# hex_display_ctrl

Figure 1. Close-up of the layout (hex_display_ctrl).
Window x 75 to 105, y 82 to 112 µm. Cells in grey, sequential cells in the stronger grey; small squares are vias.
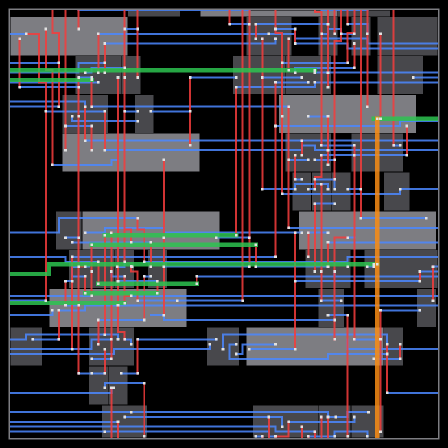

==> src/rtl/hex_display_ctrl.sv <==
// ---------------------------------------------------------------------------
// hex_display_ctrl
//   Time-multiplexed driver for eight active-low seven-segment digits.
//   A CPU write port fills a small register file (per-digit nibble / enable /
//   blink plus a control register). A prescaled scanner walks the eight digit
//   positions, pushing each one through a single shared glyph decoder and
//   latching the result into that digit's slice of the output register.
//
// Ports
//   clk        : system clock, rising edge
//   rst_n      : asynchronous active-low reset
//   wr_en      : write strobe, one write per asserted cycle
//   wr_addr    : 0-7 digit registers, 8 control register, 9-15 ignored
//   wr_data    : digit {blink[5], en[4], nibble[3:0]}; control {freeze[1], lzs[0]}
//   hex_out    : digit i segments at [7i+6:7i], active low, {g,f,e,d,c,b,a}
//   frame_done : one-cycle pulse after the scan tick that finishes digit 7
// ---------------------------------------------------------------------------
module hex_display_ctrl #(
  parameter int SCAN_DIV     = 1000,
  parameter int BLINK_FRAMES = 64
) (
  input  logic        clk,
  input  logic        rst_n,
  input  logic        wr_en,
  input  logic [3:0]  wr_addr,
  input  logic [7:0]  wr_data,
  output logic [55:0] hex_out,
  output logic        frame_done
);

  localparam int PW = (SCAN_DIV > 1) ? $clog2(SCAN_DIV) : 1;
  localparam int FW = (BLINK_FRAMES > 1) ? $clog2(BLINK_FRAMES) : 1;
  localparam logic [PW-1:0] PRESC_MAX = PW'(SCAN_DIV - 1);
  localparam logic [FW-1:0] FRAME_MAX = FW'(BLINK_FRAMES - 1);
  localparam logic [6:0]    GLYPH_BLANK = 7'b1111111;

  // register file
  logic [3:0]  r_nib [8];
  logic [7:0]  r_en;
  logic [7:0]  r_blink;
  logic        r_lzs;
  logic        r_freeze;

  // scan state
  logic [PW-1:0] r_presc;
  logic [2:0]    r_idx;
  logic [FW-1:0] r_frame_cnt;
  logic          r_blink_phase;
  logic [55:0]   r_hex;
  logic          r_frame_done;

  logic       w_tick;
  logic       w_frame_end;
  logic       w_lz_run;
  logic       w_blank;
  logic [6:0] w_glyph;
  logic       w_unused;

  // Upper data bits carry nothing for either register type.
  assign w_unused = &{1'b0, wr_data[7:6]};

  function automatic logic [6:0] f_glyph(input logic [3:0] nib);
    logic [6:0] seg;
    case (nib)
      4'h0: seg = 7'b1000000;
      4'h1: seg = 7'b1111001;
      4'h2: seg = 7'b0100100;
      4'h3: seg = 7'b0110000;
      4'h4: seg = 7'b0011001;
      4'h5: seg = 7'b0010010;
      4'h6: seg = 7'b0000010;
      4'h7: seg = 7'b1111000;
      4'h8: seg = 7'b0000000;
      4'h9: seg = 7'b0010000;
      4'hA: seg = 7'b0001000;
      4'hB: seg = 7'b0000011;
      4'hC: seg = 7'b1000110;
      4'hD: seg = 7'b0100001;
      4'hE: seg = 7'b0000110;
      default: seg = 7'b0001110;
    endcase
    return seg;
  endfunction

  // ---------------- register file ----------------
  always_ff @(posedge clk or negedge rst_n) begin
    if (!rst_n) begin
      for (int i = 0; i < 8; i++) r_nib[i] <= 4'h0;
      r_en     <= 8'h00;
      r_blink  <= 8'h00;
      r_lzs    <= 1'b0;
      r_freeze <= 1'b0;
    end else if (wr_en) begin
      if (!wr_addr[3]) begin
        r_nib[wr_addr[2:0]]   <= wr_data[3:0];
        r_en[wr_addr[2:0]]    <= wr_data[4];
        r_blink[wr_addr[2:0]] <= wr_data[5];
      end else if (wr_addr == 4'd8) begin
        r_lzs    <= wr_data[0];
        r_freeze <= wr_data[1];
      end
    end
  end

  // ---------------- scan timing ----------------
  assign w_tick      = (r_presc == PRESC_MAX);
  assign w_frame_end = w_tick && (r_idx == 3'd7);

  always_ff @(posedge clk or negedge rst_n) begin
    if (!rst_n) begin
      r_presc       <= '0;
      r_idx         <= 3'd0;
      r_frame_cnt   <= '0;
      r_blink_phase <= 1'b0;
      r_frame_done  <= 1'b0;
    end else begin
      r_frame_done <= w_frame_end;
      if (w_tick) begin
        r_presc <= '0;
        r_idx   <= r_idx + 3'd1;
      end else begin
        r_presc <= r_presc + 1'b1;
      end
      if (w_frame_end) begin
        if (r_frame_cnt == FRAME_MAX) begin
          r_frame_cnt   <= '0;
          r_blink_phase <= ~r_blink_phase;
        end else begin
          r_frame_cnt <= r_frame_cnt + 1'b1;
        end
      end
    end
  end

  // ---------------- glyph resolution for the digit under scan ----------------
  // The leading-zero run holds while every enabled digit at or above the
  // current position carries nibble 0; disabled digits are transparent.
  always_comb begin
    w_lz_run = 1'b1;
    for (int j = 0; j < 8; j++) begin
      if ((j >= int'(r_idx)) && r_en[j] && (r_nib[j] != 4'h0)) w_lz_run = 1'b0;
    end
  end

  assign w_blank = !r_en[r_idx]
                || (r_blink[r_idx] && r_blink_phase)
                || (r_lzs && (r_idx != 3'd0) && w_lz_run);

  assign w_glyph = w_blank ? GLYPH_BLANK : f_glyph(r_nib[r_idx]);

  // Freeze only gates the output load; the scanner keeps running.
  always_ff @(posedge clk or negedge rst_n) begin
    if (!rst_n) begin
      r_hex <= '1;
    end else if (w_tick && !r_freeze) begin
      for (int i = 0; i < 8; i++) begin
        if (r_idx == 3'(i)) r_hex[7*i +: 7] <= w_glyph;
      end
    end
  end

  assign hex_out    = r_hex;
  assign frame_done = r_frame_done;

endmodule

==> config.mk <==
export PLATFORM = sky130hd
export DESIGN_NAME = hex_display_ctrl
export DESIGN_NICKNAME = d
export VERILOG_FILES = /design/src/rtl/hex_display_ctrl.sv
export SDC_FILE = /design/constraint.sdc
export NUM_CORES = 1
export LEC_CHECK = 0
export CELL_PAD_IN_SITES_DETAIL_PLACEMENT = 0
export CELL_PAD_IN_SITES_GLOBAL_PLACEMENT = 1
export CORE_ASPECT_RATIO = 0.75
export CORE_MARGIN = 8
export CORE_UTILIZATION = 30
export DETAILED_ROUTE_END_ITERATION = 16
export GPL_ROUTABILITY_DRIVEN = 0
export GPL_TIMING_DRIVEN = 0
export PLACE_DENSITY = 0.55
export SYNTH_ARGS = -nofsm -noshare
export SYNTH_HDL_FRONTEND = slang
export SYNTH_SLANG_ARGS = --single-unit
==> constraint.sdc <==
create_clock -name clk -period 3.85 [get_ports clk]
set_input_delay 0.77 -clock clk [delete_from_list [all_inputs] [get_ports clk]]
set_output_delay 0.77 -clock clk [all_outputs]
set_load 0.01 [all_outputs]
# gpr_writeback_flat

[src/rtl/gpr_writeback_if.sv]
// Write-request bus for gpr_writeback: one ALU-source and one load-source channel.
interface gpr_writeback_if;
   logic        alu_valid;
   logic        alu_ready;
   logic [4:0]  alu_reg;
   logic [31:0] alu_data;
   logic        mem_valid;
   logic        mem_ready;
   logic [4:0]  mem_reg;
   logic [31:0] mem_data;

   modport master (
      output alu_valid, alu_reg, alu_data,
      output mem_valid, mem_reg, mem_data,
      input  alu_ready, mem_ready
   );

   modport slave (
      input  alu_valid, alu_reg, alu_data,
      input  mem_valid, mem_reg, mem_data,
      output alu_ready, mem_ready
   );
endinterface

[src/rtl/gpr_writeback.sv]
// GPR write-back arbiter: merges ALU results and queued load data into a single
// registered register-file write port. ALU writes take priority; loads wait in a
// DEPTH-entry FIFO. Destination r0 requests are accepted and dropped.
// Optional read bypass from the output stage is enabled by GPR_WRITEBACK_BYPASS_EN.
module gpr_writeback #(
   parameter int unsigned DEPTH = 4
) (
   input  logic         clk,
   input  logic         rst,
   gpr_writeback_if.slave bus,
   output logic         rw,
   output logic [4:0]   WriteReg,
   output logic [31:0]  WriteData,
   output logic [4:0]   pending,
   input  logic [4:0]   ReadReg1,
   input  logic [4:0]   ReadReg2,
   input  logic [31:0]  ReadData1,
   input  logic [31:0]  ReadData2,
   output logic [31:0]  FwdData1,
   output logic [31:0]  FwdData2
);

   localparam int unsigned REG_W  = 5;
   localparam int unsigned DATA_W = 32;
   localparam int unsigned CNT_W  = 5;
   localparam int unsigned PTR_W  = $clog2(DEPTH);

   typedef struct packed {
      logic [REG_W-1:0]  rd;
      logic [DATA_W-1:0] data;
   } wb_entry_t;

   wb_entry_t          queue_q [DEPTH];
   wb_entry_t          queue_d [DEPTH];
   logic [PTR_W-1:0]   wr_ptr_q, wr_ptr_d;
   logic [PTR_W-1:0]   rd_ptr_q, rd_ptr_d;
   logic [CNT_W-1:0]   pending_q, pending_d;
   logic               rw_q, rw_d;
   logic [REG_W-1:0]   write_reg_q, write_reg_d;
   logic [DATA_W-1:0]  write_data_q, write_data_d;

   logic has_room;
   logic alu_acc;
   logic mem_acc;
   logic alu_issue;
   logic head_issue;
   logic enq;

   // Readiness depends only on queue occupancy; a full queue stalls both sources.
   assign has_room      = (pending_q < CNT_W'(DEPTH));
   assign bus.alu_ready = has_room;
   assign bus.mem_ready = has_room;

   // Handshakes and issue selection; r0 requests never take an issue slot or entry.
   always_comb begin
      alu_acc    = rst & bus.alu_valid & has_room;
      mem_acc    = rst & bus.mem_valid & has_room;
      alu_issue  = alu_acc & (bus.alu_reg != '0);
      head_issue = ~alu_issue & (pending_q != '0);
      enq        = mem_acc & (bus.mem_reg != '0);
   end

   // Next-state for the output stage, FIFO storage, pointers and occupancy.
   always_comb begin
      queue_d      = queue_q;
      wr_ptr_d     = wr_ptr_q;
      rd_ptr_d     = rd_ptr_q;
      rw_d         = 1'b0;
      write_reg_d  = write_reg_q;
      write_data_d = write_data_q;

      if (alu_issue) begin
         rw_d         = 1'b1;
         write_reg_d  = bus.alu_reg;
         write_data_d = bus.alu_data;
      end else if (head_issue) begin
         rw_d         = 1'b1;
         write_reg_d  = queue_q[rd_ptr_q].rd;
         write_data_d = queue_q[rd_ptr_q].data;
         rd_ptr_d     = rd_ptr_q + PTR_W'(1);
      end

      if (enq) begin
         queue_d[wr_ptr_q] = '{rd: bus.mem_reg, data: bus.mem_data};
         wr_ptr_d          = wr_ptr_q + PTR_W'(1);
      end

      pending_d = pending_q + CNT_W'(enq) - CNT_W'(head_issue);
   end

   // Control and output-stage registers with synchronous active-low reset.
   always_ff @(posedge clk) begin
      if (!rst) begin
         wr_ptr_q     <= '0;
         rd_ptr_q     <= '0;
         pending_q    <= '0;
         rw_q         <= 1'b0;
         write_reg_q  <= '0;
         write_data_q <= '0;
      end else begin
         wr_ptr_q     <= wr_ptr_d;
         rd_ptr_q     <= rd_ptr_d;
         pending_q    <= pending_d;
         rw_q         <= rw_d;
         write_reg_q  <= write_reg_d;
         write_data_q <= write_data_d;
      end
   end

   // FIFO storage; contents are don't-care whenever the occupancy says empty.
   always_ff @(posedge clk) begin
      queue_q <= queue_d;
   end

   assign rw        = rw_q;
   assign WriteReg  = write_reg_q;
   assign WriteData = write_data_q;
   assign pending   = pending_q;

`ifdef GPR_WRITEBACK_BYPASS_EN
   // Forward the in-flight write to a matching read port; r0 is never forwarded.
   always_comb begin
      FwdData1 = ReadData1;
      FwdData2 = ReadData2;
      if (rw_q && (write_reg_q == ReadReg1) && (ReadReg1 != '0)) FwdData1 = write_data_q;
      if (rw_q && (write_reg_q == ReadReg2) && (ReadReg2 != '0)) FwdData2 = write_data_q;
   end
`else
   // No bypass: read data passes straight through; read addresses are not needed.
   logic unused_read_regs;
   assign unused_read_regs = ^{ReadReg1, ReadReg2};
   assign FwdData1 = ReadData1;
   assign FwdData2 = ReadData2;
`endif

endmodule
[src/flat_wrapper.sv]
// flat-port wrapper written by rule: the top's interface ports become plain ports
module gpr_writeback_flat 
#(
   parameter int unsigned DEPTH = 4
)
  (clk, rst, rw, WriteReg, WriteData, pending, ReadReg1, ReadReg2, ReadData1, ReadData2, FwdData1, FwdData2, bus_alu_valid, bus_alu_reg, bus_alu_data, bus_mem_valid, bus_mem_reg, bus_mem_data, bus_alu_ready, bus_mem_ready);
  gpr_writeback_if bus_i ();
  input  logic clk;
  input  logic rst;
  output logic rw;
  output logic [4:0] WriteReg;
  output logic [31:0] WriteData;
  output logic [4:0] pending;
  input  logic [4:0] ReadReg1;
  input  logic [4:0] ReadReg2;
  input  logic [31:0] ReadData1;
  input  logic [31:0] ReadData2;
  output logic [31:0] FwdData1;
  output logic [31:0] FwdData2;
  input wire logic [$bits(bus_i.alu_valid)-1:0] bus_alu_valid;
  input wire logic [$bits(bus_i.alu_reg)-1:0] bus_alu_reg;
  input wire logic [$bits(bus_i.alu_data)-1:0] bus_alu_data;
  input wire logic [$bits(bus_i.mem_valid)-1:0] bus_mem_valid;
  input wire logic [$bits(bus_i.mem_reg)-1:0] bus_mem_reg;
  input wire logic [$bits(bus_i.mem_data)-1:0] bus_mem_data;
  output wire logic [$bits(bus_i.alu_ready)-1:0] bus_alu_ready;
  output wire logic [$bits(bus_i.mem_ready)-1:0] bus_mem_ready;
  assign bus_i.alu_valid = bus_alu_valid;
  assign bus_i.alu_reg = bus_alu_reg;
  assign bus_i.alu_data = bus_alu_data;
  assign bus_i.mem_valid = bus_mem_valid;
  assign bus_i.mem_reg = bus_mem_reg;
  assign bus_i.mem_data = bus_mem_data;
  assign bus_alu_ready = bus_i.alu_ready;
  assign bus_mem_ready = bus_i.mem_ready;
  gpr_writeback #(.DEPTH(DEPTH)) u_core (.clk(clk), .rst(rst), .bus(bus_i), .rw(rw), .WriteReg(WriteReg), .WriteData(WriteData), .pending(pending), .ReadReg1(ReadReg1), .ReadReg2(ReadReg2), .ReadData1(ReadData1), .ReadData2(ReadData2), .FwdData1(FwdData1), .FwdData2(FwdData2));
endmodule
[config.mk]
export PLATFORM = sky130hd
export DESIGN_NAME = gpr_writeback_flat
export DESIGN_NICKNAME = d
export VERILOG_FILES = /design/src/rtl/gpr_writeback_if.sv /design/src/rtl/gpr_writeback.sv /design/src/flat_wrapper.sv
export SDC_FILE = /design/constraint.sdc
export NUM_CORES = 1
export LEC_CHECK = 0
export ABC_AREA = 1
export ABC_CLOCK_PERIOD_IN_PS = 4300
export CORE_MARGIN = 1
export CORE_UTILIZATION = 49
export CTS_CLUSTER_DIAMETER = 120
export DETAILED_ROUTE_END_ITERATION = 8
export PLACE_DENSITY = 0.84
export SLEW_MARGIN = 20
export SYNTH_ARGS = -nofsm -noshare
export SYNTH_HDL_FRONTEND = slang
export SYNTH_SLANG_ARGS = --single-unit
[constraint.sdc]
create_clock -name clk -period 4.3 [get_ports clk]
set_clock_uncertainty 0.1 [all_clocks]
set_input_delay 1.29 -clock clk [delete_from_list [all_inputs] [get_ports clk]]
set_output_delay 1.29 -clock clk [all_outputs]
set_load 0.05 [all_outputs]
# microwave_ctrl

[src/rtl/microwave_pkg.sv]
// Shared types and constants for the microwave controller: state encoding,
// BCD digit type, time limits and BCD/binary helpers.
package microwave_pkg;

  typedef enum logic [2:0] {
    IDLE   = 3'd0,
    ENTRY  = 3'd1,
    RUN    = 3'd2,
    PAUSED = 3'd3,
    BEEP   = 3'd4
  } state_t;

  typedef logic [3:0] bcd_t;

  localparam logic [6:0] SEC_LIMIT = 7'd60;
  localparam logic [6:0] MIN_MAX   = 7'd99;
  localparam logic [6:0] ADD30_SEC = 7'd30;

  function automatic logic [6:0] bcd2bin(bcd_t tens, bcd_t ones);
    return {3'b000, tens} * 7'd10 + {3'b000, ones};
  endfunction

  function automatic bcd_t tens_of(logic [6:0] v);
    return 4'(v / 7'd10);
  endfunction

  function automatic bcd_t ones_of(logic [6:0] v);
    return 4'(v % 7'd10);
  endfunction

endpackage

[src/rtl/bcd_entry.sv]
// Four-digit MM:SS keypad entry register with raw/normalised binary views
// and an in-place +30 s update.
module bcd_entry
  import microwave_pkg::*;
(
  input  logic       clock,
  input  logic       reset,
  input  logic       clear,
  input  logic       shift,
  input  logic       add30,
  input  bcd_t       digit,
  output logic [6:0] raw_min,
  output logic [6:0] raw_sec,
  output logic [6:0] norm_min,
  output logic [6:0] norm_sec,
  output logic       is_zero
);

  bcd_t d3, d2, d1, d0;
  logic [6:0] add_min, add_sec;

  always_comb begin
    raw_min  = bcd2bin(d3, d2);
    raw_sec  = bcd2bin(d1, d0);
    norm_min = raw_min;
    norm_sec = raw_sec;
    if (raw_sec >= SEC_LIMIT) begin
      norm_sec = raw_sec - SEC_LIMIT;
      norm_min = raw_min + 7'd1;
    end
    if (norm_min > MIN_MAX) begin
      norm_min = MIN_MAX;
      norm_sec = SEC_LIMIT - 7'd1;
    end

    // +30 s is applied to the normalised value, so seconds never exceed 89 here
    add_min = norm_min;
    add_sec = norm_sec + ADD30_SEC;
    if (add_sec >= SEC_LIMIT) begin
      add_sec = add_sec - SEC_LIMIT;
      add_min = norm_min + 7'd1;
    end
    if (add_min > MIN_MAX) begin
      add_min = MIN_MAX;
      add_sec = SEC_LIMIT - 7'd1;
    end

    is_zero = ({d3, d2, d1, d0} == 16'h0000);
  end

  always_ff @(posedge clock or posedge reset) begin
    if (reset) begin
      d3 <= '0;
      d2 <= '0;
      d1 <= '0;
      d0 <= '0;
    end else if (clear) begin
      d3 <= '0;
      d2 <= '0;
      d1 <= '0;
      d0 <= '0;
    end else if (add30) begin
      d3 <= tens_of(add_min);
      d2 <= ones_of(add_min);
      d1 <= tens_of(add_sec);
      d0 <= ones_of(add_sec);
    end else if (shift) begin
      d3 <= d2;
      d2 <= d1;
      d1 <= d0;
      d0 <= digit;
    end
  end

endmodule

[src/rtl/microwave_ctrl.sv]
// Microwave sequencer: keypad entry, timer command pulses, door handling,
// beep timing and magnetron/lamp/buzzer drive.
module microwave_ctrl
  import microwave_pkg::*;
#(
  parameter int unsigned BEEP_CYCLES = 300_000_000,
  parameter int unsigned BEEP_W      = 29
) (
  input  logic       clock,
  input  logic       reset,
  input  logic       key_valid,
  input  logic [3:0] key_digit,
  input  logic       btn_start,
  input  logic       btn_stop,
  input  logic       btn_add30,
  input  logic       door_open,
  input  logic       timer_done,
  output logic [6:0] min,
  output logic [6:0] sec,
  output logic       t_start,
  output logic       t_stop,
  output logic       t_pause,
  output logic       magnetron_on,
  output logic       lamp_on,
  output logic       buzzer,
  output state_t     state_dbg
);

  state_t state, nxt;
  logic [BEEP_W-1:0] beep_cnt, cnt_n;
  logic [6:0] raw_min, raw_sec, norm_min, norm_sec, min_n, sec_n;
  logic is_zero, key_ok, lamp_q;
  logic ent_clear, ent_shift, ent_add30, load_run, add_start;
  logic start_n, stop_n, pause_n;

  bcd_entry u_entry (
    .clock    (clock),
    .reset    (reset),
    .clear    (ent_clear),
    .shift    (ent_shift),
    .add30    (ent_add30),
    .digit    (key_digit),
    .raw_min  (raw_min),
    .raw_sec  (raw_sec),
    .norm_min (norm_min),
    .norm_sec (norm_sec),
    .is_zero  (is_zero)
  );

  assign key_ok    = key_valid && (key_digit <= 4'd9);
  assign lamp_on   = lamp_q | door_open;
  assign state_dbg = state;

  always_comb begin
    nxt       = state;
    cnt_n     = beep_cnt;
    ent_clear = 1'b0;
    ent_shift = 1'b0;
    ent_add30 = 1'b0;
    load_run  = 1'b0;
    add_start = 1'b0;
    start_n   = 1'b0;
    stop_n    = 1'b0;
    pause_n   = 1'b0;
    case (state)
      IDLE, ENTRY: begin
        if (btn_stop) begin
          ent_clear = 1'b1;
          nxt       = IDLE;
        end else if (btn_start) begin
          if (!door_open && !is_zero) begin
            load_run = 1'b1;
            start_n  = 1'b1;
            nxt      = RUN;
          end
        end else if (btn_add30) begin
          ent_add30 = 1'b1;
          if (state == IDLE && is_zero && !door_open) begin
            add_start = 1'b1;
            start_n   = 1'b1;
            nxt       = RUN;
          end else begin
            nxt = ENTRY;
          end
        end else if (key_ok) begin
          ent_shift = 1'b1;
          nxt       = ENTRY;
        end
      end
      RUN: begin
        if (timer_done) begin
          nxt   = BEEP;
          cnt_n = BEEP_W'(BEEP_CYCLES - 1);
        end else if (btn_stop) begin
          stop_n    = 1'b1;
          ent_clear = 1'b1;
          nxt       = IDLE;
        end else if (door_open) begin
          pause_n = 1'b1;
          nxt     = PAUSED;
        end
      end
      PAUSED: begin
        if (btn_stop) begin
          stop_n    = 1'b1;
          ent_clear = 1'b1;
          nxt       = IDLE;
        end else if (btn_start && !door_open) begin
          start_n = 1'b1;
          nxt     = RUN;
        end
      end
      BEEP: begin
        if (btn_start || btn_stop || btn_add30 || key_valid || door_open || beep_cnt == '0) begin
          ent_clear = 1'b1;
          cnt_n     = '0;
          nxt       = IDLE;
        end else begin
          cnt_n = beep_cnt - 1'b1;
        end
      end
      default: begin
        ent_clear = 1'b1;
        nxt       = IDLE;
      end
    endcase

    // Display tracks the raw entry while editing, and is frozen once timing starts
    min_n = min;
    sec_n = sec;
    if (load_run) begin
      min_n = norm_min;
      sec_n = norm_sec;
    end else if (add_start) begin
      min_n = 7'd0;
      sec_n = ADD30_SEC;
    end else if ((state == IDLE || state == ENTRY) && (nxt == IDLE || nxt == ENTRY)) begin
      min_n = raw_min;
      sec_n = raw_sec;
    end
  end

  always_ff @(posedge clock or posedge reset) begin
    if (reset) begin
      state        <= IDLE;
      beep_cnt     <= '0;
      min          <= '0;
      sec          <= '0;
      t_start      <= 1'b0;
      t_stop       <= 1'b0;
      t_pause      <= 1'b0;
      magnetron_on <= 1'b0;
      buzzer       <= 1'b0;
      lamp_q       <= 1'b0;
    end else begin
      state        <= nxt;
      beep_cnt     <= cnt_n;
      min          <= min_n;
      sec          <= sec_n;
      t_start      <= start_n;
      t_stop       <= stop_n;
      t_pause      <= pause_n;
      magnetron_on <= (nxt == RUN);
      buzzer       <= (nxt == BEEP);
      lamp_q       <= (nxt == RUN) || (nxt == PAUSED);
    end
  end

endmodule
[config.mk]
export PLATFORM = sky130hd
export DESIGN_NAME = microwave_ctrl
export DESIGN_NICKNAME = d
export VERILOG_FILES = /design/src/rtl/microwave_pkg.sv /design/src/rtl/bcd_entry.sv /design/src/rtl/microwave_ctrl.sv
export SDC_FILE = /design/constraint.sdc
export NUM_CORES = 1
export LEC_CHECK = 0
export CORE_ASPECT_RATIO = 1.75
export CORE_MARGIN = 2
export CORE_UTILIZATION = 30
export CTS_CLUSTER_SIZE = 8
export DETAILED_ROUTE_END_ITERATION = 16
export PLACE_DENSITY = 0.46
export SYNTH_ARGS = -nofsm -noshare
export SYNTH_HDL_FRONTEND = slang
export SYNTH_SLANG_ARGS = --single-unit
[constraint.sdc]
create_clock -name clock -period 7.8 [get_ports clock]
set_input_delay 0.78 -clock clock [delete_from_list [all_inputs] [get_ports clock]]
set_output_delay 0.78 -clock clock [all_outputs]
set_load 0.005 [all_outputs]
Figure 2. Met1 routing (hex_display_ctrl).
(2 px per µm) Supply wires on this layer in grey.
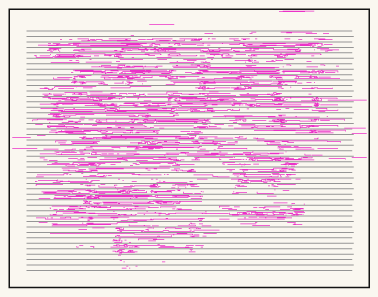
The layer carries 8870 µm of wire. The wires run mostly horizontal. The layer holds 51% of the routed length. The longest straight run is 98.9 µm.
vias after detailed routing: 4379
met1 Resource Use GR: 21.7%
post-detailed-routing wire length: 17.4 mm

Figure 3. Selected gate families (hex_display_ctrl).
(3 px per µm)
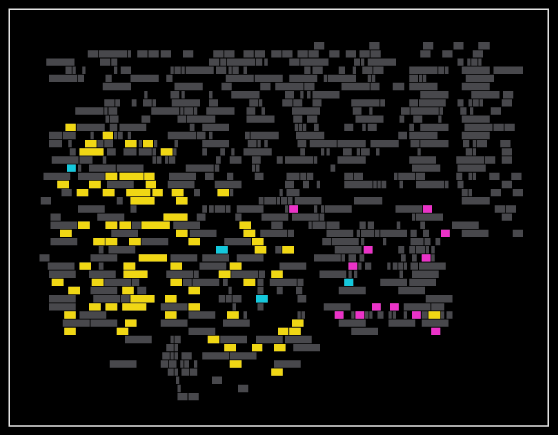
XOR/XNOR gates: in magenta, cells 12. AND-OR and OR-AND gates: in cyan, cells 4. multiplexers: in yellow, cells 74.
fraction of area in multi-input gates: 33.7%
post-layout instance count excluding filler cells: 850
most frequent logic cell in the layout: nor2_1

About Figure 1:
metal 3: in green. metal 2: in red. metal 4: in orange. metal 1: in blue.
41 logic cells have their middle in the window. Sequential cells in the window: 7. Netlist names of flops here include hex_out (7). Most frequent: nor2_1 (9), a41oi_1 (8), dfstp_2 (7).

==> reports/results.md, hex_display_ctrl <==
| Quantity | Value | Unit |
|---|---|---|
| Run status | completed | - |
| Final non-clock buffer share | 11.3 | % |
| Worst EP arrival | 3840 | ps |
| Critical Path End Type | register | - |
| Most frequent cell on the critical path | buf_6 | - |
| Gate family responsible for the most delay along the worst path | multiplexers | - |
| Slew HR | 21.3 | % |
| Met3 usage in global routing | 4.08 | % |
| Area of the core | 19500 | µm² |
| Remaining antenna violation count | 0 | - |
| Core Util at FP | 30.7 | % |
| Detailed route wirelength on metal2 | 7.38 | mm |
| Clock-pin slew reported for the worst setup and hold paths after clock tree synthesis | 60 | ps |
| CTS tree | built | - |
| XORs/XNORs by Area | 1.75 | % |
| Post-route DRC | 0 | - |
| Clock-net power | 1.52 | mW |
| AO/OA Area Share | 11.0 | % |
| Power density over the cells | 485 | nW/µm² |
| Chip footprint | 24800 | µm² |
| Average via count per standard cell | 5.15 | - |
| Utilization after layout | 38.9 | % |
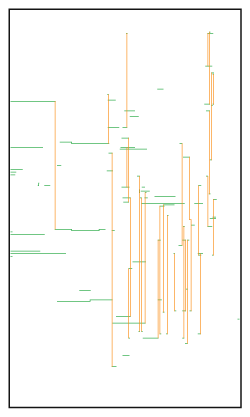
Figure 4: microwave_ctrl, signal wires by layer.
(2 px per µm) Only two layers are drawn.
metal 3: in green, wire length 409 µm. metal 4: in orange, wire length 1400 µm.
global router's overall resource usage: 21.2%
vias after detailed routing: 6761
post-detailed-routing wire length: 23.6 mm
wire per inst: 20.3 µm

==> reports/results.md, microwave_ctrl <==
| Quantity | Value | Unit |
|---|---|---|
| Run status | completed | - |
| CTS tree | built | - |
| Final hold vios | 0 | - |
| Static leakage | 3.46 | nW |
| First-pass GRT wire length | 37.1 | mm |
| Syn nets | 844 | - |
| Syn Std Cell Area | 6480 | µm² |
| Detailed route wirelength on metal2 | 13.8 | mm |
| Number of cell instances after yosys synthesis | 804 | - |
| Logic area | 4830 | µm² |
| Hold path endpoint | sec[5] | - |
| Quantity of I/O buffers inserted on ports | 34 | - |
| OpenROAD warning count | 30 | - |
| Type of the setup path with the least slack | reg -> reg | - |
| Flip-flop count of the largest register, all copies and words added | 29 | - |
| Final weighted congestion of routability-driven global placement | 0.934 | - |
| Flop count | 68 | - |
| Clock insertion delay at the later pin of the skew report | 340 | ps |
| Flops out of synthesis | 68 | - |
| Clock-pin slew reported for the worst setup and hold paths after clock tree synthesis | 60 | ps |
| Mux cell area share | 1.04 | % |
| R2R Setup Slk | 120 | ps |
| Sequential fraction of total cell area | 20.4 | % |
| Worst-path cell with the longest stage delay | fa_2 | - |
| Depth of the most critical reg-to-reg path | 36 | - |
| Leading power group | combinational cells | - |
| Most numerous cell in the Yosys netlist | nand2_1 | - |
| Slew HR | 29.8 | % |
| Number of sinks driven by the clock tree | 68 | - |
| Number of buffer and inverter instances along the worst setup path | 4 | - |
| Total power after layout | 4.68 | mW |
| GR Layer Usage met2 | 42.5 | % |
| Core Util at FP | 30.4 | % |
Figure 5. Met1 routing (gpr_writeback_flat).
(3 px per µm) Supply wires on this layer in grey.
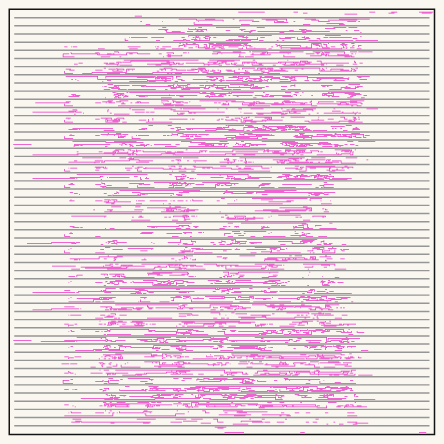
The wires run mostly horizontal. 1079 nets have wire on it.
vias after detailed routing: 6774
post-detailed-routing wire length: 22.0 mm
met1 Resource Use GR: 26.4%

==> reports/results.md, gpr_writeback_flat <==
| Quantity | Value | Unit |
|---|---|---|
| Smallest hold slack | 446 | ps |
| Portion of the clock cycle consumed by the worst path in the final layout | 80.3 | % |
| Die width | 141 | µm |
| Number of sinks driven by the clock tree | 195 | - |
| Largest register by flop count | u_core.queue_q | - |
| Achievable frequency | 290 | MHz |
| Final weighted congestion of routability-driven global placement | 0.819 | - |
| Number of buffer and inverter instances along the worst setup path | 3 | - |
| Count of plain and timing-repair buffers | 136 | - |
| Number of top-level design ports | 261 | - |
| Mux cell area share | 0 | % |
| Quantity of I/O buffers inserted on ports | 122 | - |
| OpenROAD warning count | 40 | - |
| H-tree levels | 4 | - |
| Final Setup Violations | 0 | - |
| Run status | completed | - |
| Synthesized chip area reported by yosys | 9510 | µm² |
| Power consumed by sequential cells | 2.47 | mW |
| First-pass GRT wire length | 34.1 | mm |
| Clock period minus worst slack | 3450 | ps |
| Post-route DRC | 0 | - |
| Worst-path cell with the longest stage delay | clkdlybuf4s50_1 | - |
| Crit path largest cell delay | 810 | ps |
| Flip-flop count of the largest register, all copies and words added | 148 | - |
| Req. time, crit path | 2910 | ps |
| Simple-gate portion of the synthesized area | 24.0 | % |
| Launching point of the worst reg2reg path | u_core.pending[2] | - |
| Non-clock inverter instance count of the final layout | 209 | - |
| Clock Power Share | 22.1 | % |
| XORs/XNORs by Area | 0.0921 | % |
| Most frequent cell on the critical path | inv_1 | - |
| Unrepaired setup endpoints after global routing | false | - |
| Sequential fraction of design power | 34.2 | % |
| Final hold vios | 0 | - |
| Worst hold path class | reg -> reg | - |
| Global router's overall resource usage | 22.5 | % |
| Hold path endpoint | u_core.wr_ptr_q[0] | - |
| Average via count per standard cell | 5.06 | - |
| Top area contributor share | 46.8 | % |
| Number of buffers inserted during clock tree synthesis | 17 | - |
| Met3 usage in global routing | 3.48 | % |
| Well tap count | 260 | - |
| Flop count | 195 | - |
| Number of stages on the worst hold path | 2 | - |
| Number of unique standard cell types used by synthesis | 27 | - |
| Asr flop ratio synth | 0 | % |
| Terminus of the critical flop-to-flop path | u_core.pending[4] | - |
| Most used flip-flop cell | edfxtp_1 | - |
| Resize count post-CTS | 0 | - |
| AO/OA Area Share | 0.527 | % |
| Combinational Gates | 506 | - |
| Length of routed wiring on met1 | 8.12 | mm |
| Yosys synthesis warning count | 0 | - |
| Most numerous cell in the Yosys netlist | nand2_1 | - |
| Count of clock buffers in the final design | 17 | - |
| Site row count | 50 | - |
| Total power after layout | 7.21 | mW |
| Max-capacitance violation count | 0 | - |
| Static leakage | 4.93 | nW |
| Total combinational power | 3.15 | mW |
| GR Layer Usage met2 | 38.8 | % |
| Number of fillers in the final layout | 1452 | - |
| Post-Syn Instances | 1027 | - |

# ram_data_master_flat

Figure 6. Close-up of the layout (ram_data_master_flat).
Window x 31 to 61, y 49 to 79 µm. Cells in grey, sequential cells in the stronger grey; small squares are vias.
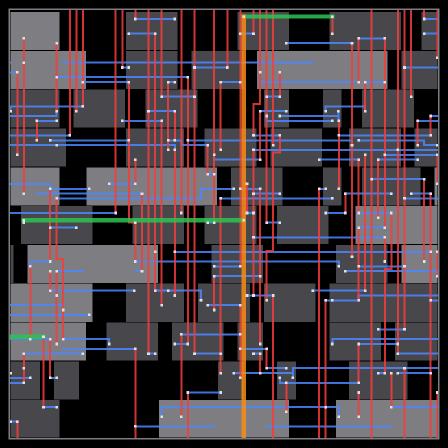

==> src/rtl/ram_data_master_if.sv <==
// Request/response channel between a load-store unit and ram_data_master.
interface ram_data_master_if #(
  parameter int unsigned DATA_WIDTH = 8,
  parameter int unsigned ADDR_WIDTH = 10
);
  logic                  iReqValid;
  logic                  oReqReady;
  logic                  iReqWrite;
  logic [ADDR_WIDTH-1:0] iReqAddr;
  logic [DATA_WIDTH-1:0] iReqWData;
  logic                  oRspValid;
  logic                  iRspReady;
  logic [DATA_WIDTH-1:0] oRspData;
  logic                  oRspError;

  modport master (
    output iReqValid, iReqWrite, iReqAddr, iReqWData, iRspReady,
    input  oReqReady, oRspValid, oRspData, oRspError
  );

  modport slave (
    input  iReqValid, iReqWrite, iReqAddr, iReqWData, iRspReady,
    output oReqReady, oRspValid, oRspData, oRspError
  );
endinterface

==> src/rtl/ram_data_master.sv <==
// Single-outstanding requester for the data RAM; all outputs registered.
// Define WRITE_READBACK_EN to verify each write by reading the same address back (CHECK state).
module ram_data_master #(
  parameter int unsigned DATA_WIDTH   = 8,
  parameter int unsigned ADDR_WIDTH   = 10,
  parameter int unsigned MEM_SIZE     = 1024,
  parameter int unsigned READ_LATENCY = 1
) (
  input  logic                  Clock,
  input  logic                  Reset,
  ram_data_master_if.slave      bus,
  output logic                  oBusy,
  output logic                  memEnable,
  output logic                  oWriteDataEnable,
  output logic [ADDR_WIDTH-1:0] oReadDataAddress,
  output logic [ADDR_WIDTH-1:0] oWriteDataAddress,
  output logic [DATA_WIDTH-1:0] oDataMemIn,
  input  logic [DATA_WIDTH-1:0] iDataMemOut
);
  localparam int unsigned CW = (READ_LATENCY > 1) ? $clog2(READ_LATENCY) : 1;

`ifdef WRITE_READBACK_EN
  typedef enum logic [2:0] {IDLE, WRITE, READ, RSP, CHECK} state_t;
`else
  typedef enum logic [1:0] {IDLE, WRITE, READ, RSP} state_t;
`endif

  state_t          state, next_state;
  logic [CW-1:0]   cnt, cnt_d;

  logic                  req_ready_q, req_ready_d;
  logic                  rsp_valid_q, rsp_valid_d;
  logic [DATA_WIDTH-1:0] rsp_data_q,  rsp_data_d;
  logic                  rsp_err_q,   rsp_err_d;
  logic                  busy_q,      busy_d;
  logic                  mem_en_q,    mem_en_d;
  logic                  we_q,        we_d;
  logic [ADDR_WIDTH-1:0] raddr_q,     raddr_d;
  logic [ADDR_WIDTH-1:0] waddr_q,     waddr_d;
  logic [DATA_WIDTH-1:0] din_q,       din_d;

  logic accept, addr_oob, lat_done;

  assign accept   = (state == IDLE) && bus.iReqValid && req_ready_q;
  assign addr_oob = 32'(bus.iReqAddr) >= MEM_SIZE;
  assign lat_done = (cnt == CW'(READ_LATENCY - 1));

  assign bus.oReqReady     = req_ready_q;
  assign bus.oRspValid     = rsp_valid_q;
  assign bus.oRspData      = rsp_data_q;
  assign bus.oRspError     = rsp_err_q;
  assign oBusy             = busy_q;
  assign memEnable         = mem_en_q;
  assign oWriteDataEnable  = we_q;
  assign oReadDataAddress  = raddr_q;
  assign oWriteDataAddress = waddr_q;
  assign oDataMemIn        = din_q;

  always_ff @(posedge Clock or negedge Reset) begin
    if (!Reset) begin
      state       <= IDLE;
      cnt         <= '0;
      req_ready_q <= 1'b0;
      rsp_valid_q <= 1'b0;
      rsp_data_q  <= '0;
      rsp_err_q   <= 1'b0;
      busy_q      <= 1'b0;
      mem_en_q    <= 1'b0;
      we_q        <= 1'b0;
      raddr_q     <= '0;
      waddr_q     <= '0;
      din_q       <= '0;
    end else begin
      state       <= next_state;
      cnt         <= cnt_d;
      req_ready_q <= req_ready_d;
      rsp_valid_q <= rsp_valid_d;
      rsp_data_q  <= rsp_data_d;
      rsp_err_q   <= rsp_err_d;
      busy_q      <= busy_d;
      mem_en_q    <= mem_en_d;
      we_q        <= we_d;
      raddr_q     <= raddr_d;
      waddr_q     <= waddr_d;
      din_q       <= din_d;
    end
  end

  always_comb begin
    next_state = state;
    cnt_d      = cnt;
    case (state)
      IDLE: begin
        if (accept) begin
          cnt_d = '0;
          if (addr_oob)           next_state = RSP;
          else if (bus.iReqWrite) next_state = WRITE;
          else                    next_state = READ;
        end
      end
      WRITE: begin
        cnt_d = '0;
`ifdef WRITE_READBACK_EN
        next_state = CHECK;
`else
        next_state = RSP;
`endif
      end
      READ: begin
        if (lat_done) next_state = RSP;
        else          cnt_d = cnt + CW'(1);
      end
`ifdef WRITE_READBACK_EN
      CHECK: begin
        if (lat_done) next_state = RSP;
        else          cnt_d = cnt + CW'(1);
      end
`endif
      RSP: begin
        if (bus.iRspReady) next_state = IDLE;
      end
      default: next_state = IDLE;
    endcase
  end

  // Output registers double as the command latch: waddr_q/din_q hold the
  // accepted write, raddr_q the accepted read address.
  always_comb begin
    req_ready_d = (next_state == IDLE);
    busy_d      = (next_state != IDLE);
    rsp_valid_d = (next_state == RSP);
    we_d        = (next_state == WRITE);
    mem_en_d    = (next_state == WRITE) || (next_state == READ);
`ifdef WRITE_READBACK_EN
    if (next_state == CHECK) mem_en_d = 1'b1;
`endif
    raddr_d    = raddr_q;
    waddr_d    = waddr_q;
    din_d      = din_q;
    rsp_data_d = rsp_data_q;
    rsp_err_d  = rsp_err_q;
    case (state)
      IDLE: begin
        if (accept) begin
          if (addr_oob) begin
            rsp_data_d = '0;
            rsp_err_d  = 1'b1;
          end else if (bus.iReqWrite) begin
            waddr_d = bus.iReqAddr;
            din_d   = bus.iReqWData;
          end else begin
            raddr_d = bus.iReqAddr;
          end
        end
      end
      WRITE: begin
`ifdef WRITE_READBACK_EN
        raddr_d = waddr_q;
`else
        rsp_data_d = din_q;
        rsp_err_d  = 1'b0;
`endif
      end
      READ: begin
        if (lat_done) begin
          rsp_data_d = iDataMemOut;
          rsp_err_d  = 1'b0;
        end
      end
`ifdef WRITE_READBACK_EN
      CHECK: begin
        if (lat_done) begin
          rsp_data_d = iDataMemOut;
          rsp_err_d  = (iDataMemOut != din_q);
        end
      end
`endif
      default: ;
    endcase
  end
endmodule

==> src/flat_wrapper.sv <==
// flat-port wrapper written by rule: the top's interface ports become plain ports
module ram_data_master_flat 
#(
  parameter int unsigned DATA_WIDTH   = 8,
  parameter int unsigned ADDR_WIDTH   = 10,
  parameter int unsigned MEM_SIZE     = 1024,
  parameter int unsigned READ_LATENCY = 1
)
  (Clock, Reset, oBusy, memEnable, oWriteDataEnable, oReadDataAddress, oWriteDataAddress, oDataMemIn, iDataMemOut, bus_iReqValid, bus_iReqWrite, bus_iReqAddr, bus_iReqWData, bus_iRspReady, bus_oReqReady, bus_oRspValid, bus_oRspData, bus_oRspError);
  ram_data_master_if #(.DATA_WIDTH(DATA_WIDTH), .ADDR_WIDTH(ADDR_WIDTH)) bus_i ();
  input  logic Clock;
  input  logic Reset;
  output logic oBusy;
  output logic memEnable;
  output logic oWriteDataEnable;
  output logic [ADDR_WIDTH-1:0] oReadDataAddress;
  output logic [ADDR_WIDTH-1:0] oWriteDataAddress;
  output logic [DATA_WIDTH-1:0] oDataMemIn;
  input  logic [DATA_WIDTH-1:0] iDataMemOut;
  input wire logic [$bits(bus_i.iReqValid)-1:0] bus_iReqValid;
  input wire logic [$bits(bus_i.iReqWrite)-1:0] bus_iReqWrite;
  input wire logic [$bits(bus_i.iReqAddr)-1:0] bus_iReqAddr;
  input wire logic [$bits(bus_i.iReqWData)-1:0] bus_iReqWData;
  input wire logic [$bits(bus_i.iRspReady)-1:0] bus_iRspReady;
  output wire logic [$bits(bus_i.oReqReady)-1:0] bus_oReqReady;
  output wire logic [$bits(bus_i.oRspValid)-1:0] bus_oRspValid;
  output wire logic [$bits(bus_i.oRspData)-1:0] bus_oRspData;
  output wire logic [$bits(bus_i.oRspError)-1:0] bus_oRspError;
  assign bus_i.iReqValid = bus_iReqValid;
  assign bus_i.iReqWrite = bus_iReqWrite;
  assign bus_i.iReqAddr = bus_iReqAddr;
  assign bus_i.iReqWData = bus_iReqWData;
  assign bus_i.iRspReady = bus_iRspReady;
  assign bus_oReqReady = bus_i.oReqReady;
  assign bus_oRspValid = bus_i.oRspValid;
  assign bus_oRspData = bus_i.oRspData;
  assign bus_oRspError = bus_i.oRspError;
  ram_data_master #(.DATA_WIDTH(DATA_WIDTH), .ADDR_WIDTH(ADDR_WIDTH), .MEM_SIZE(MEM_SIZE), .READ_LATENCY(READ_LATENCY)) u_core (.Clock(Clock), .Reset(Reset), .bus(bus_i), .oBusy(oBusy), .memEnable(memEnable), .oWriteDataEnable(oWriteDataEnable), .oReadDataAddress(oReadDataAddress), .oWriteDataAddress(oWriteDataAddress), .oDataMemIn(oDataMemIn), .iDataMemOut(iDataMemOut));
endmodule
==> config.mk <==
export PLATFORM = sky130hd
export DESIGN_NAME = ram_data_master_flat
export DESIGN_NICKNAME = d
export VERILOG_FILES = /design/src/rtl/ram_data_master_if.sv /design/src/rtl/ram_data_master.sv /design/src/flat_wrapper.sv
export SDC_FILE = /design/constraint.sdc
export NUM_CORES = 1
export LEC_CHECK = 0
export CELL_PAD_IN_SITES_DETAIL_PLACEMENT = 1
export CELL_PAD_IN_SITES_GLOBAL_PLACEMENT = 1
export CORE_MARGIN = 10
export CORE_UTILIZATION = 36
export CTS_CLUSTER_SIZE = 20
export DETAILED_ROUTE_END_ITERATION = 6
export HOLD_SLACK_MARGIN = 0.02
export PLACE_DENSITY = 0.82
export SKIP_CTS_REPAIR_TIMING = 1
export SLEW_MARGIN = 30
export SYNTH_ARGS = -nofsm -noshare
export SYNTH_HDL_FRONTEND = slang
export SYNTH_SLANG_ARGS = --single-unit
==> constraint.sdc <==
create_clock -name Clock -period 5.4 [get_ports Clock]
set_clock_uncertainty 0.1 [all_clocks]
set_input_delay 1.35 -clock Clock [delete_from_list [all_inputs] [get_ports Clock]]
set_output_delay 1.35 -clock Clock [all_outputs]
set_load 0.005 [all_outputs]
# mul_seq_6801

===== config.mk =====
export PLATFORM = sky130hd
export DESIGN_NAME = mul_seq_6801
export DESIGN_NICKNAME = d
export VERILOG_FILES = /design/src/rtl/mul_seq_6801.sv
export SDC_FILE = /design/constraint.sdc
export NUM_CORES = 1
export LEC_CHECK = 0
export CAP_MARGIN = 20
export CORE_MARGIN = 4
export CORE_UTILIZATION = 51
export DETAILED_ROUTE_END_ITERATION = 10
export PLACE_DENSITY = 0.78
export SLEW_MARGIN = 20
export SYNTH_ARGS = -nofsm -noshare
export SYNTH_HDL_FRONTEND = slang
export SYNTH_SLANG_ARGS = --single-unit

===== constraint.sdc =====
create_clock -name clk -period 2.93 [get_ports clk]
set_input_delay 0.7325 -clock clk [delete_from_list [all_inputs] [get_ports clk]]
set_output_delay 0.7325 -clock clk [all_outputs]
set_load 0.05 [all_outputs]

===== src/rtl/mul_seq_6801.sv =====
// Unsigned shift-add multiplier: WIDTH CALC cycles after the start edge, then a one-cycle done pulse.
// hold freezes every register; a held DONE keeps done high until one non-held cycle completes it.
module mul_seq_6801 #(
  parameter int WIDTH = 8
) (
  input  logic                 clk,
  input  logic                 reset_n,
  input  logic                 hold,
  input  logic                 start,
  input  logic [WIDTH-1:0]     a_in,
  input  logic [WIDTH-1:0]     b_in,
  output logic                 busy,
  output logic                 done,
  output logic [2*WIDTH-1:0]   product,
  output logic                 c_out
);

  localparam int CNT_W = (WIDTH > 2) ? $clog2(WIDTH) : 1;
  localparam logic [CNT_W-1:0] CNT_LAST = CNT_W'(WIDTH - 1);

  typedef enum logic [1:0] {
    IDLE = 2'd0,
    CALC = 2'd1,
    DONE = 2'd2
  } state_t;

  state_t               state_q, state_d;
  logic [WIDTH-1:0]     mcand_q, mcand_d;
  logic [WIDTH-1:0]     mplr_q,  mplr_d;
  logic [WIDTH-1:0]     acc_q,   acc_d;
  logic [CNT_W-1:0]     cnt_q,   cnt_d;
  logic [2*WIDTH-1:0]   product_q, product_d;
  logic [WIDTH:0]       sum;

  // The extra sum bit is the carry that shifts into the accumulator MSB.
  assign sum = {1'b0, acc_q} + ({1'b0, mcand_q} & {(WIDTH+1){mplr_q[0]}});

  always_comb begin
    state_d   = state_q;
    mcand_d   = mcand_q;
    mplr_d    = mplr_q;
    acc_d     = acc_q;
    cnt_d     = cnt_q;
    product_d = product_q;
    if (!hold) begin
      case (state_q)
        IDLE, DONE: begin
          state_d = IDLE;
          if (start) begin
            mcand_d = a_in;
            mplr_d  = b_in;
            acc_d   = '0;
            cnt_d   = '0;
            state_d = CALC;
          end
        end
        CALC: begin
          acc_d  = sum[WIDTH:1];
          mplr_d = {sum[0], mplr_q[WIDTH-1:1]};
          cnt_d  = cnt_q + CNT_W'(1);
          if (cnt_q == CNT_LAST) begin
            cnt_d     = '0;
            state_d   = DONE;
            product_d = {sum[WIDTH:1], sum[0], mplr_q[WIDTH-1:1]};
          end
        end
        default: state_d = IDLE;
      endcase
    end
  end

  always_ff @(posedge clk or negedge reset_n) begin
    if (!reset_n) begin
      state_q   <= IDLE;
      mcand_q   <= '0;
      mplr_q    <= '0;
      acc_q     <= '0;
      cnt_q     <= '0;
      product_q <= '0;
    end else begin
      state_q   <= state_d;
      mcand_q   <= mcand_d;
      mplr_q    <= mplr_d;
      acc_q     <= acc_d;
      cnt_q     <= cnt_d;
      product_q <= product_d;
    end
  end

  assign busy    = (state_q == CALC);
  assign done    = (state_q == DONE);
  assign product = product_q;
  assign c_out   = product_q[WIDTH-1];

endmodule

# mem_arbiter_flat

<file path="config.mk">
export PLATFORM = sky130hd
export DESIGN_NAME = mem_arbiter_flat
export DESIGN_NICKNAME = d
export VERILOG_FILES = /design/src/rtl/mem_arbiter_pkg.sv /design/src/rtl/mem_arbiter_if.sv /design/src/rtl/mem_arbiter.sv /design/src/flat_wrapper.sv
export SDC_FILE = /design/constraint.sdc
export NUM_CORES = 1
export LEC_CHECK = 0
export CORE_AREA = 2 2 270 272
export DETAILED_ROUTE_END_ITERATION = 8
export DIE_AREA = 0 0 272 274
export HOLD_SLACK_MARGIN = 0.05
export SYNTH_ARGS = -nofsm -noshare
export SYNTH_HDL_FRONTEND = slang
export SYNTH_SLANG_ARGS = --single-unit
export TNS_END_PERCENT = 10
</file>
<file path="constraint.sdc">
create_clock -name clk -period 8.4 [get_ports clk]
set_input_delay 0.84 -clock clk [delete_from_list [all_inputs] [get_ports clk]]
set_output_delay 0.84 -clock clk [all_outputs]
set_load 0.05 [all_outputs]
</file>
<file path="src/rtl/mem_arbiter_pkg.sv">
// Shared types for the two-port to one-port line memory arbiter:
// LC-3b word/line widths, arbiter state encoding and the line-alignment helper.
package mem_arbiter_pkg;

    typedef logic [15:0]  lc3b_word;
    typedef logic [127:0] lc3b_line;

    typedef enum logic [1:0] {
        IDLE    = 2'd0,
        SERVE_I = 2'd1,
        SERVE_D = 2'd2
    } arb_state_t;

    localparam lc3b_word LINE_OFFSET_MASK = 16'h000F;

    // Lines are 16 bytes, so the downstream port only ever sees line-aligned addresses.
    function automatic lc3b_word line_align(input lc3b_word addr);
        return addr & ~LINE_OFFSET_MASK;
    endfunction

endpackage

</file>
<file path="src/rtl/mem_arbiter_if.sv">
// Bundle of I-cache, D-cache and physical-memory line ports around the arbiter.
// Handshake: a requester holds read/write (and address/data) until its one-cycle resp pulse.
interface mem_arbiter_if;
    import mem_arbiter_pkg::*;

    logic     i_read;
    lc3b_word i_address;
    lc3b_line i_rdata;
    logic     i_resp;

    logic     d_read;
    logic     d_write;
    lc3b_word d_address;
    lc3b_line d_wdata;
    lc3b_line d_rdata;
    logic     d_resp;

    logic     pmem_read;
    logic     pmem_write;
    lc3b_word pmem_address;
    lc3b_line pmem_wdata;
    lc3b_line pmem_rdata;
    logic     pmem_resp;

    modport slave (
        input  i_read, i_address, d_read, d_write, d_address, d_wdata,
        input  pmem_rdata, pmem_resp,
        output i_rdata, i_resp, d_rdata, d_resp,
        output pmem_read, pmem_write, pmem_address, pmem_wdata
    );

    modport master (
        output i_read, i_address, d_read, d_write, d_address, d_wdata,
        output pmem_rdata, pmem_resp,
        input  i_rdata, i_resp, d_rdata, d_resp,
        input  pmem_read, pmem_write, pmem_address, pmem_wdata
    );

endinterface

</file>
<file path="src/rtl/mem_arbiter.sv">
// Round-robin arbiter granting the split L1 caches one at a time onto a single line-wide
// memory port; the winning request is latched so the downstream side sees stable signals.
module mem_arbiter
    import mem_arbiter_pkg::*;
(
    input  logic          clk,
    input  logic          reset,
    mem_arbiter_if.slave  io_bus,
    output arb_state_t    o_state,
    output logic          o_last_d
);

    arb_state_t r_state;
    logic       r_last_d;
    logic       r_pmem_read;
    logic       r_pmem_write;
    lc3b_word   r_pmem_address;
    lc3b_line   r_pmem_wdata;

    logic       w_req_i;
    logic       w_req_d;
    logic       w_grant_d;

    assign w_req_i = io_bus.i_read;
    assign w_req_d = io_bus.d_read | io_bus.d_write;
    // On contention, the port that was not served last wins.
    assign w_grant_d = w_req_d & (~w_req_i | ~r_last_d);

    always_ff @(posedge clk or posedge reset) begin
        if (reset) begin
            r_state        <= IDLE;
            r_last_d       <= 1'b0;
            r_pmem_read    <= 1'b0;
            r_pmem_write   <= 1'b0;
            r_pmem_address <= '0;
            r_pmem_wdata   <= '0;
        end else begin
            case (r_state)
                IDLE: begin
                    if (w_grant_d) begin
                        r_state        <= SERVE_D;
                        r_last_d       <= 1'b1;
                        // read+write together is treated as a writeback
                        r_pmem_read    <= ~io_bus.d_write;
                        r_pmem_write   <= io_bus.d_write;
                        r_pmem_address <= line_align(io_bus.d_address);
                        r_pmem_wdata   <= io_bus.d_wdata;
                    end else if (w_req_i) begin
                        r_state        <= SERVE_I;
                        r_last_d       <= 1'b0;
                        r_pmem_read    <= 1'b1;
                        r_pmem_write   <= 1'b0;
                        r_pmem_address <= line_align(io_bus.i_address);
                    end
                end
                SERVE_I, SERVE_D: begin
                    if (io_bus.pmem_resp) begin
                        r_state      <= IDLE;
                        r_pmem_read  <= 1'b0;
                        r_pmem_write <= 1'b0;
                    end
                end
                default: begin
                    r_state      <= IDLE;
                    r_pmem_read  <= 1'b0;
                    r_pmem_write <= 1'b0;
                end
            endcase
        end
    end

    assign io_bus.pmem_read    = r_pmem_read;
    assign io_bus.pmem_write   = r_pmem_write;
    assign io_bus.pmem_address = r_pmem_address;
    assign io_bus.pmem_wdata   = r_pmem_wdata;

    // Completion is forwarded in the same cycle, only to the port currently granted.
    assign io_bus.i_resp  = (r_state == SERVE_I) & io_bus.pmem_resp;
    assign io_bus.d_resp  = (r_state == SERVE_D) & io_bus.pmem_resp;
    assign io_bus.i_rdata = io_bus.pmem_rdata;
    assign io_bus.d_rdata = io_bus.pmem_rdata;

    assign o_state  = r_state;
    assign o_last_d = r_last_d;

endmodule

</file>
<file path="src/flat_wrapper.sv">
// flat-port wrapper written by rule: the top's interface ports become plain ports
module mem_arbiter_flat import mem_arbiter_pkg::*;
  (clk, reset, o_state, o_last_d, io_bus_i_read, io_bus_i_address, io_bus_d_read, io_bus_d_write, io_bus_d_address, io_bus_d_wdata, io_bus_pmem_rdata, io_bus_pmem_resp, io_bus_i_rdata, io_bus_i_resp, io_bus_d_rdata, io_bus_d_resp, io_bus_pmem_read, io_bus_pmem_write, io_bus_pmem_address, io_bus_pmem_wdata);
  mem_arbiter_if io_bus_i ();
  input  logic clk;
  input  logic reset;
  output arb_state_t o_state;
  output logic o_last_d;
  input wire logic [$bits(io_bus_i.i_read)-1:0] io_bus_i_read;
  input wire logic [$bits(io_bus_i.i_address)-1:0] io_bus_i_address;
  input wire logic [$bits(io_bus_i.d_read)-1:0] io_bus_d_read;
  input wire logic [$bits(io_bus_i.d_write)-1:0] io_bus_d_write;
  input wire logic [$bits(io_bus_i.d_address)-1:0] io_bus_d_address;
  input wire logic [$bits(io_bus_i.d_wdata)-1:0] io_bus_d_wdata;
  input wire logic [$bits(io_bus_i.pmem_rdata)-1:0] io_bus_pmem_rdata;
  input wire logic [$bits(io_bus_i.pmem_resp)-1:0] io_bus_pmem_resp;
  output wire logic [$bits(io_bus_i.i_rdata)-1:0] io_bus_i_rdata;
  output wire logic [$bits(io_bus_i.i_resp)-1:0] io_bus_i_resp;
  output wire logic [$bits(io_bus_i.d_rdata)-1:0] io_bus_d_rdata;
  output wire logic [$bits(io_bus_i.d_resp)-1:0] io_bus_d_resp;
  output wire logic [$bits(io_bus_i.pmem_read)-1:0] io_bus_pmem_read;
  output wire logic [$bits(io_bus_i.pmem_write)-1:0] io_bus_pmem_write;
  output wire logic [$bits(io_bus_i.pmem_address)-1:0] io_bus_pmem_address;
  output wire logic [$bits(io_bus_i.pmem_wdata)-1:0] io_bus_pmem_wdata;
  assign io_bus_i.i_read = io_bus_i_read;
  assign io_bus_i.i_address = io_bus_i_address;
  assign io_bus_i.d_read = io_bus_d_read;
  assign io_bus_i.d_write = io_bus_d_write;
  assign io_bus_i.d_address = io_bus_d_address;
  assign io_bus_i.d_wdata = io_bus_d_wdata;
  assign io_bus_i.pmem_rdata = io_bus_pmem_rdata;
  assign io_bus_i.pmem_resp = io_bus_pmem_resp;
  assign io_bus_i_rdata = io_bus_i.i_rdata;
  assign io_bus_i_resp = io_bus_i.i_resp;
  assign io_bus_d_rdata = io_bus_i.d_rdata;
  assign io_bus_d_resp = io_bus_i.d_resp;
  assign io_bus_pmem_read = io_bus_i.pmem_read;
  assign io_bus_pmem_write = io_bus_i.pmem_write;
  assign io_bus_pmem_address = io_bus_i.pmem_address;
  assign io_bus_pmem_wdata = io_bus_i.pmem_wdata;
  mem_arbiter u_core (.clk(clk), .reset(reset), .io_bus(io_bus_i), .o_state(o_state), .o_last_d(o_last_d));
endmodule
</file>
# apb_timer_multi

### src/rtl/timer_pkg.sv
// Register map, control/status bit positions and prescaler encodings shared by
// the multi-channel APB timer and its per-channel counter slices.
package timer_pkg;

  localparam int CH_STRIDE = 16;

  localparam logic [3:0] OFF_TDR  = 4'h0;
  localparam logic [3:0] OFF_TCR  = 4'h4;
  localparam logic [3:0] OFF_TSR  = 4'h8;
  localparam logic [3:0] OFF_TCNT = 4'hC;

  localparam int TCR_CKS_LO = 0;
  localparam int TCR_CKS_HI = 1;
  localparam int TCR_EN     = 4;
  localparam int TCR_UD     = 5;
  localparam int TCR_AR     = 6;
  localparam int TCR_LOAD   = 7;
  localparam int TCR_IE     = 8;

  localparam int TSR_OVF = 0;
  localparam int TSR_UDF = 1;

  typedef enum logic [1:0] {
    CKS_DIV1 = 2'b00,
    CKS_DIV2 = 2'b01,
    CKS_DIV4 = 2'b10,
    CKS_DIV8 = 2'b11
  } cks_e;

  // Prescaler fires on the last phase of its 1/2/4/8-cycle period.
  function automatic logic presc_tick(cks_e cks, logic [2:0] pre);
    logic t;
    case (cks)
      CKS_DIV1: t = 1'b1;
      CKS_DIV2: t = pre[0];
      CKS_DIV4: t = &pre[1:0];
      default:  t = &pre;
    endcase
    return t;
  endfunction

endpackage

### src/rtl/timer_channel.sv
// One timer channel: prescaler, up/down counter with auto-reload, W1C flags and
// registered irq. Register writes take effect on the commit edge; never stalls.
module timer_channel
  import timer_pkg::*;
#(
  parameter int CNT_W = 8
) (
  input  logic        pclk,
  input  logic        presetn,
  input  logic        wr,
  input  logic [3:0]  off,
  input  logic [31:0] wdata,
  output logic [31:0] rd_dat,
  output logic        irq
);

  localparam logic [CNT_W-1:0] CNT_MAX = '1;
  localparam logic [CNT_W-1:0] CNT_ONE = CNT_W'(1);

  logic [CNT_W-1:0] tdr, cnt;
  cks_e             cks;
  logic             en, ud, ar, ie, ovf, udf;
  logic [2:0]       pre;
  logic             wr_tdr, wr_tcr, wr_tsr, load, tick, wrap_up, wrap_dn;
  logic             unused_wdata;

  assign unused_wdata = ^wdata;

  assign wr_tdr  = wr && (off == OFF_TDR);
  assign wr_tcr  = wr && (off == OFF_TCR);
  assign wr_tsr  = wr && (off == OFF_TSR);
  assign load    = wr_tcr && wdata[TCR_LOAD];
  assign tick    = en && presc_tick(cks, pre);
  // A load on the same edge swallows the tick, including its flag.
  assign wrap_up = tick && !load && !ud && (cnt == CNT_MAX);
  assign wrap_dn = tick && !load &&  ud && (cnt == '0);

  always_ff @(posedge pclk or negedge presetn) begin
    if (!presetn) begin
      tdr <= '0;
      cnt <= '0;
      cks <= CKS_DIV1;
      en  <= 1'b0;
      ud  <= 1'b0;
      ar  <= 1'b0;
      ie  <= 1'b0;
      pre <= '0;
      ovf <= 1'b0;
      udf <= 1'b0;
      irq <= 1'b0;
    end else begin
      if (wr_tdr) tdr <= wdata[CNT_W-1:0];
      if (wr_tcr) begin
        cks <= cks_e'(wdata[TCR_CKS_HI:TCR_CKS_LO]);
        en  <= wdata[TCR_EN];
        ud  <= wdata[TCR_UD];
        ar  <= wdata[TCR_AR];
        ie  <= wdata[TCR_IE];
      end
      pre <= en ? pre + 3'd1 : 3'd0;

      if (load)         cnt <= tdr;
      else if (wrap_up) cnt <= ar ? tdr : '0;
      else if (wrap_dn) cnt <= ar ? tdr : CNT_MAX;
      else if (tick)    cnt <= ud ? cnt - CNT_ONE : cnt + CNT_ONE;

      ovf <= wrap_up | (ovf & ~(wr_tsr & wdata[TSR_OVF]));
      udf <= wrap_dn | (udf & ~(wr_tsr & wdata[TSR_UDF]));
      irq <= ie & (ovf | udf);
    end
  end

  always_comb begin
    rd_dat = '0;
    case (off)
      OFF_TDR:  rd_dat[CNT_W-1:0] = tdr;
      OFF_TCR: begin
        rd_dat[TCR_CKS_HI:TCR_CKS_LO] = cks;
        rd_dat[TCR_EN] = en;
        rd_dat[TCR_UD] = ud;
        rd_dat[TCR_AR] = ar;
        rd_dat[TCR_IE] = ie;
      end
      OFF_TSR: begin
        rd_dat[TSR_OVF] = ovf;
        rd_dat[TSR_UDF] = udf;
      end
      OFF_TCNT: rd_dat[CNT_W-1:0] = cnt;
      default:  rd_dat = '0;
    endcase
  end

endmodule

### src/rtl/apb_timer_multi.sv
// APB front end for NUM_CH timer channels: decode, wait-state counter, read mux.
// pready after WAIT_CYCLES access cycles; writes commit on the edge ending pready.
module apb_timer_multi
  import timer_pkg::*;
#(
  parameter int NUM_CH      = 2,
  parameter int CNT_W       = 8,
  parameter int WAIT_CYCLES = 2
) (
  input  logic              pclk,
  input  logic              presetn,
  input  logic              psel,
  input  logic              penable,
  input  logic              pwrite,
  input  logic [7:0]        paddr,
  input  logic [31:0]       pwdata,
  output logic [31:0]       prdata,
  output logic              pready,
  output logic              pslverr,
  output logic [NUM_CH-1:0] irq
);

  localparam int         CH_SHIFT  = $clog2(CH_STRIDE);
  localparam logic [1:0] WAIT_LAST = 2'(WAIT_CYCLES);

  logic [7-CH_SHIFT:0]  ch_idx;
  logic [CH_SHIFT-1:0]  off;
  logic [1:0]           wait_cnt;
  logic                 access, ready, off_ok, ch_ok, err, commit;
  logic [31:0]          ch_rd [NUM_CH];
  logic [31:0]          rd_sel;

  assign ch_idx = paddr[7:CH_SHIFT];
  assign off    = paddr[CH_SHIFT-1:0];
  assign access = psel && penable;
  // Gating with presetn drops pready combinationally when a transfer is reset.
  assign ready  = presetn && access && (wait_cnt == WAIT_LAST);
  assign off_ok = off inside {OFF_TDR, OFF_TCR, OFF_TSR, OFF_TCNT};
  assign ch_ok  = int'(ch_idx) < NUM_CH;
  assign err    = !off_ok || !ch_ok || (pwrite && (off == OFF_TCNT));
  assign commit = ready && pwrite && !err;

  assign pready  = ready;
  assign pslverr = ready && err;
  assign prdata  = (ready && !pwrite && !err) ? rd_sel : '0;

  always_ff @(posedge pclk or negedge presetn) begin
    if (!presetn)             wait_cnt <= '0;
    else if (!psel || ready)  wait_cnt <= '0;
    else if (access)          wait_cnt <= wait_cnt + 2'd1;
  end

  always_comb begin
    rd_sel = '0;
    for (int i = 0; i < NUM_CH; i++) begin
      if (int'(ch_idx) == i) rd_sel = ch_rd[i];
    end
  end

  for (genvar c = 0; c < NUM_CH; c++) begin : g_ch
    timer_channel #(.CNT_W(CNT_W)) u_ch (
      .pclk    (pclk),
      .presetn (presetn),
      .wr      (commit && (int'(ch_idx) == c)),
      .off     (off),
      .wdata   (pwdata),
      .rd_dat  (ch_rd[c]),
      .irq     (irq[c])
    );
  end

endmodule

### config.mk
export PLATFORM = sky130hd
export DESIGN_NAME = apb_timer_multi
export DESIGN_NICKNAME = d
export VERILOG_FILES = /design/src/rtl/timer_pkg.sv /design/src/rtl/timer_channel.sv /design/src/rtl/apb_timer_multi.sv
export SDC_FILE = /design/constraint.sdc
export NUM_CORES = 1
export LEC_CHECK = 0
export CORE_MARGIN = 5
export CORE_UTILIZATION = 49
export DETAILED_ROUTE_END_ITERATION = 8
export PLACE_DENSITY = 0.78
export SYNTH_ARGS = -nofsm -noshare
export SYNTH_HDL_FRONTEND = slang
export SYNTH_HIERARCHICAL = 1
export SYNTH_SLANG_ARGS = --single-unit
### constraint.sdc
create_clock -name pclk -period 2.6 [get_ports pclk]
set_input_delay 0.39 -clock pclk [delete_from_list [all_inputs] [get_ports pclk]]
set_output_delay 0.39 -clock pclk [all_outputs]
set_load 0.01 [all_outputs]

==> screenshots <==
Signal wires by layer.
panel A
(4 px per µm) Only two layers are drawn.
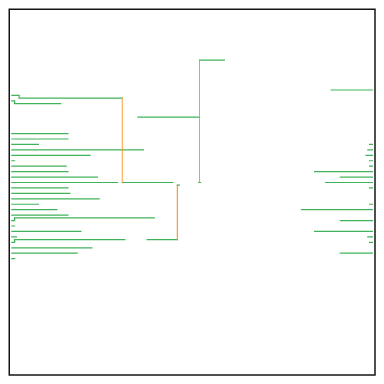
panel B
(1.5 px per µm) Only two layers are drawn.
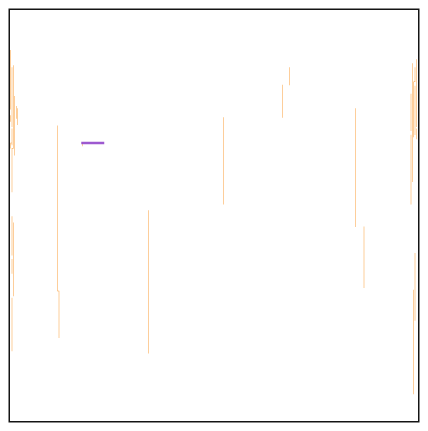
panel C
(4 px per µm) Only two layers are drawn.
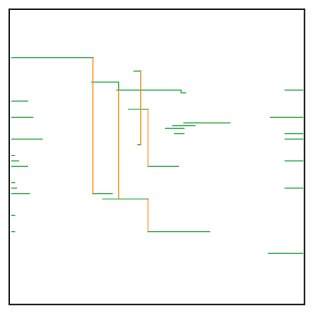
Of these, largest die: panel B
Of these, most wire: panel B
panel A: ram_data_master_flat
panel B: mem_arbiter_flat
panel C: mul_seq_6801

Key to panel C:
metal 3: in green, wire length 186 µm. metal 4: in orange, wire length 102 µm.

Figure 7. Met1 routing (mul_seq_6801).
(4 px per µm) Supply wires on this layer in grey.
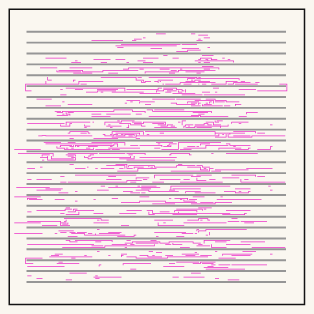
The layer holds 47% of the routed length. The longest straight run is 22.5 µm. The wires run mostly horizontal.
met1 Resource Use GR: 25.7%
vias after detailed routing: 1499
post-detailed-routing wire length: 4.51 mm

==> reports/results.md, mul_seq_6801 <==
| Quantity | Value | Unit |
|---|---|---|
| Run status | completed | - |
| Yosys synthesis warning count | 0 | - |
| Most used cells in the layout excluding fill and tap cells | dfrtp_1, clkdlybuf4s50_1, nand2_1 | - |
| Most used flip-flop cell | dfrtp_1 | - |
| Power density over the cells | 997 | nW/µm² |
| Crit path largest cell delay | 810 | ps |
| Largest fanout on the critical path | 5 | - |
| Top cell types by occurrence after synthesis | dfrtp_1, nand2_1, mux2_1 | - |
| Resize count post-CTS | 0 | - |
| Number of unique standard cell types used by synthesis | 42 | - |
| Final Setup Violations | 0 | - |
| AO/OA Area Share | 11.7 | % |
| Mux cell area share | 15.0 | % |
| Pins over their slew limit | 0 | - |
| Leading power group | combinational cells | - |
| Sequential fraction of design power | 37.4 | % |
| Register area | 1130 | µm² |
| Well tap count | 50 | - |
| Flops out of synthesis | 45 | - |
| Pin count of the biggest net entering global routing | 46 | - |
| Detailed route wirelength on metal2 | 2.11 | mm |
| Post-layout instance count excluding filler cells | 272 | - |
| Global router's overall resource usage | 18.9 | % |
| Worst hold path class | in -> async | - |
| Simple-gate portion of the synthesized area | 11.0 | % |
| Smallest hold slack | 421 | ps |
| Asr flop ratio synth | 100 | % |
| Setup WS post-layout | 467 | ps |
| Number of fillers in the final layout | 281 | - |
| Synthesized area per cell | 12.1 | µm² |
| Share of the yosys chip area belonging to registers | 51.6 | % |
| Non-clock inverter instance count of the final layout | 2 | - |
| Routed length on met3 | 185 | µm |
| CTS tree | built | - |
| Cell class with the largest area share | sequential cells | - |
| Total non-filler cell area in the finished layout | 2720 | µm² |
| Wire per inst | 16.6 | µm |
| Prevailing logic family in the synthesized netlist | multiplexers | - |
| Max-capacitance violation count | 0 | - |
| Utilization after layout | 67.0 | % |
| Number of cell instances after yosys synthesis | 180 | - |
| Syn Std Cell Area | 2180 | µm² |
| Most frequent logic cell in the layout | dfrtp_1 | - |
| Gate family responsible for the most delay along the worst path | buffers and inverters | - |
| Area of the core | 4060 | µm² |
| Logic pwr share | 47.0 | % |
| Clock Power Share | 15.5 | % |
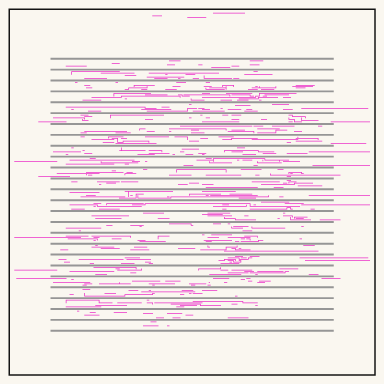
Figure 8: ram_data_master_flat, met1 routing.
(4 px per µm) Supply wires on this layer in grey.
The layer carries 1990 µm of wire. The longest straight run is 26.2 µm. 208 nets have wire on it.
post-detailed-routing wire length: 4.97 mm
vias after detailed routing: 1280

## Picture notes: Figure 6
metal 3: in green. metal 4: in orange. metal 2: in red. metal 1: in blue.
Netlist names of flops here include u_core.oDataMemIn (4), u_core.bus.oRspData (3), u_core.oReadDataAddress (2). Sequential cells in the window: 9. Most frequent: clkdlybuf4s50_1 (20), dfrtp_1 (9), mux2_2 (6). 51 logic cells have their middle in the window.

==> reports/results.md, ram_data_master_flat <==
| Quantity | Value | Unit |
|---|---|---|
| Run status | completed | - |
| Most used flip-flop cell | dfrtp_1 | - |
| Number of placed cells counting well taps | 261 | - |
| Post-layout instance count excluding filler cells | 269 | - |
| Depth of the most critical reg-to-reg path | 7 | - |
| Worst hold path class | reg -> reg | - |
| Area of the core | 4820 | µm² |
| Pins over their slew limit | 0 | - |
| CTS Buffer Depth | 2 | - |
| Worst EP arrival | 3420 | ps |
| R2R Setup Slk | 2780 | ps |
| Worst-path cell with the longest stage delay | clkdlybuf4s50_1 | - |
| Syn nets | 166 | - |
| Launching point of the worst reg2reg path | u_core.state[0] | - |
| Post-Syn Instances | 129 | - |
| Congestion Overflow GR | 0 | - |
| Combinational Gates | 76 | - |
| Crit path largest cell delay | 540 | ps |
| Number of cell instances after yosys synthesis | 129 | - |
| Final Setup Violations | 0 | - |
| Routed length on met3 | 551 | µm |
| Smallest hold slack | 409 | ps |
| Simple-gate portion of the synthesized area | 6.33 | % |
| Count of TritonRoute iterations in the first routing pass | 4 | - |
| Sequential fraction of design power | 36.2 | % |
| Synthesized chip area reported by yosys | 1820 | µm² |
| Clock Power Share | 16.5 | % |
| Setup WS post-layout | 2080 | ps |
| Number of top-level design ports | 73 | - |
| Logic pwr share | 47.2 | % |
| Number of diodes added for antenna fixing | 0 | - |
| Top cell types by occurrence after synthesis | dfrtp_1, mux2_2, nor2_1 | - |
| Power density over the cells | 585 | nW/µm² |
| Most numerous cell in the Yosys netlist | dfrtp_1 | - |
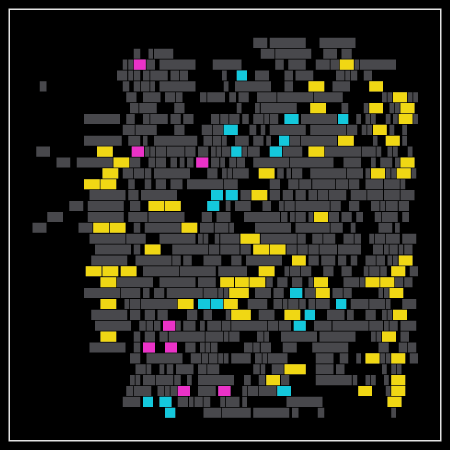
Figure 9: apb_timer_multi, selected gate families.
(4 px per µm)
AND-OR and OR-AND gates: in cyan, cells 20. multiplexers: in yellow, cells 65. XOR/XNOR gates: in magenta, cells 8.
fraction of area in multi-input gates: 52.5%
most frequent logic cell in the layout: dfrtp_1
post-layout instance count excluding filler cells: 700

==> reports/results.md, apb_timer_multi <==
| Quantity | Value | Unit |
|---|---|---|
| CTS Root Cell | clkbuf_8 | - |
| Run status | completed | - |
| Endpoint of the worst setup timing path | prdata[1] | - |
| Count of plain and timing-repair buffers | 84 | - |
| Total Nets Final | 630 | - |
| Die Height | 107 | µm |
| Register area | 1450 | µm² |
| Global router's overall resource usage | 21.3 | % |
| Terminus of the critical flop-to-flop path | g_ch[0].u_ch/cnt[7] | - |
| Largest fanout on the critical path | 8 | - |
| Worst-case setup slack after placement | -503 | ps |
| Non-clock inverter instance count of the final layout | 23 | - |
| Synthesized chip area reported by yosys | 4660 | µm² |
| OpenROAD warning count | 50 | - |
| R2R Setup Slk | 170 | ps |
| Share of the yosys chip area belonging to registers | 31.2 | % |
| Well tap count | 129 | - |
| Power consumed by sequential cells | 908 | µW |
| Count of clock buffers in the final design | 12 | - |
| Final hold vios | 0 | - |
| Clock Skew | 12.1 | ps |
| Number of unique standard cell types used by synthesis | 71 | - |
| Most frequent cell on the critical path | buf_4 | - |
| Core Util at FP | 50.4 | % |
| Simple-gate portion of the synthesized area | 19.6 | % |
| Registers with the most flip-flops | g_ch.u_ch/cnt: 16 flops, g_ch.u_ch/tdr: 16 flops, g_ch.u_ch/pre: 6 flops | - |
| Resize count post-CTS | 53 | - |
| Placed cell areas | 5200 | µm² |
| Syn Std Cell Area | 4660 | µm² |
| Final non-clock buffer share | 12.9 | % |
| Share of post-route cells with drive strength above 1 | 24.3 | % |
| Clock-pin slew reported for the worst setup and hold paths after clock tree synthesis | 70 | ps |
| Busiest layer in global routing | met2 | - |
| Post-route DRC | 0 | - |
| Vias in the first global route | 4011 | - |
| Area Growth Syn to Fin | 19.2 | % |
| Met3 usage in global routing | 4.44 | % |
| Total non-filler cell area in the finished layout | 5550 | µm² |
| Share of synthesized cell area in full adder, half adder and majority cells | 5.43 | % |
| Portion of the clock cycle consumed by the worst path in the final layout | 98.6 | % |
| Half-perimeter wire length after placement | 9.06 | mm |
| Post-Syn Instances | 491 | - |
| XORs/XNORs by Area | 1.50 | % |
| Req. time, crit path | 2210 | ps |
| Number of buffer and inverter instances along the worst setup path | 4 | - |
| Number of top-level design ports | 81 | - |
| Area contributors post-synth | dfrtp_1, mux2i_1, buf_4, mux2_2, ha_1 | - |
| Yosys synthesis warning count | 6 | - |
| Post-CTS Hold Buffers | 0 | - |
| Top cell types by occurrence after synthesis | dfrtp_1, buf_4, mux2i_1 | - |
| Final Setup Violations | 0 | - |
| Utilization after layout | 60.1 | % |
Figure 10. Track usage over the die (mem_arbiter_flat).
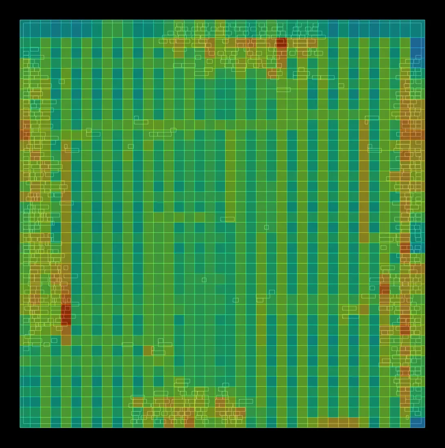
wire per inst: 12.2 µm
met3 usage in global routing: 3.62%
GR Layer Usage met2: 8.45%

==> reports/results.md, mem_arbiter_flat <==
| Quantity | Value | Unit |
|---|---|---|
| Run status | completed | - |
| Post-layout instance count excluding filler cells | 1636 | - |
| Utilization after layout | 15.0 | % |
| Area of the core | 72000 | µm² |
| Slew HR | 39.9 | % |
| Most frequent cell on the critical path | clkdlybuf4s50_1 | - |
| Number of top-level design ports | 701 | - |
| Number of sinks driven by the clock tree | 145 | - |
| XORs/XNORs by Area | 0 | % |
| Depth of the most critical reg-to-reg path | 5 | - |
| Share of the yosys chip area belonging to registers | 44.9 | % |
| Power consumed by sequential cells | 1.26 | mW |
| Achievable frequency | 318 | MHz |
| Sequential fraction of design power | 24.7 | % |
| Detailed route wirelength on metal2 | 9.26 | mm |
| Quantity of I/O buffers inserted on ports | 304 | - |
| Cell class with the largest area share | sequential cells | - |
| Req. time, crit path | 7560 | ps |
| Die Height | 274 | µm |
| R2R Setup Slk | 5890 | ps |
| Length of routed wiring on met1 | 6.68 | mm |
| Clock Power Share | 15.7 | % |
| Final setup TNS | 0 | ps |
| OpenROAD warning count | 38 | - |
| Half-perimeter wire length after placement | 14.3 | mm |
| Number of buffer and inverter instances along the worst setup path | 2 | - |
| Flop count | 145 | - |
| Congestion Overflow GR | 0 | - |
| Share of synthesized cell area in full adder, half adder and majority cells | 0.465 | % |
| Final weighted congestion of routability-driven global placement | 0.721 | - |
| Logic area | 2230 | µm² |
| Number of fillers in the final layout | 7945 | - |
| Total power after layout | 5.11 | mW |
| Yosys top cell by area | dfrtp_1 | - |
| Number of diodes added for antenna fixing | 0 | - |
| Unrepaired setup endpoints after global routing | false | - |
| Clock-net power | 803 | µW |
| Static leakage | 4.41 | nW |
| Core Util at FP | 11.2 | % |
| Routed length on met3 | 2.73 | mm |
| Register area | 3630 | µm² |
| Number of stages on the worst hold path | 2 | - |
| Area Growth Syn to Fin | 33.5 | % |
| Vias in the first global route | 4826 | - |
| Clock-pin slew reported for the worst setup and hold paths after clock tree synthesis | 60 | ps |
| Uppermost layer routed | met5 | - |
| Drt first-iter violations | 61 | - |
| Count of plain and timing-repair buffers | 309 | - |
| Fraction of area in multi-input gates | 20.7 | % |
| Synthesized area per cell | 13.2 | µm² |
| Worst Hold Launch | u_core.io_bus.pmem_address[14] | - |
| Asr flop ratio synth | 100 | % |
| Kind of start point of the critical path | input port | - |
| Setup Buffers After CTS | 0 | - |
| Terminus of the critical flop-to-flop path | u_core.io_bus.pmem_wdata[6] | - |
| Simple-gate portion of the synthesized area | 1.08 | % |
| Worst-path cell with the longest stage delay | clkdlybuf4s50_1 | - |
| Peak VDD IR | 0.000208 | V |
| Post-detailed-routing wire length | 19.9 | mm |
| Worst-margin pin slew | 901 | ps |
| Most used flip-flop cell | dfrtp_1 | - |
| Top cell types by occurrence after synthesis | buf_4, dfrtp_1, mux2_4 | - |
| Syn Std Cell Area | 8070 | µm² |


==> layout pictures side by side <==
Track usage over the die.
picture 1
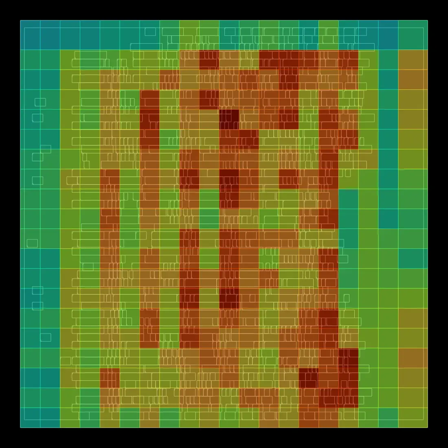
picture 2
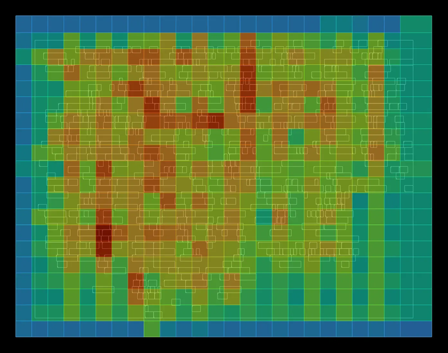
picture 3
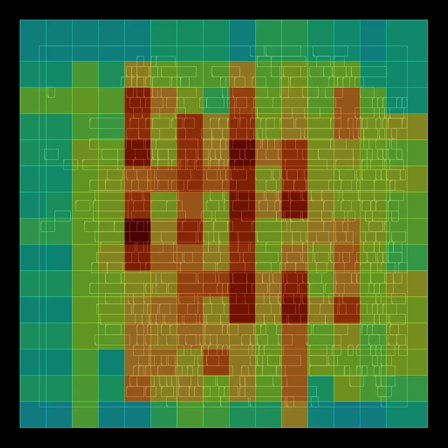
picture 4
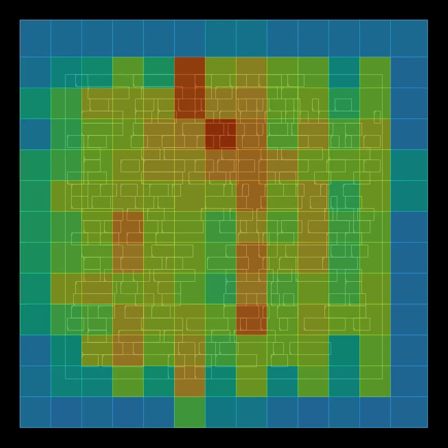
picture 5
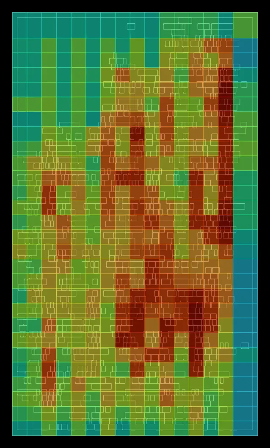
picture 6
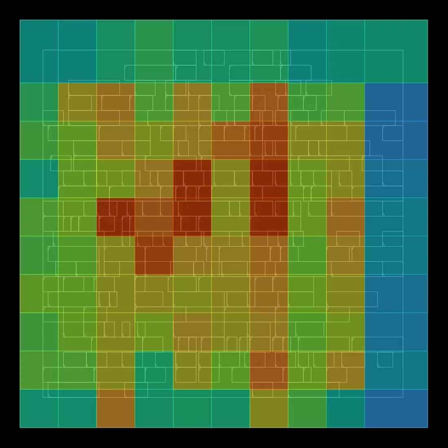
- lowest track usage: picture 4
picture 5: microwave_ctrl
picture 2: hex_display_ctrl
picture 3: apb_timer_multi
picture 1: gpr_writeback_flat
picture 6: mul_seq_6801
picture 4: ram_data_master_flat


==> notes/layouts.md <==
Pictures saved along the way, in no particular order.

Close-up of the layout.
(a)
Window x 22 to 52, y 36 to 66 µm. Cells in grey, sequential cells in the stronger grey; small squares are vias.
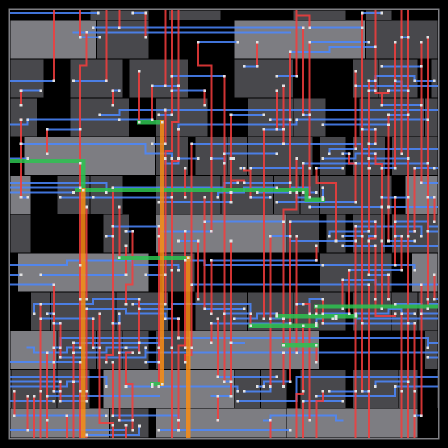
(b)
Window x 39 to 69, y 60 to 90 µm. Cells in grey, sequential cells in the stronger grey; small squares are vias.
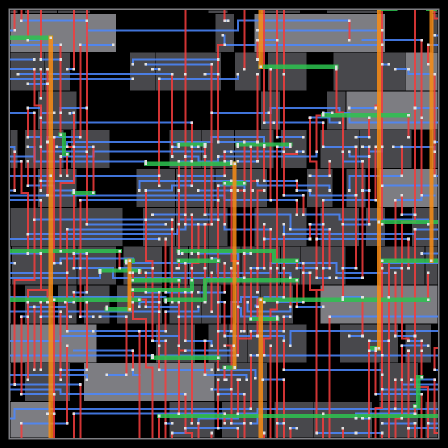
(c)
Window x 43 to 73, y 124 to 154 µm. Cells in grey, sequential cells in the stronger grey; small squares are vias.
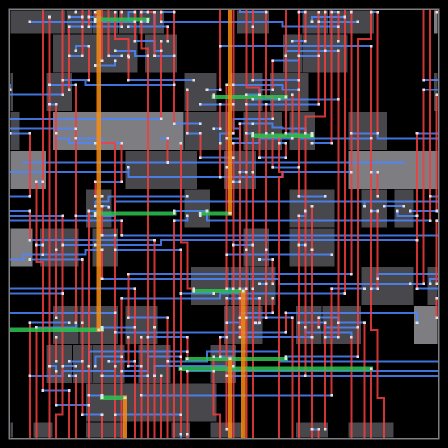
(d)
Window x 56 to 86, y 84 to 114 µm. Cells in grey, sequential cells in the stronger grey; small squares are vias.
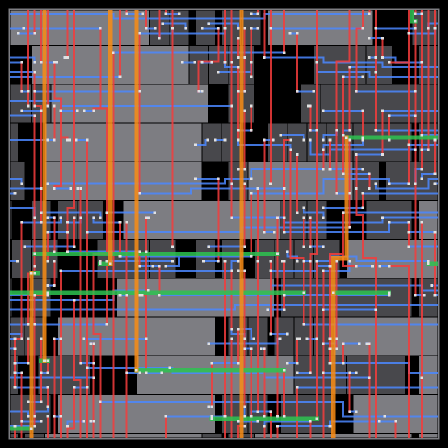
| from | picture |
|---|---|
| microwave_ctrl | (c) |
| apb_timer_multi | (b) |
| gpr_writeback_flat | (d) |
| mul_seq_6801 | (a) |

Key to (d):
metal 3: in green. metal 2: in red. metal 1: in blue. metal 4: in orange.
Most frequent: nand2_1 (23), nand3_1 (14). Sequential cells in the window: 15. Netlist names of flops here include u_core.queue_q (13), u_core.WriteData (2). 77 logic cells have their middle in the window.

Power figures rest on the tool's default switching activity, not on a simulated workload.
